# design 1

**Design 1: signal wires by layer**

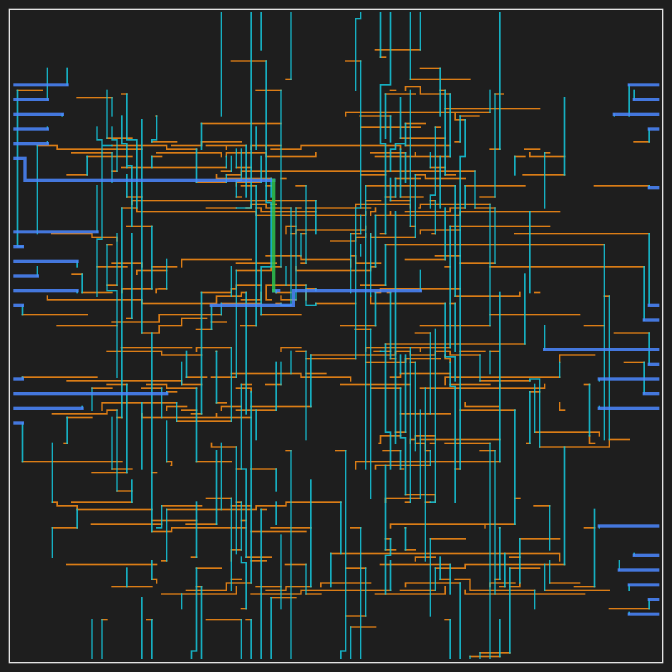

File: src/rtl/instr_fetch_ctrl.sv
// ---------------------------------------------------------------------------
// instr_fetch_ctrl
//
// Fetch sequencer for an 8-bit instruction memory with a combinational read
// port. It owns the program counter, drives the memory address and hands
// each fetched instruction, with the PC it came from, to decode through a
// one-entry valid/ready output register. It handles start, branch/jump
// redirect and detection of the HALT opcode.
//
// Ports:
//   clk            rising-edge clock
//   rst            synchronous, active-high reset
//   start          pulse that moves IDLE/HALT into RUN
//   redirect_valid branch/jump taken this cycle
//   redirect_addr  new PC target
//   mem_addr       instruction memory address (equals the PC)
//   mem_data       instruction read from mem_addr in the same cycle
//   out_valid      out_instr/out_pc hold an undelivered instruction
//   out_ready      decode accepts the held instruction this cycle
//   out_instr      fetched instruction
//   out_pc         address out_instr was fetched from
//   halted         high while in HALT
//   fetch_count    count of delivered instructions
//
// Optional feature macro: FETCH_PERF_CNT_EN
//   defined   -> fetch_count counts transfers, wrapping at 16'hFFFF
//   undefined -> no counter register, fetch_count tied to 16'h0000
// ---------------------------------------------------------------------------
module instr_fetch_ctrl #(
  parameter int                ADDR_W      = 8,
  parameter int                DATA_W      = 8,
  parameter logic [ADDR_W-1:0] RESET_PC    = '0,
  parameter logic [DATA_W-1:0] HALT_OPCODE = 8'hFF
) (
  input  logic              clk,
  input  logic              rst,
  input  logic              start,
  input  logic              redirect_valid,
  input  logic [ADDR_W-1:0] redirect_addr,
  output logic [ADDR_W-1:0] mem_addr,
  input  logic [DATA_W-1:0] mem_data,
  output logic              out_valid,
  input  logic              out_ready,
  output logic [DATA_W-1:0] out_instr,
  output logic [ADDR_W-1:0] out_pc,
  output logic              halted,
  output logic [15:0]       fetch_count
);

  typedef enum logic [1:0] {
    IDLE = 2'd0,
    RUN  = 2'd1,
    HALT = 2'd2
  } state_t;

  state_t            state_q, state_d;
  logic [ADDR_W-1:0] pc_q, pc_d;
  logic              valid_d;
  logic [DATA_W-1:0] instr_d;
  logic [ADDR_W-1:0] opc_d;
  logic              halted_d;
  logic              transfer;
  logic              slot_free;

  assign mem_addr  = pc_q;
  assign transfer  = out_valid && out_ready;
  assign slot_free = !out_valid || out_ready;

  // State register and all registered outputs.
  always_ff @(posedge clk) begin
    if (rst) begin
      state_q   <= IDLE;
      pc_q      <= RESET_PC;
      out_valid <= 1'b0;
      out_instr <= '0;
      out_pc    <= '0;
      halted    <= 1'b0;
    end else begin
      state_q   <= state_d;
      pc_q      <= pc_d;
      out_valid <= valid_d;
      out_instr <= instr_d;
      out_pc    <= opc_d;
      halted    <= halted_d;
    end
  end

  // Next-state and next-output logic. A redirect outranks everything but
  // reset: it flushes the output slot (even one being accepted this cycle)
  // and spends its edge loading the PC, so the target is fetched one edge
  // later.
  always_comb begin
    state_d = state_q;
    pc_d    = pc_q;
    valid_d = out_valid;
    instr_d = out_instr;
    opc_d   = out_pc;

    if (redirect_valid) begin
      pc_d    = redirect_addr;
      valid_d = 1'b0;
      if (state_q == IDLE) begin
        state_d = start ? RUN : IDLE;
      end else begin
        state_d = RUN;
      end
    end else begin
      if (transfer) begin
        valid_d = 1'b0;
      end
      unique case (state_q)
        IDLE: begin
          if (start) begin
            state_d = RUN;
          end
        end
        RUN: begin
          // The HALT opcode itself is delivered; only further fetches stop.
          if (slot_free) begin
            instr_d = mem_data;
            opc_d   = pc_q;
            valid_d = 1'b1;
            pc_d    = pc_q + ADDR_W'(1);
            if (mem_data == HALT_OPCODE) begin
              state_d = HALT;
            end
          end
        end
        HALT: begin
          if (start) begin
            state_d = RUN;
          end
        end
        default: begin
          state_d = IDLE;
        end
      endcase
    end

    halted_d = (state_d == HALT);
  end

`ifdef FETCH_PERF_CNT_EN
  logic [15:0] count_q;

  // Counts accepted instructions; a flushed slot is never counted.
  always_ff @(posedge clk) begin
    if (rst) begin
      count_q <= 16'h0000;
    end else if (transfer && !redirect_valid) begin
      count_q <= count_q + 16'h0001;
    end
  end

  assign fetch_count = count_q;
`else
  assign fetch_count = 16'h0000;
`endif

endmodule
File: config.mk
export PLATFORM = sky130hd
export DESIGN_NAME = instr_fetch_ctrl
export DESIGN_NICKNAME = d
export VERILOG_FILES = /design/src/rtl/instr_fetch_ctrl.sv
export SDC_FILE = /design/constraint.sdc
export NUM_CORES = 1
export LEC_CHECK = 0
export CAP_MARGIN = 20
export CORE_MARGIN = 2
export CORE_UTILIZATION = 42
export CTS_BUF_LIST = sky130_fd_sc_hd__clkbuf_4
export CTS_CLUSTER_DIAMETER = 100
export DETAILED_ROUTE_END_ITERATION = 16
export PLACE_DENSITY_LB_ADDON = 0.05
export SLEW_MARGIN = 20
export SYNTH_ARGS = -nofsm -noshare
export SYNTH_HDL_FRONTEND = slang
export SYNTH_SLANG_ARGS = --single-unit
File: constraint.sdc
create_clock -name clk -period 1.8 [get_ports clk]
set_clock_uncertainty 0.15 [all_clocks]
set_input_delay 0.36 -clock clk [delete_from_list [all_inputs] [get_ports clk]]
set_output_delay 0.36 -clock clk [all_outputs]
set_load 0.02 [all_outputs]
# design 2

## config.mk

```make
export PLATFORM = sky130hd
export DESIGN_NAME = mem_stage
export DESIGN_NICKNAME = d
export VERILOG_FILES = /design/src/rtl/mem_stage.sv
export SDC_FILE = /design/constraint.sdc
export NUM_CORES = 1
export LEC_CHECK = 0
export CAP_MARGIN = 40
export CORE_MARGIN = 2
export CORE_UTILIZATION = 35
export CTS_CLUSTER_SIZE = 14
export DETAILED_ROUTE_END_ITERATION = 8
export PLACE_DENSITY = 0.73
export REMOVE_ABC_BUFFERS = 1
export SYNTH_ARGS = -nofsm -noshare
export SYNTH_HDL_FRONTEND = slang
export SYNTH_SLANG_ARGS = --single-unit
```

## constraint.sdc

```tcl
create_clock -name clk -period 1.5 [get_ports clk]
set_input_delay 0.3 -clock clk [delete_from_list [all_inputs] [get_ports clk]]
set_output_delay 0.3 -clock clk [all_outputs]
set_load 0.005 [all_outputs]
```

## src/rtl/mem_stage.sv

```systemverilog
// ---------------------------------------------------------------------------
// mem_stage
//   Memory-access stage of the pipelined processor. Consumes the EX/MEM
//   pipeline register, runs a multi-cycle request/acknowledge access to data
//   memory, stalls upstream while that access is outstanding, resolves
//   branches, and loads the MEM/WB pipeline register.
//
// Ports
//   clk, rst            clock; synchronous active-high reset
//   in_valid            EX/MEM slot holds a real instruction (0 = bubble)
//   m[2:0]              {branch, memread, memwrite}
//   wb[2:0]             {regwrite, memtoreg, spare}, passed to MEM/WB
//   pc, zero            branch target and ALU zero flag from EX
//   alu_result          ALU result / memory byte address
//   writedata           store data
//   ex_rd               destination register
//   stall               freeze PC, IF/ID, ID/EX, EX/MEM this cycle
//   pcsrc               take branch (combinational)
//   branch_target       equals pc
//   misalign            one-cycle pulse: bad memory op dropped
//   dmem_req/we/addr/wdata   registered request, held until dmem_ack
//   dmem_ack, dmem_rdata     completion strobe and load data
//   wb_valid, wb_ctrl, wb_rd, wb_alu_result, wb_read_data   MEM/WB register
// ---------------------------------------------------------------------------
module mem_stage #(
    parameter int ADDR_W = 32,
    parameter int DATA_W = 32
) (
    input  logic              clk,
    input  logic              rst,
    input  logic              in_valid,
    input  logic [2:0]        m,
    input  logic [2:0]        wb,
    input  logic [31:0]       pc,
    input  logic              zero,
    input  logic [31:0]       alu_result,
    input  logic [31:0]       writedata,
    input  logic [4:0]        ex_rd,
    output logic              stall,
    output logic              pcsrc,
    output logic [31:0]       branch_target,
    output logic              misalign,
    output logic              dmem_req,
    output logic              dmem_we,
    output logic [ADDR_W-1:0] dmem_addr,
    output logic [DATA_W-1:0] dmem_wdata,
    input  logic              dmem_ack,
    input  logic [DATA_W-1:0] dmem_rdata,
    output logic              wb_valid,
    output logic [2:0]        wb_ctrl,
    output logic [4:0]        wb_rd,
    output logic [31:0]       wb_alu_result,
    output logic [31:0]       wb_read_data
);

    localparam logic [0:0] S_IDLE   = 1'b0;
    localparam logic [0:0] S_ACCESS = 1'b1;

    logic [0:0] state;
    logic       memop;
    logic       bad;
    logic       good_memop;

    assign memop      = in_valid & (m[1] | m[0]);
    // Word-misaligned addresses and the illegal read+write encoding are dropped.
    assign bad        = memop & ((alu_result[1:0] != 2'b00) | (m[1] & m[0]));
    assign good_memop = memop & ~bad;

    assign branch_target = pc;

    // NOTE: every output of a combinational block gets a default first so
    // that no path leaves it unassigned and a latch is inferred.
    always_comb begin
        stall    = 1'b0;
        misalign = 1'b0;
        pcsrc    = 1'b0;
        if (state == S_IDLE) begin
            stall    = good_memop;
            misalign = bad;
            pcsrc    = in_valid & m[2] & zero;
        end else begin
            // Upstream advances in the ack cycle itself.
            stall = ~dmem_ack;
        end
    end

    // NOTE: sequential state uses non-blocking assignments so every register
    // samples pre-edge values regardless of statement order.
    always_ff @(posedge clk) begin
        if (rst) begin
            state         <= S_IDLE;
            dmem_req      <= 1'b0;
            dmem_we       <= 1'b0;
            dmem_addr     <= '0;
            dmem_wdata    <= '0;
            wb_valid      <= 1'b0;
            wb_ctrl       <= 3'b000;
            wb_rd         <= 5'd0;
            wb_alu_result <= 32'd0;
            wb_read_data  <= 32'd0;
        end else begin
            // Default: MEM/WB takes a bubble; rd/alu/read data simply hold.
            wb_valid <= 1'b0;
            wb_ctrl  <= 3'b000;
            case (state)
                S_IDLE: begin
                    if (good_memop) begin
                        dmem_addr  <= ADDR_W'(alu_result);
                        dmem_wdata <= DATA_W'(writedata);
                        dmem_we    <= m[0];
                        dmem_req   <= 1'b1;
                        state      <= S_ACCESS;
                    end else if (in_valid && !memop) begin
                        wb_valid      <= 1'b1;
                        wb_ctrl       <= wb;
                        wb_rd         <= ex_rd;
                        wb_alu_result <= alu_result;
                    end
                end
                S_ACCESS: begin
                    // Inputs are frozen by stall, so m/wb/ex_rd still describe
                    // the instruction that issued this access.
                    if (dmem_ack) begin
                        dmem_req      <= 1'b0;
                        wb_valid      <= 1'b1;
                        wb_ctrl       <= wb;
                        wb_rd         <= ex_rd;
                        wb_alu_result <= alu_result;
                        if (m[1]) begin
                            wb_read_data <= 32'(dmem_rdata);
                        end
                        state <= S_IDLE;
                    end
                end
                default: state <= S_IDLE;
            endcase
        end
    end

endmodule

```

# design 3

[src/rtl/load_store_unit.sv]
// MEM-stage load/store unit: ready-handshake with data memory, store lane steering and load extension.
// Optional access timeout is enabled by defining LSU_TIMEOUT_EN.
module load_store_unit #(
  parameter int unsigned TIMEOUT_CYCLES = 255
) (
  input  logic        CLK,
  input  logic        RESET,
  input  logic        READ_EN,
  input  logic        WRITE_EN,
  input  logic [2:0]  FUNCT3,
  input  logic [31:0] ADDRESS,
  input  logic [31:0] WRITE_DATA,
  input  logic        MEM_READY,
  input  logic [31:0] MEM_READDATA,
  output logic        MEM_READ,
  output logic        MEM_WRITE,
  output logic [31:0] MEM_ADDRESS,
  output logic [31:0] MEM_WRITEDATA,
  output logic [3:0]  MEM_BYTEEN,
  output logic [31:0] LOAD_DATA,
  output logic        BUSYWAIT,
  output logic        ACCESS_FAULT,
  output logic        BUS_ERROR
);

  typedef enum logic [1:0] {IDLE, ACCESS, DONE} state_t;

  state_t      state_q;
  logic        memRead_q, memWrite_q, accessFault_q;
  logic [31:0] memAddr_q, memWdata_q, loadData_q;
  logic [3:0]  memByteen_q;
  logic [2:0]  funct3_q;
  logic [1:0]  offs_q;

  logic        request, reqFault;
  logic [31:0] storeData_d, loadData_d;
  logic [3:0]  storeByteen_d;
  logic [7:0]  byteSel;
  logic [15:0] halfSel;

  assign request = READ_EN | WRITE_EN;

  always_comb begin
    reqFault = 1'b0;
    if (READ_EN && WRITE_EN)                              reqFault = 1'b1;
    if (FUNCT3 == 3'b011 || FUNCT3[2:1] == 2'b11)         reqFault = 1'b1;
    if (WRITE_EN && FUNCT3[2])                            reqFault = 1'b1;
    if (FUNCT3[1:0] == 2'b01 && ADDRESS[0])               reqFault = 1'b1;
    if (FUNCT3 == 3'b010 && ADDRESS[1:0] != 2'b00)        reqFault = 1'b1;
  end

  // Stores replicate the datum across lanes so memory only needs the byte enables.
  always_comb begin
    storeData_d   = WRITE_DATA;
    storeByteen_d = 4'b1111;
    case (FUNCT3[1:0])
      2'b00: begin
        storeData_d   = {4{WRITE_DATA[7:0]}};
        storeByteen_d = 4'b0001 << ADDRESS[1:0];
      end
      2'b01: begin
        storeData_d   = {2{WRITE_DATA[15:0]}};
        storeByteen_d = ADDRESS[1] ? 4'b1100 : 4'b0011;
      end
      default: ;
    endcase
  end

  always_comb begin
    case (offs_q)
      2'd0:    byteSel = MEM_READDATA[7:0];
      2'd1:    byteSel = MEM_READDATA[15:8];
      2'd2:    byteSel = MEM_READDATA[23:16];
      default: byteSel = MEM_READDATA[31:24];
    endcase
    halfSel = offs_q[1] ? MEM_READDATA[31:16] : MEM_READDATA[15:0];
    case (funct3_q)
      3'b000:  loadData_d = {{24{byteSel[7]}}, byteSel};
      3'b100:  loadData_d = {24'd0, byteSel};
      3'b001:  loadData_d = {{16{halfSel[15]}}, halfSel};
      3'b101:  loadData_d = {16'd0, halfSel};
      default: loadData_d = MEM_READDATA;
    endcase
  end

`ifdef LSU_TIMEOUT_EN
  localparam int CntW = ($clog2(TIMEOUT_CYCLES + 1) < 8) ? 8 :
                        (($clog2(TIMEOUT_CYCLES + 1) > 32) ? 32 : $clog2(TIMEOUT_CYCLES + 1));
  logic [CntW-1:0] cnt_q;
  logic            busError_q;
  assign BUS_ERROR = busError_q;
`else
  assign BUS_ERROR = 1'b0;
`endif

  always_ff @(posedge CLK or posedge RESET) begin
    if (RESET) begin
      state_q       <= IDLE;
      memRead_q     <= 1'b0;
      memWrite_q    <= 1'b0;
      memAddr_q     <= '0;
      memWdata_q    <= '0;
      memByteen_q   <= '0;
      loadData_q    <= '0;
      accessFault_q <= 1'b0;
      funct3_q      <= '0;
      offs_q        <= '0;
`ifdef LSU_TIMEOUT_EN
      cnt_q         <= '0;
      busError_q    <= 1'b0;
`endif
    end else begin
      accessFault_q <= 1'b0;
`ifdef LSU_TIMEOUT_EN
      busError_q    <= 1'b0;
`endif
      case (state_q)
        IDLE: begin
          if (request && reqFault) begin
            accessFault_q <= 1'b1;
            state_q       <= DONE;
          end else if (request) begin
            memRead_q   <= READ_EN;
            memWrite_q  <= WRITE_EN;
            memAddr_q   <= {ADDRESS[31:2], 2'b00};
            memWdata_q  <= storeData_d;
            memByteen_q <= WRITE_EN ? storeByteen_d : 4'b0000;
            funct3_q    <= FUNCT3;
            offs_q      <= ADDRESS[1:0];
`ifdef LSU_TIMEOUT_EN
            cnt_q       <= '0;
`endif
            state_q     <= ACCESS;
          end
        end
        ACCESS: begin
          if (MEM_READY) begin
            if (memRead_q) loadData_q <= loadData_d;
            memRead_q  <= 1'b0;
            memWrite_q <= 1'b0;
            state_q    <= DONE;
          end
`ifdef LSU_TIMEOUT_EN
          else if (cnt_q == CntW'(TIMEOUT_CYCLES - 1)) begin
            memRead_q  <= 1'b0;
            memWrite_q <= 1'b0;
            busError_q <= 1'b1;
            state_q    <= DONE;
          end else begin
            cnt_q <= cnt_q + 1'b1;
          end
`endif
        end
        default: state_q <= IDLE;
      endcase
    end
  end

  assign MEM_READ      = memRead_q;
  assign MEM_WRITE     = memWrite_q;
  assign MEM_ADDRESS   = memAddr_q;
  assign MEM_WRITEDATA = memWdata_q;
  assign MEM_BYTEEN    = memByteen_q;
  assign LOAD_DATA     = loadData_q;
  assign ACCESS_FAULT  = accessFault_q;
  assign BUSYWAIT      = ((state_q == IDLE) && request) || (state_q == ACCESS);

endmodule
[config.mk]
export PLATFORM = sky130hd
export DESIGN_NAME = load_store_unit
export DESIGN_NICKNAME = d
export VERILOG_FILES = /design/src/rtl/load_store_unit.sv
export SDC_FILE = /design/constraint.sdc
export NUM_CORES = 1
export LEC_CHECK = 0
export CORE_AREA = 5 5 115 117
export DETAILED_ROUTE_END_ITERATION = 7
export DIE_AREA = 0 0 120 122
export HOLD_SLACK_MARGIN = 0.03
export PLACE_DENSITY = 0.79
export SLEW_MARGIN = 30
export SYNTH_ARGS = -nofsm -noshare
export SYNTH_HDL_FRONTEND = slang
export SYNTH_SLANG_ARGS = --single-unit
[constraint.sdc]
create_clock -name CLK -period 5.33 [get_ports CLK]
set_input_delay 1.599 -clock CLK [delete_from_list [all_inputs] [get_ports CLK]]
set_output_delay 1.599 -clock CLK [all_outputs]
set_load 0.01 [all_outputs]
# design 4

==> config.mk <==
export PLATFORM = sky130hd
export DESIGN_NAME = text_write_scheduler
export DESIGN_NICKNAME = d
export VERILOG_FILES = /design/src/rtl/text_write_scheduler.sv
export SDC_FILE = /design/constraint.sdc
export NUM_CORES = 1
export LEC_CHECK = 0
export CAP_MARGIN = 20
export CORE_MARGIN = 2
export CORE_UTILIZATION = 45
export DETAILED_ROUTE_END_ITERATION = 8
export PLACE_DENSITY = 0.74
export RECOVER_POWER = 100
export SYNTH_ARGS = -nofsm -noshare
export SYNTH_HDL_FRONTEND = slang
export SYNTH_SLANG_ARGS = --single-unit
export TNS_END_PERCENT = 100
==> constraint.sdc <==
create_clock -name clk -period 3.9 [get_ports clk]
set_clock_uncertainty 0.2 [all_clocks]
set_input_delay 0.39 -clock clk [delete_from_list [all_inputs] [get_ports clk]]
set_output_delay 0.39 -clock clk [all_outputs]
set_load 0.05 [all_outputs]
==> src/rtl/text_write_scheduler.sv <==
// text_write_scheduler: owns the video memory write port and shares it
// between buffered single-cell writes (I2C strobes) and bulk fill commands.
// At most one cell write is issued per clk; all outputs except cmd_ready
// are registered.
module text_write_scheduler #(
  parameter int NCOLS      = 100,
  parameter int NROWS      = 37,
  parameter int COL_W      = 7,
  parameter int ROW_W      = 6,
  parameter int ATTR_W     = 24,
  parameter int FIFO_DEPTH = 4
) (
  input  logic              clk,
  input  logic              reset_button,
  input  logic              wr_strobe,
  input  logic [COL_W-1:0]  wr_x,
  input  logic [ROW_W-1:0]  wr_y,
  input  logic [ATTR_W-1:0] wr_value,
  input  logic              cmd_valid,
  output logic              cmd_ready,
  input  logic [1:0]        cmd_op,
  input  logic [COL_W-1:0]  cmd_x,
  input  logic [ROW_W-1:0]  cmd_y,
  input  logic [ATTR_W-1:0] cmd_value,
  input  logic              ovf_clear,
  output logic              mem_write,
  output logic [COL_W-1:0]  mem_x,
  output logic [ROW_W-1:0]  mem_y,
  output logic [ATTR_W-1:0] mem_value,
  output logic              busy,
  output logic              done,
  output logic              overflow
);

  localparam int AW = $clog2(FIFO_DEPTH);
  localparam int EW = COL_W + ROW_W + ATTR_W;

  localparam logic [COL_W-1:0] X_LAST = COL_W'(NCOLS - 1);
  localparam logic [ROW_W-1:0] Y_LAST = ROW_W'(NROWS - 1);

  localparam logic [0:0] ST_IDLE = 1'b0;
  localparam logic [0:0] ST_FILL = 1'b1;

  localparam logic [1:0] OP_SCREEN = 2'b00;
  localparam logic [1:0] OP_ROW    = 2'b01;
  localparam logic [1:0] OP_EOL    = 2'b10;
  localparam logic [1:0] OP_RSVD   = 2'b11;

  // Single-write FIFO: storage plus wrap-bit pointers
  logic [EW-1:0]    fifo_mem [FIFO_DEPTH];
  logic [AW:0]      wptr_q, wptr_d;
  logic [AW:0]      rptr_q, rptr_d;
  logic             fifo_empty, fifo_full;
  logic             push, pop, ovf_set;
  logic [EW-1:0]    fifo_head;
  logic [COL_W-1:0] head_x;
  logic [ROW_W-1:0] head_y;
  logic [ATTR_W-1:0] head_v;

  // Fill walker state
  logic [0:0]        state_q, state_d;
  logic [COL_W-1:0]  cx_q, cx_d;
  logic [ROW_W-1:0]  cy_q, cy_d;
  logic [COL_W-1:0]  xs_q, xs_d;
  logic [ROW_W-1:0]  ye_q, ye_d;
  logic [ATTR_W-1:0] fval_q, fval_d;
  logic              last_q, last_d;

  // Registered outputs
  logic              mem_write_q, mem_write_d;
  logic [COL_W-1:0]  mem_x_q, mem_x_d;
  logic [ROW_W-1:0]  mem_y_q, mem_y_d;
  logic [ATTR_W-1:0] mem_value_q, mem_value_d;
  logic              done_q, done_d;
  logic              overflow_q, overflow_d;

  // Command decode
  logic              accept;
  logic              cmd_bad;
  logic [COL_W-1:0]  cmd_xs;
  logic [ROW_W-1:0]  cmd_ys;
  logic [ROW_W-1:0]  cmd_ye;

  // FIFO status, push/pop decisions and overflow tracking
  always_comb begin
    fifo_empty = (wptr_q == rptr_q);
    fifo_full  = (wptr_q[AW] != rptr_q[AW]) &&
                 (wptr_q[AW-1:0] == rptr_q[AW-1:0]);
    fifo_head  = fifo_mem[rptr_q[AW-1:0]];
    head_x     = fifo_head[EW-1 -: COL_W];
    head_y     = fifo_head[ATTR_W +: ROW_W];
    head_v     = fifo_head[ATTR_W-1:0];

    pop        = (state_q == ST_IDLE) && !fifo_empty;
    cmd_ready  = (state_q == ST_IDLE) && fifo_empty;
    // A same-cycle pop frees the slot, so a full FIFO can still take the strobe
    push       = wr_strobe && (!fifo_full || pop);
    ovf_set    = wr_strobe && fifo_full && !pop;

    wptr_d     = push ? wptr_q + (AW+1)'(1) : wptr_q;
    rptr_d     = pop  ? rptr_q + (AW+1)'(1) : rptr_q;
    overflow_d = ovf_set | (overflow_q & ~ovf_clear);
  end

  // Bulk command decode: bounds and rejection of unusable commands
  always_comb begin
    accept  = cmd_valid && cmd_ready;
    cmd_bad = (cmd_op == OP_RSVD) ||
              ((cmd_op != OP_SCREEN) && (cmd_y > Y_LAST)) ||
              ((cmd_op == OP_EOL) && (cmd_x > X_LAST));
    cmd_xs  = (cmd_op == OP_EOL)    ? cmd_x : '0;
    cmd_ys  = (cmd_op == OP_SCREEN) ? '0    : cmd_y;
    cmd_ye  = (cmd_op == OP_SCREEN) ? Y_LAST : cmd_y;
  end

  // Scheduler: FIFO entries first, then bulk commands, then the fill walk.
  // The first fill cell is issued on the accepting edge so writes start one
  // cycle after acceptance; last_q marks that the final cell has gone out,
  // and the following FILL cycle only raises done.
  always_comb begin
    state_d     = state_q;
    cx_d        = cx_q;
    cy_d        = cy_q;
    xs_d        = xs_q;
    ye_d        = ye_q;
    fval_d      = fval_q;
    last_d      = last_q;
    mem_write_d = 1'b0;
    mem_x_d     = mem_x_q;
    mem_y_d     = mem_y_q;
    mem_value_d = mem_value_q;
    done_d      = 1'b0;

    case (state_q)
      ST_IDLE: begin
        if (pop) begin
          if ((head_x <= X_LAST) && (head_y <= Y_LAST)) begin
            mem_write_d = 1'b1;
            mem_x_d     = head_x;
            mem_y_d     = head_y;
            mem_value_d = head_v;
          end
        end else if (accept) begin
          if (cmd_bad) begin
            done_d = 1'b1;
          end else begin
            mem_write_d = 1'b1;
            mem_x_d     = cmd_xs;
            mem_y_d     = cmd_ys;
            mem_value_d = cmd_value;
            xs_d        = cmd_xs;
            ye_d        = cmd_ye;
            fval_d      = cmd_value;
            last_d      = (cmd_xs == X_LAST) && (cmd_ys == cmd_ye);
            if (cmd_xs == X_LAST) begin
              cx_d = cmd_xs;
              cy_d = cmd_ys + ROW_W'(1);
            end else begin
              cx_d = cmd_xs + COL_W'(1);
              cy_d = cmd_ys;
            end
            state_d = ST_FILL;
          end
        end
      end
      ST_FILL: begin
        if (last_q) begin
          done_d  = 1'b1;
          last_d  = 1'b0;
          state_d = ST_IDLE;
        end else begin
          mem_write_d = 1'b1;
          mem_x_d     = cx_q;
          mem_y_d     = cy_q;
          mem_value_d = fval_q;
          last_d      = (cx_q == X_LAST) && (cy_q == ye_q);
          if (cx_q == X_LAST) begin
            cx_d = xs_q;
            cy_d = cy_q + ROW_W'(1);
          end else begin
            cx_d = cx_q + COL_W'(1);
          end
        end
      end
      default: state_d = ST_IDLE;
    endcase
  end

  // FIFO storage; emptiness is governed by the pointers, so no reset here
  always_ff @(posedge clk) begin
    if (push) fifo_mem[wptr_q[AW-1:0]] <= {wr_x, wr_y, wr_value};
  end

  // State, pointers and output registers
  always_ff @(posedge clk or negedge reset_button) begin
    if (!reset_button) begin
      state_q     <= ST_IDLE;
      wptr_q      <= '0;
      rptr_q      <= '0;
      cx_q        <= '0;
      cy_q        <= '0;
      xs_q        <= '0;
      ye_q        <= '0;
      fval_q      <= '0;
      last_q      <= 1'b0;
      mem_write_q <= 1'b0;
      mem_x_q     <= '0;
      mem_y_q     <= '0;
      mem_value_q <= '0;
      done_q      <= 1'b0;
      overflow_q  <= 1'b0;
    end else begin
      state_q     <= state_d;
      wptr_q      <= wptr_d;
      rptr_q      <= rptr_d;
      cx_q        <= cx_d;
      cy_q        <= cy_d;
      xs_q        <= xs_d;
      ye_q        <= ye_d;
      fval_q      <= fval_d;
      last_q      <= last_d;
      mem_write_q <= mem_write_d;
      mem_x_q     <= mem_x_d;
      mem_y_q     <= mem_y_d;
      mem_value_q <= mem_value_d;
      done_q      <= done_d;
      overflow_q  <= overflow_d;
    end
  end

  assign mem_write = mem_write_q;
  assign mem_x     = mem_x_q;
  assign mem_y     = mem_y_q;
  assign mem_value = mem_value_q;
  assign busy      = (state_q == ST_FILL);
  assign done      = done_q;
  assign overflow  = overflow_q;

endmodule

**Design 1: cell classes on the final placement**

Fill, decap, tap and diode cells in grey.
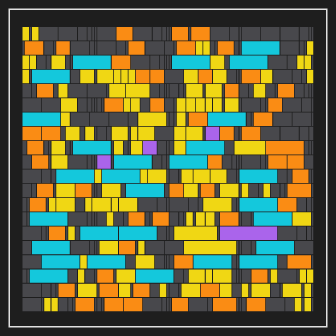
legend:
  all other logic:
    colour: yellow
    cells: 104
    share_of_their_area: 38%
  flip-flops:
    colour: cyan
    cells: 28
    share_of_their_area: 30%
  clock drivers and dummy loads:
    colour: purple
    cells: 4
    share_of_their_area: 2.8%
  other buffers and delay cells:
    colour: orange
    cells: 58
    share_of_their_area: 29%

Notes on 'signal wires by layer' of design 1 above:
legend:
  met4:
    colour: green
    wire_length: 10.2 um
  met1:
    colour: orange
    wire_length: 1300 um
  met2:
    colour: cyan
    wire_length: 1480 um
  met3:
    colour: blue
    wire_length: 162 um

==> results.tsv, design 1 <==
stage	metric	value	unit
run_status	status	completed	
pwr	cellLeakagePower	0.000846	uW
sta	fin_setup_tns	0	ns
yosys	async_flop_share	0	%
layout	area_growth	44.0	%
drt	vias_per_cell	4.72	
yosys	ff_type	dfxtp_1	
global_routing	top_usage_layer	met2	
yosys	fa_ha_area_share	0.940	%
yosys	xor_share	4.61	%
critical_path	end_kind	output pin	
place	post-place-ws	-0.422	ns
yosys	top_area_share	42.1	%
clock_network	cts-resized-gates	26	
die	chip_area	3640	sq um
yosys	synth.largest_area_cell	dfxtp_1	
die	die_w	60.3	um
critical_path	crit_fanout	1	
pwr	maxPowerGroup	registers	
drt	vias	1123	
layout	comb_share	36.4	%
critical_path	cp-endpoint	halted	
die	rows	20	
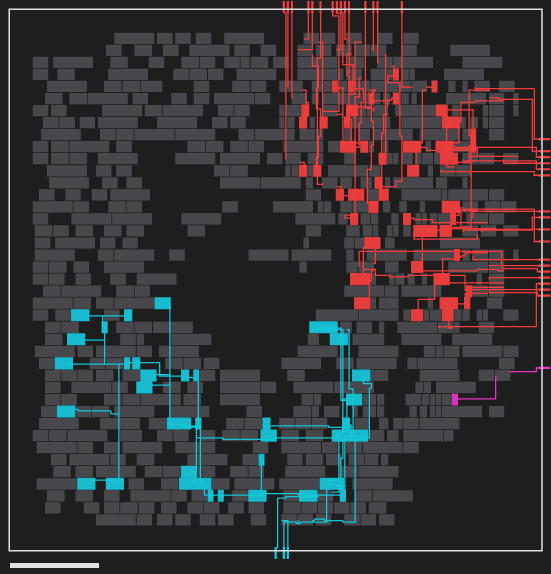
**Above:** design 3 (I/O nets highlighted).
The bar under the picture is 20 um long.
legend:
  MEM_READDATA:
    colour: red
    bits: 32
    direction: input
    edge: 17 right, 15 top
    end_cells: 51
    buffers: 32
    wire: 1310 um
  BUSYWAIT:
    colour: magenta
    bits: 1
    direction: output
    edge: right
    end_cells: 1
    buffers: 1
    wire: 21.8 um
  FUNCT3:
    colour: cyan
    bits: 3
    direction: input
    edge: bottom
    end_cells: 42
    buffers: 4
    wire: 539 um

==> results.tsv, design 3 <==
stage	metric	value	unit
die	chip_area	14600	sq um
drt	drt_pass1_iterations	4	
sta	period_minus_slack	4.58	ns
layout	register_area	2700	sq um
min_path	hold_end	LOAD_DATA[15]$_DFFE_PP0P_	
sta	tightest_slew	0.825	ns
place	dp_cells	771	
critical_path	path_cells	clkdlybuf4s50_1 > o21ai_1 > buf_4 > nand2_1 > clkdlybuf4s50_1	
run_status	status	completed	
global_routing	grt_pass1_wl	22.1	mm
pwr	pwr-share-comb	45.3	%
critical_path	crit_arrival	2.98	ns
yosys	edf_count	0	
critical_path	cp_slowest_stage_delay	0.53	ns
layout	clock_cell_area_share	3.78	%
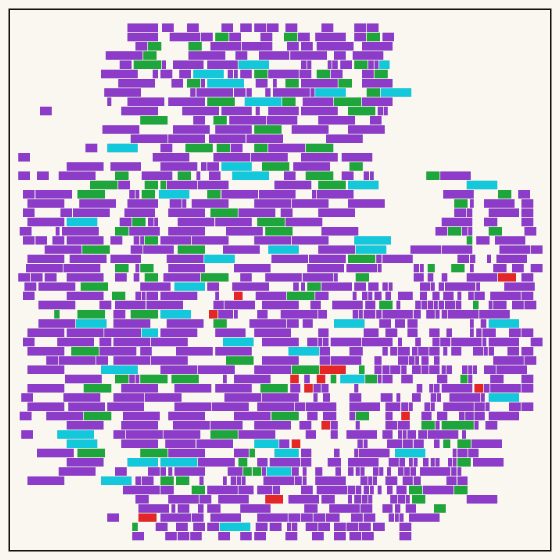
**Above:** design 4 (cells by drive strength).
legend:
  drive 1 or less:
    colour: purple
    cells: 704
  drive 6 and up:
    colour: cyan
    cells: 39
  drive 3 to 4:
    colour: red
    cells: 13
  drive 2:
    colour: green
    cells: 105

==> results.tsv, design 4 <==
stage	metric	value	unit
critical_path	startpoint	rptr_q[0]$_DFFE_PN0N_	
clock_network	numCtsBuffers	26	
critical_path	cp-start-kind	flip-flop	
pwr	p_sw	4520	uW
run_status	violations	max-capacitance violations, max-slew violations	
yosys	synth_cell_types	51	
sta	drv_slew	65	
run_status	status	complete, but fails checks	
pwr	power	12100	uW
run	maxCapViolCount	1	
yosys	synth_area	10800	sq um
layout	signal_buffers	143	
drt	wl_met3	1.44	mm
layout	finalNonFillerCells	1186	
drt	wirelength	23.5	mm
place	post-place-ws	0.550	ns
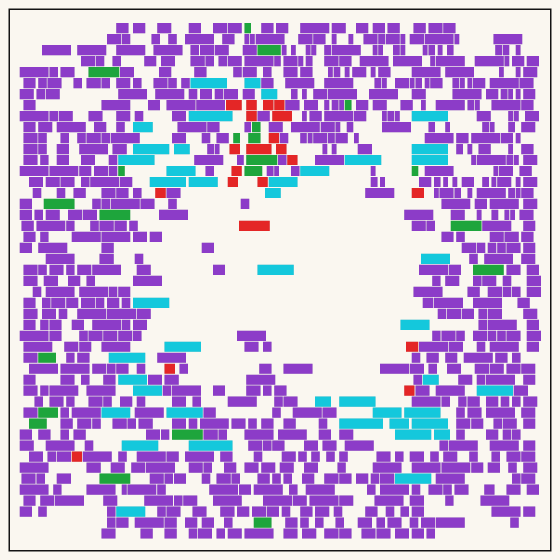
**Above:** design 2 (cells by drive strength).
legend:
  drive 1 or less:
    colour: purple
    cells: 759
  drive 3 to 4:
    colour: red
    cells: 21
  drive 2:
    colour: green
    cells: 21
  drive 6 and up:
    colour: cyan
    cells: 43

==> results.tsv, design 2 <==
stage	metric	value	unit
run_status	status	complete, but fails checks	
yosys	async_flop_share	0	%
yosys	synth_seq_share	47.6	%
yosys	most_common_cell	nand2b_1	
drt	drt-met1-wl	6.79	mm
place	dp_cells	1030	
sta	fin_setup_tns	-3.08	ns
layout	final_cell_area	9160	sq um
clock_network	cts_hold_buf	0	
sta	hold_slack	0.358	ns
pwr	cellLeakagePower	0.00434	uW
drt	dr.max_layer_used	met5	
run_status	violations	negative setup slack	
layout	mostFrequentLayoutCells	nand2b_1, dlygate4sd2_1, dfxtp_1	
clock_network	path_clk_slew	0.06	ns
sta	setup_ws	-0.319	ns
sta	report.final.setup_viol	39	
yosys	synth_area	5890	sq um
critical_path	end_kind	output pin	

==> gallery <==
Placed standard cells.
shot_01.png
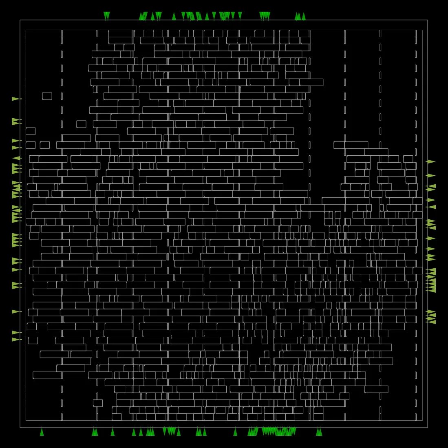
shot_02.png
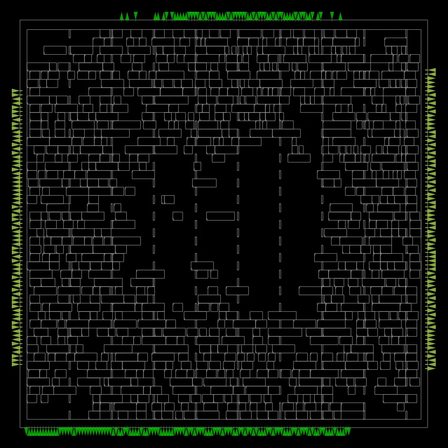
shot_03.png
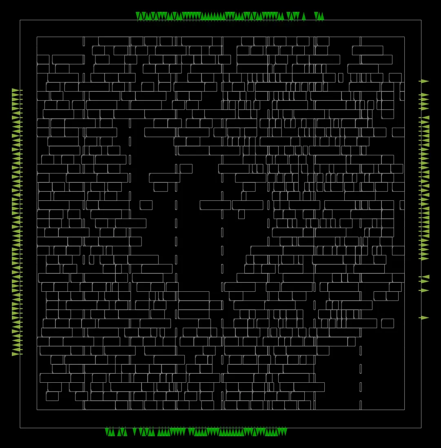
shot_04.png
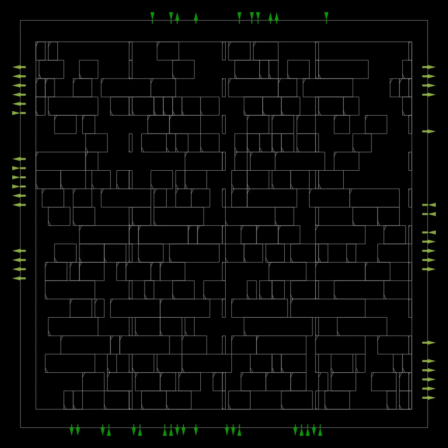
| from | picture |
|---|---|
| design 2 | shot_02.png |
| design 4 | shot_01.png |
| design 1 | shot_04.png |
| design 3 | shot_03.png |
The one with the fewest sequential cells is shot_04.png.


# design 5

**Design 5: cell classes on the final placement**

Fill, decap, tap and diode cells in grey.
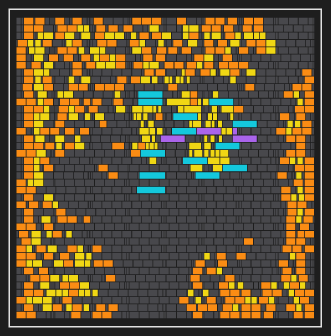

File: config.mk
export PLATFORM = sky130hd
export DESIGN_NAME = wb_rr_arbiter
export DESIGN_NICKNAME = d
export VERILOG_FILES = /design/src/rtl/wb_rr_arbiter.sv
export SDC_FILE = /design/constraint.sdc
export NUM_CORES = 1
export LEC_CHECK = 0
export CORE_AREA = 2 2 113 115
export DETAILED_ROUTE_END_ITERATION = 6
export DIE_AREA = 0 0 115 117
export GPL_ROUTABILITY_DRIVEN = 0
export PLACE_DENSITY = 0.65
export SYNTH_ARGS = -nofsm -noshare
export SYNTH_HDL_FRONTEND = slang
export SYNTH_SLANG_ARGS = --single-unit
File: constraint.sdc
create_clock -name clk -period 4.6 [get_ports clk]
set_clock_uncertainty 0.05 [all_clocks]
set_input_delay 1.38 -clock clk [delete_from_list [all_inputs] [get_ports clk]]
set_output_delay 1.38 -clock clk [all_outputs]
set_load 0.005 [all_outputs]
File: src/rtl/wb_rr_arbiter.sv
// wb_rr_arbiter -- round-robin Wishbone classic arbiter, NM masters onto one
// slave port. Ownership is registered, granted one cycle after CYC is seen
// in IDLE, and held until the owner drops CYC. A per-transfer watchdog
// answers a stalled STB with ERR after TIMEOUT cycles (TIMEOUT=0 disables it).
//
// Ports:
//   clk, rst                     clock, asynchronous active-high reset
//   i_mcyc/i_mstb/i_mwe [NM]     per-master Wishbone control
//   i_maddr/i_mdata/i_msel       per-master packed address/write data/select
//   o_mack/o_merr [NM]           per-master ACK/ERR (owner only)
//   o_mdata [NM*DW]              slave read data replicated to every master
//   o_scyc..o_ssel               slave-side request, muxed from the owner
//   i_sack/i_serr/i_sdata        slave response
//   o_grant [NM]                 registered one-hot owner, zero when idle
module wb_rr_arbiter #(
  parameter int NM      = 2,
  parameter int AW      = 22,
  parameter int DW      = 32,
  parameter int SW      = 4,
  parameter int TIMEOUT = 255
) (
  input  logic             clk,
  input  logic             rst,
  input  logic [NM-1:0]    i_mcyc,
  input  logic [NM-1:0]    i_mstb,
  input  logic [NM-1:0]    i_mwe,
  input  logic [NM*AW-1:0] i_maddr,
  input  logic [NM*DW-1:0] i_mdata,
  input  logic [NM*SW-1:0] i_msel,
  output logic [NM-1:0]    o_mack,
  output logic [NM-1:0]    o_merr,
  output logic [NM*DW-1:0] o_mdata,
  output logic             o_scyc,
  output logic             o_sstb,
  output logic             o_swe,
  output logic [AW-1:0]    o_saddr,
  output logic [DW-1:0]    o_sdata,
  output logic [SW-1:0]    o_ssel,
  input  logic             i_sack,
  input  logic             i_serr,
  input  logic [DW-1:0]    i_sdata,
  output logic [NM-1:0]    o_grant
);

  localparam int LW = $clog2(NM);
  localparam int WW = (TIMEOUT > 0) ? $clog2(TIMEOUT + 1) : 1;

  typedef enum logic {IDLE, OWN} state_e;

  state_e          state_q, state_d;
  logic [NM-1:0]   grant_q, grant_d;
  logic [LW-1:0]   gidx_q,  gidx_d;
  logic [LW-1:0]   last_q,  last_d;
  logic [WW-1:0]   wdog_q,  wdog_d;

  logic            own, gcyc, gstb, to_fire;
  logic            pick_vld;
  logic [LW-1:0]   pick;
  logic [LW:0]     idx;

  // Unpacked per-master views so the owner mux is a plain array select.
  logic [AW-1:0]   maddr_a [NM];
  logic [DW-1:0]   mdata_a [NM];
  logic [SW-1:0]   msel_a  [NM];

  for (genvar k = 0; k < NM; k++) begin : g_view
    assign maddr_a[k]           = i_maddr[k*AW +: AW];
    assign mdata_a[k]           = i_mdata[k*DW +: DW];
    assign msel_a[k]            = i_msel[k*SW +: SW];
    assign o_mdata[k*DW +: DW]  = rst ? '0 : i_sdata;
  end

  assign own  = (state_q == OWN);
  assign gcyc = i_mcyc[gidx_q];
  assign gstb = i_mstb[gidx_q];

  // Round-robin search upward from last+1. Iterating from the farthest
  // candidate down lets the nearest requester overwrite earlier hits.
  always_comb begin
    pick_vld = 1'b0;
    pick     = last_q;
    idx      = '0;
    for (int i = NM; i >= 1; i--) begin
      idx = {1'b0, last_q} + (LW+1)'(i);
      if (idx >= (LW+1)'(NM)) idx = idx - (LW+1)'(NM);
      if (i_mcyc[idx[LW-1:0]]) begin
        pick_vld = 1'b1;
        pick     = idx[LW-1:0];
      end
    end
  end

  // Watchdog fires while the owner is still strobing and the count has hit
  // the limit; the same cycle suppresses STB so the slave sees the abort.
  assign to_fire = (TIMEOUT > 0) && own && gcyc && gstb &&
                   (wdog_q == WW'(TIMEOUT));

  // Slave side: combinational from the owner, forced low outside OWN.
  assign o_scyc  = own & gcyc;
  assign o_sstb  = own & gcyc & gstb & ~to_fire;
  assign o_swe   = own & i_mwe[gidx_q];
  assign o_saddr = own ? maddr_a[gidx_q] : '0;
  assign o_sdata = own ? mdata_a[gidx_q] : '0;
  assign o_ssel  = own ? msel_a[gidx_q]  : '0;

  // grant_q is only non-zero in OWN, so it doubles as the response steer.
  // ERR beats ACK when the slave asserts both.
  assign o_mack  = grant_q & i_mcyc & {NM{i_sack & ~i_serr}};
  assign o_merr  = grant_q & i_mcyc & {NM{i_serr | to_fire}};
  assign o_grant = grant_q;

  always_comb begin
    wdog_d = '0;
    if ((TIMEOUT > 0) && o_sstb && !i_sack && !i_serr)
      wdog_d = wdog_q + WW'(1);
  end

  always_comb begin
    state_d = state_q;
    grant_d = grant_q;
    gidx_d  = gidx_q;
    last_d  = last_q;
    case (state_q)
      IDLE: begin
        if (pick_vld) begin
          state_d = OWN;
          grant_d = {{(NM-1){1'b0}}, 1'b1} << pick;
          gidx_d  = pick;
          last_d  = pick;
        end
      end
      OWN: begin
        if (!gcyc) begin
          state_d = IDLE;
          grant_d = '0;
        end
      end
    endcase
  end

  always_ff @(posedge clk or posedge rst) begin
    if (rst) begin
      state_q <= IDLE;
      grant_q <= '0;
      gidx_q  <= '0;
      last_q  <= LW'(NM - 1);
      wdog_q  <= '0;
    end else begin
      state_q <= state_d;
      grant_q <= grant_d;
      gidx_q  <= gidx_d;
      last_q  <= last_d;
      wdog_q  <= wdog_d;
    end
  end

endmodule
# design 6

[config.mk]
export PLATFORM = sky130hd
export DESIGN_NAME = tff_pulse_sequencer
export DESIGN_NICKNAME = d
export VERILOG_FILES = /design/src/rtl/tff_pulse_sequencer_pkg.sv /design/src/rtl/tff_pulse_sequencer_tff_cell.sv /design/src/rtl/tff_pulse_sequencer.sv
export SDC_FILE = /design/constraint.sdc
export NUM_CORES = 1
export LEC_CHECK = 0
export CORE_MARGIN = 2
export CORE_UTILIZATION = 45
export DETAILED_ROUTE_END_ITERATION = 10
export GPL_TIMING_DRIVEN = 0
export PLACE_DENSITY = 0.74
export SYNTH_ARGS = -nofsm -noshare
export SYNTH_HDL_FRONTEND = slang
export SYNTH_HIERARCHICAL = 1
export SYNTH_SLANG_ARGS = --single-unit
[constraint.sdc]
create_clock -name clk -period 6.4 [get_ports clk]
set_input_delay 0.96 -clock clk [delete_from_list [all_inputs] [get_ports clk]]
set_output_delay 0.96 -clock clk [all_outputs]
set_load 0.01 [all_outputs]
[src/rtl/tff_pulse_sequencer_pkg.sv]
// Shared constants for the T flip-flop pulse sequencer: state encoding and
// default widths of the toggle-count and period fields.
package tff_pulse_sequencer_pkg;

  localparam int CNT_W_DEF = 8;
  localparam int DIV_W_DEF = 4;

  typedef enum logic [1:0] {
    ST_IDLE = 2'd0,
    ST_RUN  = 2'd1,
    ST_DONE = 2'd2
  } state_t;

endpackage

[src/rtl/tff_pulse_sequencer_tff_cell.sv]
// T flip-flop: q inverts on every rising edge where t is high, cleared by
// synchronous active-high reset.
module tff_cell (
  input  logic clk,
  input  logic reset,
  input  logic t,
  output logic q
);

  logic r_q;

  always_ff @(posedge clk) begin
    if (reset) begin
      r_q <= 1'b0;
    end else if (t) begin
      r_q <= ~r_q;
    end
  end

  assign q = r_q;

endmodule

[src/rtl/tff_pulse_sequencer.sv]
// Issues a burst of n_toggles enables to a T flip-flop, spaced period idle
// cycles apart, with abort, a done pulse and a remaining-toggle count.
module tff_pulse_sequencer
  import tff_pulse_sequencer_pkg::*;
#(
  parameter int CNT_W = CNT_W_DEF,
  parameter int DIV_W = DIV_W_DEF
) (
  input  logic             clk,
  input  logic             reset,
  input  logic             start,
  input  logic             abort,
  input  logic [CNT_W-1:0] n_toggles,
  input  logic [DIV_W-1:0] period,
  output logic             tff_en,
  output logic             q,
  output logic             busy,
  output logic             done,
  output logic [CNT_W-1:0] remaining,
  output logic [1:0]       dbg_state
);

  // Handshake: start is a request accepted only while the FSM is in IDLE
  // (implicit ready = !busy && !done); abort is honoured only while busy.
  state_t           r_state;
  logic [CNT_W-1:0] r_rem;
  logic [DIV_W-1:0] r_div;
  logic [DIV_W-1:0] r_period;
  logic             w_fire;

  assign w_fire = (r_state == ST_RUN) && (r_div == '0) && !abort;

  always_ff @(posedge clk) begin
    if (reset) begin
      r_state  <= ST_IDLE;
      r_rem    <= '0;
      r_div    <= '0;
      r_period <= '0;
    end else begin
      case (r_state)
        ST_IDLE: begin
          if (start) begin
            if (n_toggles != '0) begin
              r_rem    <= n_toggles;
              r_div    <= period;
              r_period <= period;
              r_state  <= ST_RUN;
            end else begin
              r_state  <= ST_DONE;
            end
          end
        end
        ST_RUN: begin
          // Abort beats a coincident final toggle: count and q both hold.
          if (abort) begin
            r_state <= ST_IDLE;
          end else if (r_div != '0) begin
            r_div <= r_div - DIV_W'(1);
          end else begin
            r_div <= r_period;
            if (r_rem != '0) begin
              r_rem <= r_rem - CNT_W'(1);
            end
            if (r_rem <= CNT_W'(1)) begin
              r_state <= ST_DONE;
            end
          end
        end
        ST_DONE: begin
          r_state <= ST_IDLE;
        end
        default: begin
          r_state <= ST_IDLE;
        end
      endcase
    end
  end

  // Outputs are quiet for the whole reset cycle, not just after its edge.
  assign tff_en    = w_fire && !reset;
  assign busy      = (r_state == ST_RUN) && !reset;
  assign done      = (r_state == ST_DONE) && !reset;
  assign remaining = reset ? '0 : r_rem;
  assign dbg_state = r_state;

  tff_cell u_tff (
    .clk   (clk),
    .reset (reset),
    .t     (tff_en),
    .q     (q)
  );

endmodule

# design 7

`config.mk`:
```
export PLATFORM = sky130hd
export DESIGN_NAME = usb_tx_encoder
export DESIGN_NICKNAME = d
export VERILOG_FILES = /design/src/rtl/usb_pkg.sv /design/src/rtl/usb_tx_bitproc.sv /design/src/rtl/usb_tx_encoder.sv
export SDC_FILE = /design/constraint.sdc
export NUM_CORES = 1
export LEC_CHECK = 0
export ABC_AREA = 1
export CELL_PAD_IN_SITES_DETAIL_PLACEMENT = 1
export CELL_PAD_IN_SITES_GLOBAL_PLACEMENT = 1
export CORE_MARGIN = 10
export CORE_UTILIZATION = 43
export CTS_CLUSTER_DIAMETER = 200
export DETAILED_ROUTE_END_ITERATION = 12
export PLACE_DENSITY = 0.88
export SLEW_MARGIN = 25
export SYNTH_ARGS = -nofsm -noshare
export SYNTH_HDL_FRONTEND = slang
export SYNTH_SLANG_ARGS = --single-unit
```
`constraint.sdc`:
```
create_clock -name clk -period 2.1 [get_ports clk]
set_input_delay 0.42 -clock clk [delete_from_list [all_inputs] [get_ports clk]]
set_output_delay 0.42 -clock clk [all_outputs]
set_load 0.02 [all_outputs]
```
`src/rtl/usb_pkg.sv`:
```
// Shared definitions for the USB full-speed transmit path.
//   - tx_code_e : request codes presented on tx_packet
//   - PID_*     : 4-bit packet identifiers
//   - SYNC_BYTE : SYNC pattern, sent LSB-first
//   - CRC16_*   : data CRC polynomial and seed
//   - LINE_*    : {dp, dm} line states
//   - crc16_step: one-bit CRC16 update, LSB-first data order
package usb_pkg;

  typedef enum logic [2:0] {
    TX_NONE  = 3'd0,
    TX_DATA0 = 3'd1,
    TX_DATA1 = 3'd2,
    TX_ACK   = 3'd3,
    TX_NAK   = 3'd4,
    TX_STALL = 3'd5
  } tx_code_e;

  localparam logic [3:0] PID_DATA0 = 4'b0011;
  localparam logic [3:0] PID_DATA1 = 4'b1011;
  localparam logic [3:0] PID_ACK   = 4'b0010;
  localparam logic [3:0] PID_NAK   = 4'b1010;
  localparam logic [3:0] PID_STALL = 4'b1110;

  localparam logic [7:0] SYNC_BYTE = 8'h80;

  localparam logic [15:0] CRC16_POLY = 16'h8005;
  localparam logic [15:0] CRC16_INIT = 16'hFFFF;

  // {dp, dm}
  localparam logic [1:0] LINE_J   = 2'b10;
  localparam logic [1:0] LINE_K   = 2'b01;
  localparam logic [1:0] LINE_SE0 = 2'b00;

  function automatic logic [15:0] crc16_step(input logic [15:0] crc, input logic din);
    logic fb;
    fb = crc[15] ^ din;
    return {crc[14:0], 1'b0} ^ (fb ? CRC16_POLY : 16'h0000);
  endfunction

  function automatic logic [3:0] pid_of(input tx_code_e code);
    logic [3:0] pid;
    case (code)
      TX_DATA0: pid = PID_DATA0;
      TX_DATA1: pid = PID_DATA1;
      TX_ACK:   pid = PID_ACK;
      TX_NAK:   pid = PID_NAK;
      TX_STALL: pid = PID_STALL;
      default:  pid = 4'h0;
    endcase
    return pid;
  endfunction

endpackage

```
`src/rtl/usb_tx_bitproc.sv`:
```
// Line-side bit processor: bit stuffing plus NRZI encoding.
// Ports:
//   clk, n_rst : clock, asynchronous active-low reset
//   bit_stb    : a new bit time starts at this edge
//   raw_bit    : unencoded bit for the new bit time
//   stuff_en   : raw_bit belongs to the stuffed region (PID..CRC)
//   line_se0   : drive SE0 for the new bit time
//   line_j     : drive J for the new bit time and return NRZI level to J
//   dp_out     : D+ line
//   dm_out     : D- line
//   stall      : the coming bit time carries a stuffed 0; caller must hold
module usb_tx_bitproc
  import usb_pkg::*;
(
  input  logic clk,
  input  logic n_rst,
  input  logic bit_stb,
  input  logic raw_bit,
  input  logic stuff_en,
  input  logic line_se0,
  input  logic line_j,
  output logic dp_out,
  output logic dm_out,
  output logic stall
);

  logic       level;     // 1 = J, 0 = K
  logic       se0;
  logic [2:0] ones_cnt;

  // Six 1s already on the line: the next bit time must be a stuffed 0.
  assign stall = (ones_cnt == 3'd6);

  assign {dp_out, dm_out} = se0 ? LINE_SE0 : (level ? LINE_J : LINE_K);

  always_ff @(posedge clk or negedge n_rst) begin
    if (!n_rst) begin
      level    <= 1'b1;
      se0      <= 1'b0;
      ones_cnt <= 3'd0;
    end else if (bit_stb) begin
      if (line_se0) begin
        se0      <= 1'b1;
        ones_cnt <= 3'd0;
      end else if (line_j) begin
        se0      <= 1'b0;
        level    <= 1'b1;
        ones_cnt <= 3'd0;
      end else if (stall) begin
        // stuffed 0: toggles the line like any other 0 and clears the run
        level    <= ~level;
        ones_cnt <= 3'd0;
      end else begin
        se0 <= 1'b0;
        if (!raw_bit) level <= ~level;
        ones_cnt <= (stuff_en && raw_bit) ? ones_cnt + 3'd1 : 3'd0;
      end
    end
  end

endmodule

```
`src/rtl/usb_tx_encoder.sv`:
```
// USB full-speed packet transmitter (consumer end of the endpoint TX buffer).
// Sends SYNC, PID, optional payload + CRC16, then EOP.
// Ports:
//   clk, n_rst         : clock, asynchronous active-low reset
//   tx_packet          : request code (1 DATA0, 2 DATA1, 3 ACK, 4 NAK, 5 STALL)
//   buff_occ           : bytes held in the buffer, latched as payload length
//   TX_packet_data     : byte at the buffer read pointer
//   get_tx_data        : one-cycle strobe, advances the buffer read pointer
//   dp_out, dm_out     : USB lines
//   tx_transfer_active : high from request accept until idle restored
//   tx_error           : one-cycle pulse on an invalid request code
module usb_tx_encoder
  import usb_pkg::*;
#(
  parameter int CLKS_PER_BIT = 8,
  parameter int MAX_BYTES    = 64
) (
  input  logic                           clk,
  input  logic                           n_rst,
  input  logic [2:0]                     tx_packet,
  input  logic [$clog2(MAX_BYTES+1)-1:0] buff_occ,
  input  logic [7:0]                     TX_packet_data,
  output logic                           get_tx_data,
  output logic                           dp_out,
  output logic                           dm_out,
  output logic                           tx_transfer_active,
  output logic                           tx_error
);

  localparam int CNT_W = $clog2(MAX_BYTES+1);
  localparam int BC_W  = (CLKS_PER_BIT > 1) ? $clog2(CLKS_PER_BIT) : 1;
  localparam logic [BC_W-1:0] BIT_LAST = BC_W'(CLKS_PER_BIT - 1);
  localparam logic [BC_W-1:0] BIT_PRE  = BC_W'(CLKS_PER_BIT - 2);

  localparam logic [3:0] ST_IDLE    = 4'd0;
  localparam logic [3:0] ST_SYNC    = 4'd1;
  localparam logic [3:0] ST_PID     = 4'd2;
  localparam logic [3:0] ST_LOAD    = 4'd3;
  localparam logic [3:0] ST_DATA    = 4'd4;
  localparam logic [3:0] ST_CRC_HI  = 4'd5;
  localparam logic [3:0] ST_CRC_LO  = 4'd6;
  localparam logic [3:0] ST_EOP_SE0 = 4'd7;
  localparam logic [3:0] ST_EOP_J   = 4'd8;

  tx_code_e          code;
  logic [3:0]        state, state_n;
  logic [2:0]        bit_idx, idx_n;
  logic [BC_W-1:0]   bit_cnt;
  logic [CNT_W-1:0]  byte_cnt, cnt_n;
  logic [3:0]        pid;
  logic              is_data;
  logic [7:0]        shift, shift_n;
  logic [15:0]       crc, crc_n;

  logic active, accept, bit_end, advance, load_due, byte_last, stall;
  logic slot_raw, slot_stuff, slot_se0, slot_j;

  assign code      = tx_code_e'(tx_packet);
  assign active    = (state != ST_IDLE);
  assign accept    = (state == ST_IDLE) && (tx_packet != 3'd0) && (tx_packet <= 3'd5);
  assign bit_end   = active && (bit_cnt == BIT_LAST);
  assign advance   = bit_end && !stall;
  assign byte_last = (bit_idx == 3'd7);

  // The buffer read happens in the last cycle of the bit preceding a byte, so
  // LOAD is entered one cycle early. A pending stuffed bit defers it by one bit.
  assign load_due = active && (bit_cnt == BIT_PRE) && !stall && byte_last &&
                    (byte_cnt != '0) &&
                    (((state == ST_PID) && is_data) || (state == ST_DATA));

  assign get_tx_data        = (state == ST_LOAD);
  assign tx_transfer_active = active;

  // Next-slot decode: at the end of each bit the FSM chooses the next bit time
  // and presents its raw value to the bit processor in the same cycle.
  always_comb begin
    state_n    = state;
    idx_n      = bit_idx;
    shift_n    = shift;
    crc_n      = crc;
    cnt_n      = byte_cnt;
    slot_raw   = 1'b1;
    slot_stuff = 1'b0;
    slot_se0   = 1'b0;
    slot_j     = 1'b0;

    if (accept) begin
      state_n  = ST_SYNC;
      idx_n    = 3'd0;
      shift_n  = SYNC_BYTE;
      crc_n    = CRC16_INIT;
      cnt_n    = ((code == TX_DATA0) || (code == TX_DATA1)) ? buff_occ : '0;
      slot_raw = SYNC_BYTE[0];
    end else if (load_due) begin
      state_n = ST_LOAD;
    end else if (advance) begin
      case (state)
        ST_SYNC: begin
          if (!byte_last) begin
            idx_n    = bit_idx + 3'd1;
            shift_n  = shift >> 1;
            slot_raw = shift[1];
          end else begin
            state_n    = ST_PID;
            idx_n      = 3'd0;
            shift_n    = {~pid, pid};
            slot_raw   = pid[0];
            slot_stuff = 1'b1;
          end
        end
        ST_PID: begin
          if (!byte_last) begin
            idx_n      = bit_idx + 3'd1;
            shift_n    = shift >> 1;
            slot_raw   = shift[1];
            slot_stuff = 1'b1;
          end else if (!is_data) begin
            state_n  = ST_EOP_SE0;
            idx_n    = 3'd0;
            slot_se0 = 1'b1;
          end else begin
            // zero-length data packet: straight to CRC
            state_n    = ST_CRC_HI;
            idx_n      = 3'd0;
            slot_raw   = ~crc[15];
            slot_stuff = 1'b1;
          end
        end
        ST_LOAD: begin
          state_n    = ST_DATA;
          idx_n      = 3'd0;
          shift_n    = TX_packet_data;
          slot_raw   = TX_packet_data[0];
          slot_stuff = 1'b1;
          crc_n      = crc16_step(crc, TX_packet_data[0]);
          cnt_n      = byte_cnt - CNT_W'(1);
        end
        ST_DATA: begin
          if (!byte_last) begin
            idx_n      = bit_idx + 3'd1;
            shift_n    = shift >> 1;
            slot_raw   = shift[1];
            slot_stuff = 1'b1;
            crc_n      = crc16_step(crc, shift[1]);
          end else begin
            state_n    = ST_CRC_HI;
            idx_n      = 3'd0;
            slot_raw   = ~crc[15];
            slot_stuff = 1'b1;
          end
        end
        ST_CRC_HI, ST_CRC_LO: begin
          // the CRC register itself is the shifter; bit 15 is always on the line
          crc_n      = {crc[14:0], 1'b0};
          slot_raw   = ~crc[14];
          slot_stuff = 1'b1;
          idx_n      = bit_idx + 3'd1;
          if (byte_last) begin
            idx_n = 3'd0;
            if (state == ST_CRC_HI) begin
              state_n = ST_CRC_LO;
            end else begin
              state_n    = ST_EOP_SE0;
              slot_se0   = 1'b1;
              slot_stuff = 1'b0;
            end
          end
        end
        ST_EOP_SE0: begin
          if (bit_idx == 3'd0) begin
            idx_n    = 3'd1;
            slot_se0 = 1'b1;
          end else begin
            state_n = ST_EOP_J;
            idx_n   = 3'd0;
            slot_j  = 1'b1;
          end
        end
        ST_EOP_J: begin
          state_n = ST_IDLE;
          slot_j  = 1'b1;
        end
        default: state_n = ST_IDLE;
      endcase
    end
  end

  // Control state
  always_ff @(posedge clk or negedge n_rst) begin
    if (!n_rst) begin
      state    <= ST_IDLE;
      bit_idx  <= 3'd0;
      bit_cnt  <= '0;
      byte_cnt <= '0;
      pid      <= 4'h0;
      is_data  <= 1'b0;
      tx_error <= 1'b0;
    end else begin
      state    <= state_n;
      bit_idx  <= idx_n;
      byte_cnt <= cnt_n;
      tx_error <= (state == ST_IDLE) && (tx_packet >= 3'd6);
      if (accept) begin
        pid     <= pid_of(code);
        is_data <= (code == TX_DATA0) || (code == TX_DATA1);
        bit_cnt <= '0;
      end else if (active) begin
        bit_cnt <= (bit_cnt == BIT_LAST) ? '0 : bit_cnt + BC_W'(1);
      end
    end
  end

  // Datapath: reseeded on every accept, so no reset needed
  always_ff @(posedge clk) begin
    shift <= shift_n;
    crc   <= crc_n;
  end

  usb_tx_bitproc u_bitproc (
    .clk      (clk),
    .n_rst    (n_rst),
    .bit_stb  (accept || bit_end),
    .raw_bit  (slot_raw),
    .stuff_en (slot_stuff),
    .line_se0 (slot_se0),
    .line_j   (slot_j),
    .dp_out   (dp_out),
    .dm_out   (dm_out),
    .stall    (stall)
  );

endmodule

```
# design 8

$ cat config.mk
export PLATFORM = sky130hd
export DESIGN_NAME = time_set_controller
export DESIGN_NICKNAME = d
export VERILOG_FILES = /design/src/rtl/time_set_pkg.sv /design/src/rtl/time_set_controller_button_debouncer.sv /design/src/rtl/time_set_controller.sv
export SDC_FILE = /design/constraint.sdc
export NUM_CORES = 1
export LEC_CHECK = 0
export CAP_MARGIN = 20
export CORE_MARGIN = 2
export CORE_UTILIZATION = 30
export CTS_CLUSTER_SIZE = 10
export DETAILED_ROUTE_END_ITERATION = 10
export PLACE_DENSITY = 0.5
export SETUP_SLACK_MARGIN = 0.3
export SYNTH_ARGS = -nofsm -noshare
export SYNTH_HDL_FRONTEND = slang
export SYNTH_SLANG_ARGS = --single-unit
$ cat constraint.sdc
create_clock -name clock -period 2.2 [get_ports clock]
set_input_delay 0.33 -clock clock [delete_from_list [all_inputs] [get_ports clock]]
set_output_delay 0.33 -clock clock [all_outputs]
set_load 0.03 [all_outputs]
$ cat src/rtl/time_set_pkg.sv
// Shared types, field codes and wrap helpers for the front-panel time-setting controller.
package time_set_pkg;

  typedef enum logic [2:0] {
    IDLE      = 3'd0,
    EDIT_HOUR = 3'd1,
    EDIT_MIN  = 3'd2,
    EDIT_AMPM = 3'd3,
    COMMIT    = 3'd4
  } state_t;

  localparam logic [1:0] FIELD_NONE = 2'd0;
  localparam logic [1:0] FIELD_HOUR = 2'd1;
  localparam logic [1:0] FIELD_MIN  = 2'd2;
  localparam logic [1:0] FIELD_AMPM = 2'd3;

  localparam logic [3:0] HOUR_MIN   = 4'd1;
  localparam logic [3:0] HOUR_MAX   = 4'd12;
  localparam logic [5:0] MINUTE_MAX = 6'd59;

  localparam int BTN_MODE   = 0;
  localparam int BTN_UP     = 1;
  localparam int BTN_CANCEL = 2;
  localparam int BTN_COUNT  = 3;

  // Out-of-range hours also fall back to 1 so a corrupt shadow recovers on the next press.
  function automatic logic [3:0] next_hour(input logic [3:0] h);
    return (h >= HOUR_MAX || h < HOUR_MIN) ? HOUR_MIN : h + 4'd1;
  endfunction

  function automatic logic [5:0] next_minute(input logic [5:0] m);
    return (m >= MINUTE_MAX) ? 6'd0 : m + 6'd1;
  endfunction

  function automatic logic [1:0] field_of(input state_t s);
    case (s)
      EDIT_HOUR: return FIELD_HOUR;
      EDIT_MIN:  return FIELD_MIN;
      EDIT_AMPM: return FIELD_AMPM;
      default:   return FIELD_NONE;
    endcase
  endfunction

endpackage

$ cat src/rtl/time_set_controller_button_debouncer.sv
// Two-flop synchroniser plus stability counter; emits a one-cycle pulse on the debounced rising edge.
module button_debouncer #(
  parameter int DEBOUNCE_CYCLES = 16
) (
  input  logic clock,
  input  logic reset_n,
  input  logic btn_raw,
  output logic btn_level,
  output logic btn_press
);

  localparam int CW = (DEBOUNCE_CYCLES > 1) ? $clog2(DEBOUNCE_CYCLES) : 1;
  localparam logic [CW-1:0] CNT_LAST = CW'(DEBOUNCE_CYCLES - 1);

  logic          sync1_q, sync1_d;
  logic          sync2_q, sync2_d;
  logic          level_q, level_d;
  logic          press_q, press_d;
  logic [CW-1:0] cnt_q, cnt_d;

  // The counter only runs while a change is pending; any bounce back restarts it.
  always_comb begin
    sync1_d = btn_raw;
    sync2_d = sync1_q;
    level_d = level_q;
    press_d = 1'b0;
    cnt_d   = '0;
    if (sync2_q != level_q) begin
      if (cnt_q == CNT_LAST) begin
        level_d = sync2_q;
        press_d = sync2_q;
      end else begin
        cnt_d = cnt_q + 1'b1;
      end
    end
  end

  always_ff @(posedge clock or negedge reset_n) begin
    if (!reset_n) begin
      sync1_q <= 1'b0;
      sync2_q <= 1'b0;
      level_q <= 1'b0;
      press_q <= 1'b0;
      cnt_q   <= '0;
    end else begin
      sync1_q <= sync1_d;
      sync2_q <= sync2_d;
      level_q <= level_d;
      press_q <= press_d;
      cnt_q   <= cnt_d;
    end
  end

  assign btn_level = level_q;
  assign btn_press = press_q;

endmodule

$ cat src/rtl/time_set_controller.sv
// Front-panel edit FSM driving the clock core's set interface from a preloaded shadow copy.
// Optional auto-repeat on a held up button: define TIME_SET_AUTO_REPEAT_EN.
module time_set_controller
  import time_set_pkg::*;
#(
  parameter int DEBOUNCE_CYCLES  = 16,
  parameter int SET_PULSE_CYCLES = 4,
  parameter int TIMEOUT_CYCLES   = 1000000,
  parameter int REPEAT_DELAY     = 500000,
  parameter int REPEAT_PERIOD    = 100000
) (
  input  logic       clock,
  input  logic       reset_n,
  input  logic       btn_mode,
  input  logic       btn_up,
  input  logic       btn_cancel,
  input  logic [3:0] cur_hour,
  input  logic [5:0] cur_minute,
  input  logic       cur_am_pm,
  output logic       set_time,
  output logic [3:0] set_hour,
  output logic [5:0] set_minute,
  output logic       set_am_pm,
  output logic       editing,
  output logic [1:0] edit_field
);

  localparam int TW = (TIMEOUT_CYCLES > 1) ? $clog2(TIMEOUT_CYCLES) : 1;
  localparam logic [TW-1:0] TIMEOUT_LAST = TW'(TIMEOUT_CYCLES - 1);
  localparam int PW = (SET_PULSE_CYCLES > 1) ? $clog2(SET_PULSE_CYCLES) : 1;
  localparam logic [PW-1:0] PULSE_LAST = PW'(SET_PULSE_CYCLES - 1);

  logic [BTN_COUNT-1:0] btn_raw_vec;
  logic [BTN_COUNT-1:0] btn_level_vec;
  logic [BTN_COUNT-1:0] btn_press_vec;

  assign btn_raw_vec = {btn_cancel, btn_up, btn_mode};

  genvar gi;
  generate
    for (gi = 0; gi < BTN_COUNT; gi++) begin : g_btn
      button_debouncer #(
        .DEBOUNCE_CYCLES(DEBOUNCE_CYCLES)
      ) u_debouncer (
        .clock    (clock),
        .reset_n  (reset_n),
        .btn_raw  (btn_raw_vec[gi]),
        .btn_level(btn_level_vec[gi]),
        .btn_press(btn_press_vec[gi])
      );
    end
  endgenerate

  logic mode_press, up_press, cancel_press;
  assign mode_press   = btn_press_vec[BTN_MODE];
  assign up_press     = btn_press_vec[BTN_UP];
  assign cancel_press = btn_press_vec[BTN_CANCEL];

  state_t        state_q, state_d;
  logic [3:0]    hour_q, hour_d;
  logic [5:0]    minute_q, minute_d;
  logic          am_pm_q, am_pm_d;
  logic          set_time_q, set_time_d;
  logic          editing_q, editing_d;
  logic [1:0]    edit_field_q, edit_field_d;
  logic [PW-1:0] pulse_cnt_q, pulse_cnt_d;
  logic [TW-1:0] inact_q, inact_d;

  logic in_edit;
  logic rpt_fire;
  logic up_evt;

  assign in_edit = (state_q == EDIT_HOUR) || (state_q == EDIT_MIN) || (state_q == EDIT_AMPM);
  assign up_evt  = up_press | rpt_fire;

`ifdef TIME_SET_AUTO_REPEAT_EN
  localparam int RMAX = (REPEAT_DELAY > REPEAT_PERIOD) ? REPEAT_DELAY : REPEAT_PERIOD;
  localparam int RW = (RMAX > 1) ? $clog2(RMAX) : 1;
  localparam logic [RW-1:0] DELAY_LAST  = RW'(REPEAT_DELAY - 1);
  localparam logic [RW-1:0] PERIOD_LAST = RW'(REPEAT_PERIOD - 1);

  logic [RW-1:0] rpt_cnt_q, rpt_cnt_d;
  logic          rpt_armed_q, rpt_armed_d;

  // First repeat waits the long delay after the press; once armed, the short period applies.
  always_comb begin
    rpt_fire    = 1'b0;
    rpt_cnt_d   = '0;
    rpt_armed_d = 1'b0;
    if (in_edit && btn_level_vec[BTN_UP] && !up_press) begin
      if (rpt_cnt_q == (rpt_armed_q ? PERIOD_LAST : DELAY_LAST)) begin
        rpt_fire    = 1'b1;
        rpt_armed_d = 1'b1;
      end else begin
        rpt_cnt_d   = rpt_cnt_q + 1'b1;
        rpt_armed_d = rpt_armed_q;
      end
    end
  end

  always_ff @(posedge clock or negedge reset_n) begin
    if (!reset_n) begin
      rpt_cnt_q   <= '0;
      rpt_armed_q <= 1'b0;
    end else begin
      rpt_cnt_q   <= rpt_cnt_d;
      rpt_armed_q <= rpt_armed_d;
    end
  end

  logic unused_levels;
  assign unused_levels = ^{btn_level_vec[BTN_MODE], btn_level_vec[BTN_CANCEL]};
`else
  assign rpt_fire = 1'b0;

  localparam int unused_repeat = REPEAT_DELAY + REPEAT_PERIOD;
  logic unused_levels;
  assign unused_levels = ^btn_level_vec;
`endif

  always_comb begin
    state_d     = state_q;
    hour_d      = hour_q;
    minute_d    = minute_q;
    am_pm_d     = am_pm_q;
    pulse_cnt_d = pulse_cnt_q;
    set_time_d  = 1'b0;
    inact_d     = '0;

    case (state_q)
      IDLE: begin
        if (mode_press) begin
          hour_d   = (cur_hour >= HOUR_MIN && cur_hour <= HOUR_MAX) ? cur_hour : HOUR_MAX;
          minute_d = cur_minute;
          am_pm_d  = cur_am_pm;
          state_d  = EDIT_HOUR;
        end
      end

      EDIT_HOUR, EDIT_MIN, EDIT_AMPM: begin
        if (cancel_press || inact_q == TIMEOUT_LAST) begin
          state_d = IDLE;
        end else begin
          // Up lands on the current field before a simultaneous mode press advances it.
          if (up_evt) begin
            case (state_q)
              EDIT_HOUR: hour_d   = next_hour(hour_q);
              EDIT_MIN:  minute_d = next_minute(minute_q);
              default:   am_pm_d  = ~am_pm_q;
            endcase
          end
          if (mode_press) begin
            case (state_q)
              EDIT_HOUR: state_d = EDIT_MIN;
              EDIT_MIN:  state_d = EDIT_AMPM;
              default: begin
                state_d     = COMMIT;
                set_time_d  = 1'b1;
                pulse_cnt_d = '0;
              end
            endcase
          end
          inact_d = (mode_press || up_evt) ? '0 : inact_q + 1'b1;
        end
      end

      COMMIT: begin
        if (pulse_cnt_q == PULSE_LAST) begin
          state_d = IDLE;
        end else begin
          set_time_d  = 1'b1;
          pulse_cnt_d = pulse_cnt_q + 1'b1;
        end
      end

      default: state_d = IDLE;
    endcase

    editing_d    = (state_d != IDLE);
    edit_field_d = field_of(state_d);
  end

  always_ff @(posedge clock or negedge reset_n) begin
    if (!reset_n) begin
      state_q      <= IDLE;
      hour_q       <= HOUR_MAX;
      minute_q     <= '0;
      am_pm_q      <= 1'b0;
      set_time_q   <= 1'b0;
      editing_q    <= 1'b0;
      edit_field_q <= FIELD_NONE;
      pulse_cnt_q  <= '0;
      inact_q      <= '0;
    end else begin
      state_q      <= state_d;
      hour_q       <= hour_d;
      minute_q     <= minute_d;
      am_pm_q      <= am_pm_d;
      set_time_q   <= set_time_d;
      editing_q    <= editing_d;
      edit_field_q <= edit_field_d;
      pulse_cnt_q  <= pulse_cnt_d;
      inact_q      <= inact_d;
    end
  end

  assign set_time   = set_time_q;
  assign set_hour   = hour_q;
  assign set_minute = minute_q;
  assign set_am_pm  = am_pm_q;
  assign editing    = editing_q;
  assign edit_field = edit_field_q;

endmodule

**Design 6: cell classes on the final placement**

Fill, decap, tap and diode cells in grey.
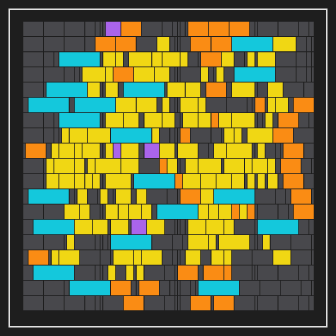
legend:
  all other logic:
    colour: yellow
    cells: 122
    share_of_their_area: 53%
  flip-flops:
    colour: cyan
    cells: 19
    share_of_their_area: 24%
  clock drivers and dummy loads:
    colour: purple
    cells: 4
    share_of_their_area: 1.7%
  other buffers and delay cells:
    colour: orange
    cells: 37
    share_of_their_area: 21%

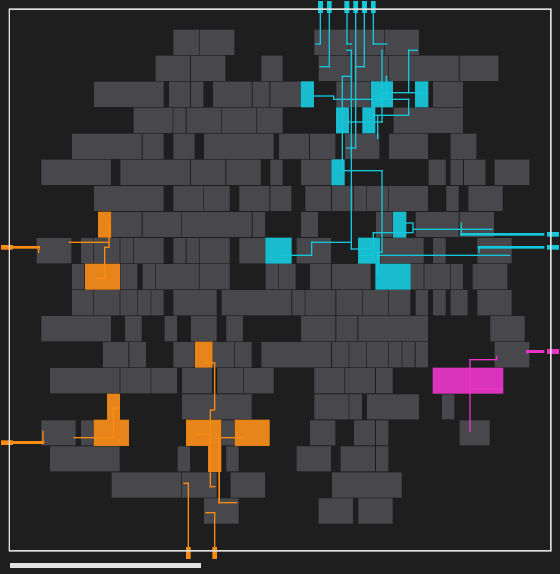
**Above:** design 6 (I/O nets highlighted).
The bar under the picture is 20 um long.
legend:
  n_toggles:
    colour: cyan
    bits: 8
    direction: input
    edge: 6 top, 2 right
    end_cells: 10
    buffers: 8
    wire: 190 um
  q:
    colour: magenta
    bits: 1
    direction: output
    edge: right
    end_cells: 1
    buffers: 1
    wire: 15.6 um
  period:
    colour: orange
    bits: 4
    direction: input
    edge: 2 left, 2 bottom
    end_cells: 8
    buffers: 4
    wire: 65.3 um

==> results.tsv, design 6 <==
stage	metric	value	unit
global_routing	track_usage	21.2	%
pwr	seq_power	146	uW
sta	fmax	0.259	GHz
yosys	synth.largest_area_cell	dfxtp_1	
critical_path	cp.required	5.44	ns
critical_path	crit-reg2reg-launch	r_div[0]$_SDFFE_PP0P_	
layout	area.combinational	786	sq um
run_status	status	completed	
yosys	most_common_cell	nor2_1	
clock_network	cts_tree	built	
layout	drive_above_1_share	8.24	%
critical_path	critical_path.slowest_cell	clkdlybuf4s50_1	
drt	wl_met3	113	um
yosys	yosys_warnings	6	
critical_path	path_cells	clkdlybuf4s50_1 > clkbuf_1 > buf_1 > nor3b_1 > clkdlybuf4s50_1	
drt	dr.max_layer_used	met4	
sta	tightest_slew	0.832	ns
sta	fin_setup_tns	0	ns
global_routing	grt_overflow	0	
critical_path	crit_family	buffers and inverters	
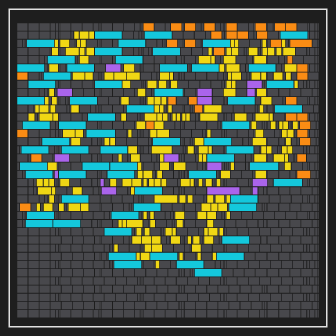
**Above:** design 8 (cell classes on the final placement).
Fill, decap, tap and diode cells in grey.
legend:
  flip-flops:
    colour: cyan
    cells: 64
    share_of_their_area: 45%
  clock drivers and dummy loads:
    colour: purple
    cells: 15
    share_of_their_area: 5.2%
  other buffers and delay cells:
    colour: orange
    cells: 36
    share_of_their_area: 10%
  all other logic:
    colour: yellow
    cells: 209
    share_of_their_area: 40%

==> results.tsv, design 8 <==
stage	metric	value	unit
critical_path	crit_arrival	1.48	ns
pwr	vdd_drop_max	0.369	mV
layout	diodes	0	
drt	vias_per_cell	4.68	
clock_network	cts-resized-gates	3	
yosys	top_cells_by_count	dfrtp_1, nor2_1, nand2_1, xor2_1, nand3_1	
sta	fin_setup_tns	0	ns
drt	drt_pass1_iterations	4	
critical_path	cp-endpoint	set_minute[3]	
yosys	most_common_cell	dfrtp_1	
layout	final_common_cell	dfrtp_1	
die	die_h	105	um
critical_path	cp.required	1.87	ns
layout	top_register	inact_q	
critical_path	cp.buffers_inverters	1	
yosys	synth.largest_area_cell	dfrtp_1	
run_status	status	completed	
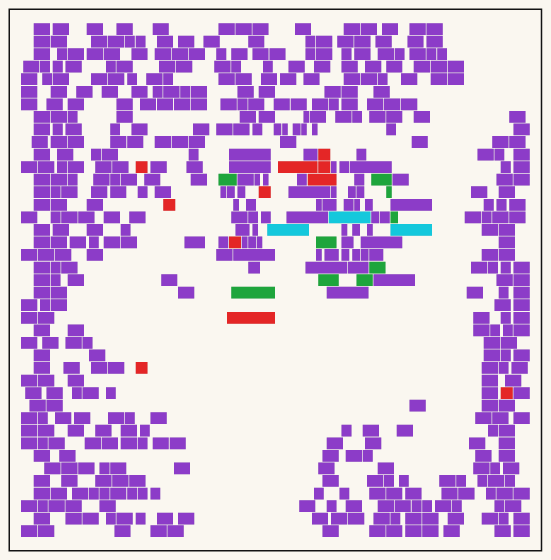
**Above:** design 5 (cells by drive strength).
legend:
  drive 1 or less:
    colour: purple
    cells: 500
  drive 2:
    colour: green
    cells: 9
  drive 6 and up:
    colour: cyan
    cells: 3
  drive 3 to 4:
    colour: red
    cells: 11

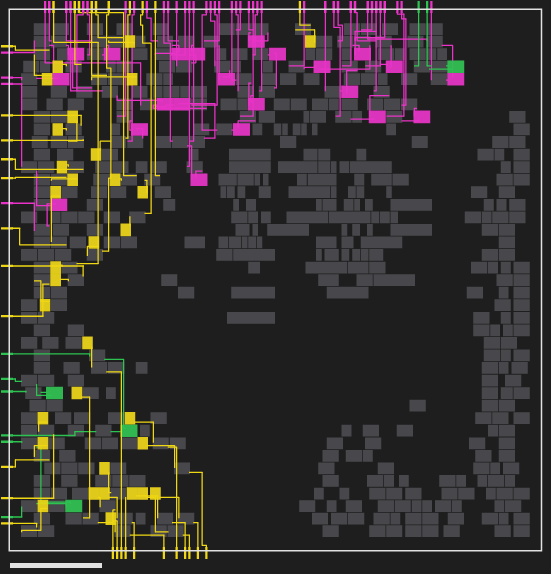
**Above:** design 5 (I/O nets highlighted).
The bar under the picture is 20 um long.
legend:
  i_maddr:
    colour: magenta
    bits: 44
    direction: input
    edge: 40 top, 4 left
    end_cells: 22
    buffers: 44
    wire: 980 um
  i_msel:
    colour: green
    bits: 8
    direction: input
    edge: 6 left, 2 top
    end_cells: 4
    buffers: 8
    wire: 135 um
  o_sdata:
    colour: yellow
    bits: 32
    direction: output
    edge: 11 left, 11 bottom, 10 top
    end_cells: 32
    buffers: 32
    wire: 842 um

Notes on 'cell classes on the final placement' of design 5 above:
legend:
  flip-flops:
    colour: cyan
    cells: 13
    share_of_their_area: 6.7%
  other buffers and delay cells:
    colour: orange
    cells: 296
    share_of_their_area: 60%
  all other logic:
    colour: yellow
    cells: 210
    share_of_their_area: 32%
  clock drivers and dummy loads:
    colour: purple
    cells: 4
    share_of_their_area: 1.6%

==> results.tsv, design 5 <==
stage	metric	value	unit
clock_network	numCtsBuffers	3	
pwr	seqPwrFrac	17.1	%
global_routing	track_usage	12.3	%
die	core	12300	sq um
run_status	status	completed	
yosys	ff_type	dfrtp_1	
critical_path	worst-setup-path-type	input port to output pin	
drt	drt-met1-wl	3.25	mm
clock_network	cts_setup_buffers	0	
layout	ff_count	13	
layout	comb_share	30.4	%
pwr	vdd_drop_max	0.145	mV
pwr	p_comb	943	uW
layout	final_cell_area	5100	sq um
pwr	cellLeakagePower	0.00203	uW
layout	register_area	330	sq um
pwr	pwr-share-comb	70.5	%
drt	initialDrtViolationCount	64	
clock_network	cts_buffer_depth	2	
clock_network	insertion_delay	0.24	ns
pwr	powerDensity	262	nW/um^2
drt	vias	2763	
global_routing	grt_use_met3	4.89	%
global_routing	grt_pass1_vias	2619	
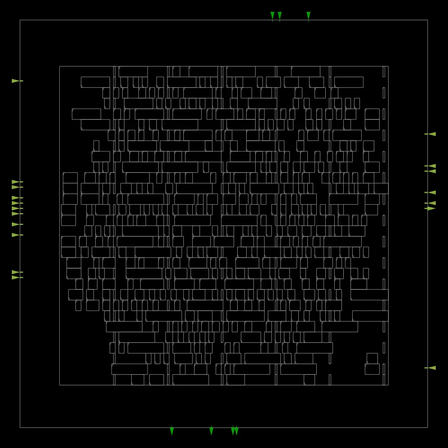
**Above:** design 7 (placed standard cells).
Post-Route Utilization: 51.8%
CORE AREA: 6870 sq um

==> results.tsv, design 7 <==
stage	metric	value	unit
global_routing	grt_util_met2	24.9	%
yosys	synth_seq_share	38.0	%
die	chip_area	10900	sq um
layout	seq_share	32.7	%
layout	diodes	0	
yosys	synth.largest_area_cell	dfrtp_1	
run_status	status	completed	
layout	top_register	crc	
yosys	synth_area	3060	sq um
layout	signal_buffers	38	
global_routing	grt_pass1_vias	2905	
sta	fmax	0.495	GHz
yosys	yosys_cells	419	
yosys	most_common_cell	nand2_1	
sta	period_minus_slack	2.02	ns
clock_network	numCtsBuffers	5	
critical_path	crit-reg2reg-launch	bit_idx[0]$_DFFE_PN0P_	
critical_path	cp-start-kind	flip-flop	
clock_network	cts_setup_buffers	0	
pwr	pwr-share-comb	4.3	%
drt	dr.max_layer_used	met4	
layout	area_growth	16.4	%
yosys	xor_share	1.43	%


==> gallery <==
Signal wires by layer.
picture 1
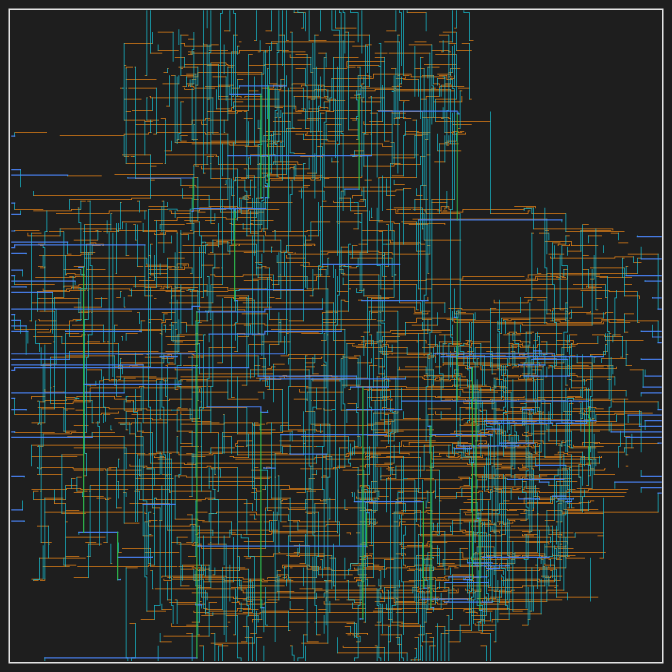
picture 2
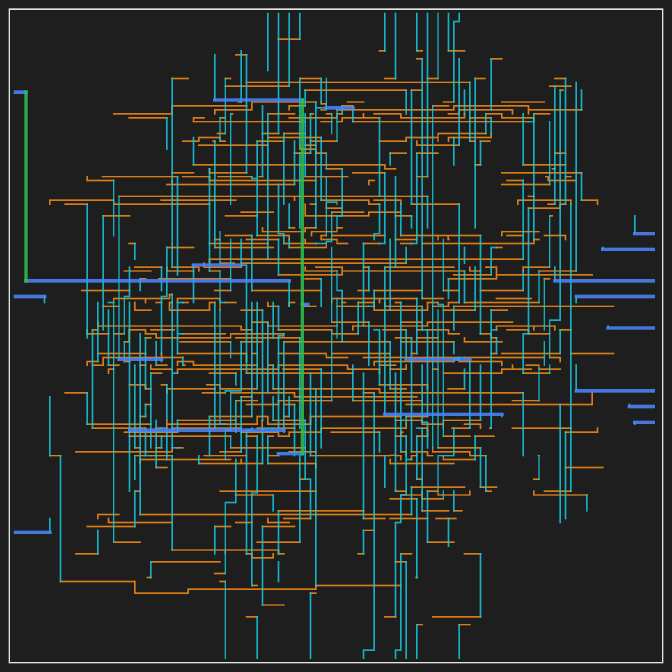
picture 3
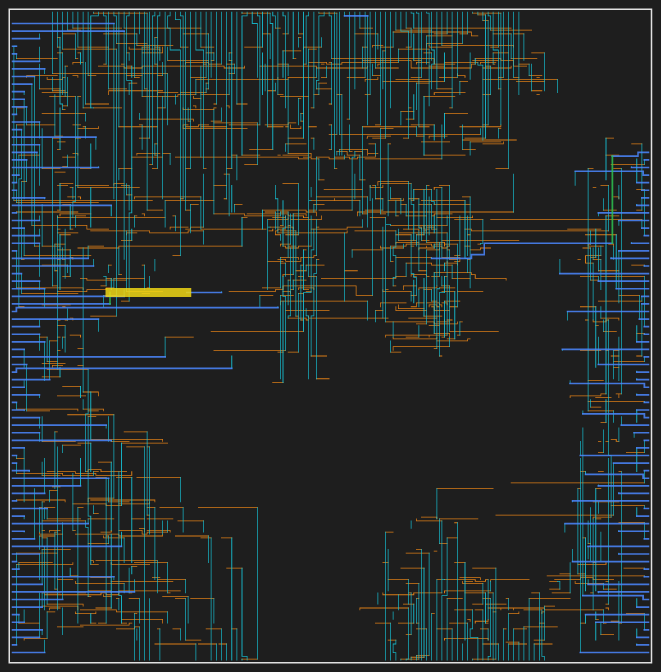
picture 4
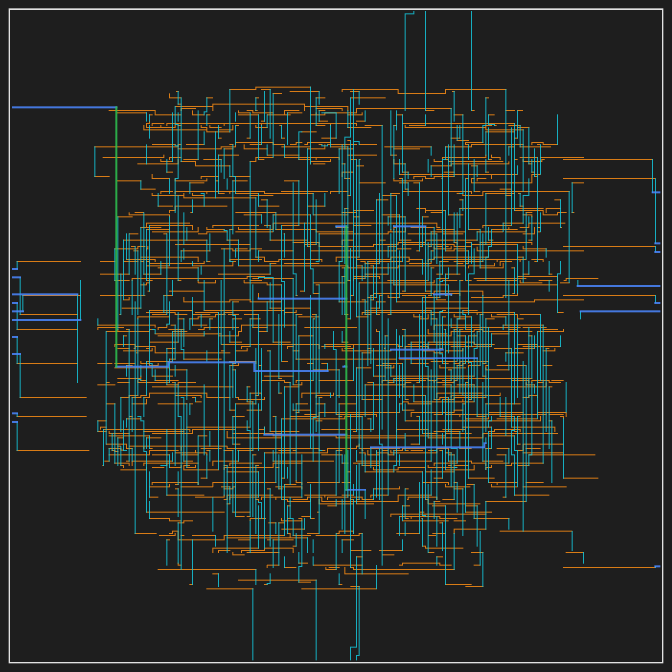
picture 5
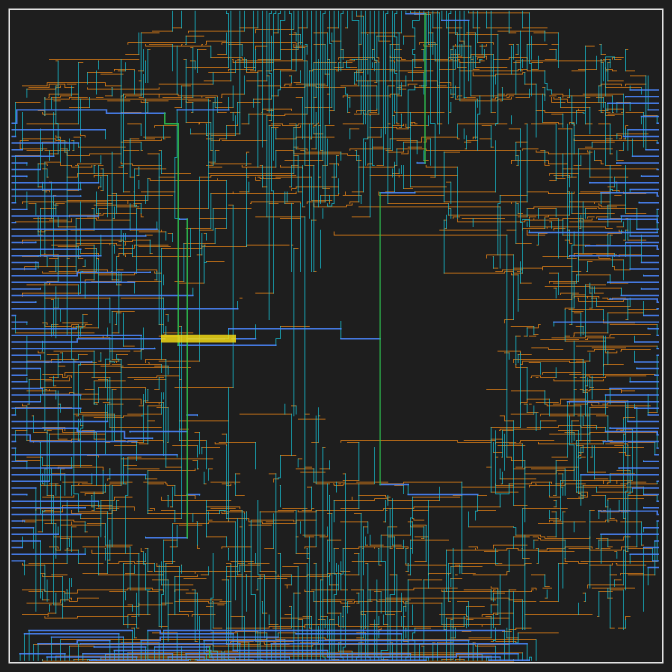
picture 6
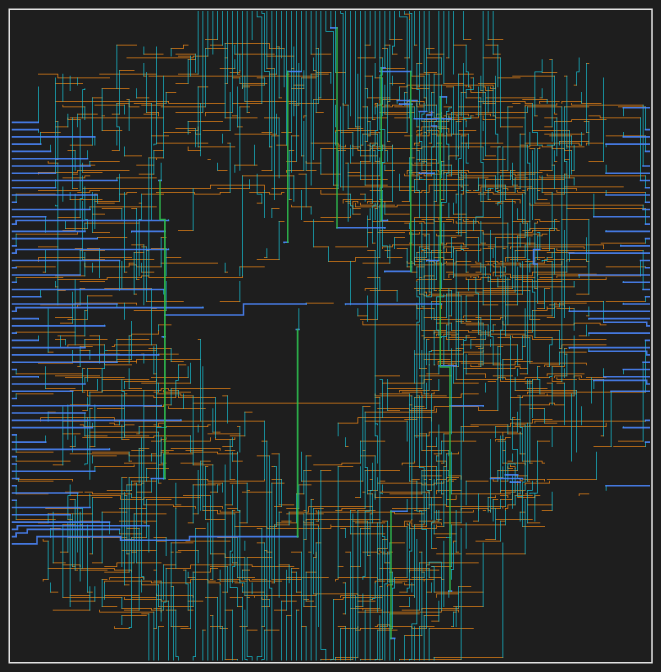
For design 7, see picture 4.
For design 2, see picture 5.
For design 4, see picture 1.
For design 5, see picture 3.
For design 3, see picture 6.
For design 6, see picture 2.

Key to picture 6:
legend:
  met3:
    colour: blue
    wire_length: 1120 um
  met4:
    colour: green
    wire_length: 349 um
  met1:
    colour: orange
    wire_length: 5410 um
  met2:
    colour: cyan
    wire_length: 6980 um


## Gallery

Cell classes on the final placement.
Fill, decap, tap and diode cells in grey.
panel A
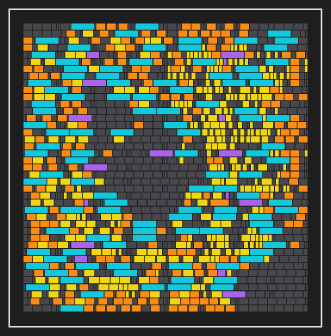
panel B
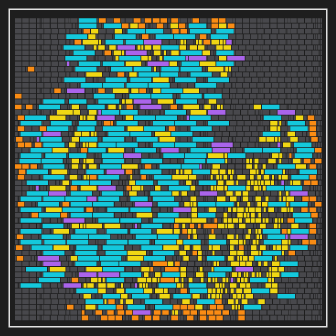
panel C
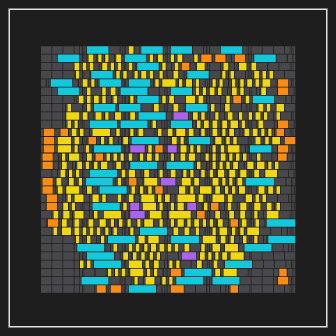
panel D
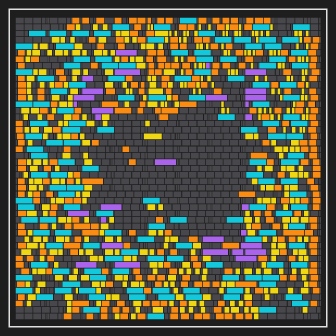
Of these, most sequential cells: panel B
| picture | from |
|---|---|
| panel A | design 3 |
| panel B | design 4 |
| panel D | design 2 |
| panel C | design 7 |

No activity file was given, so power comes from the tool's default toggle rates.
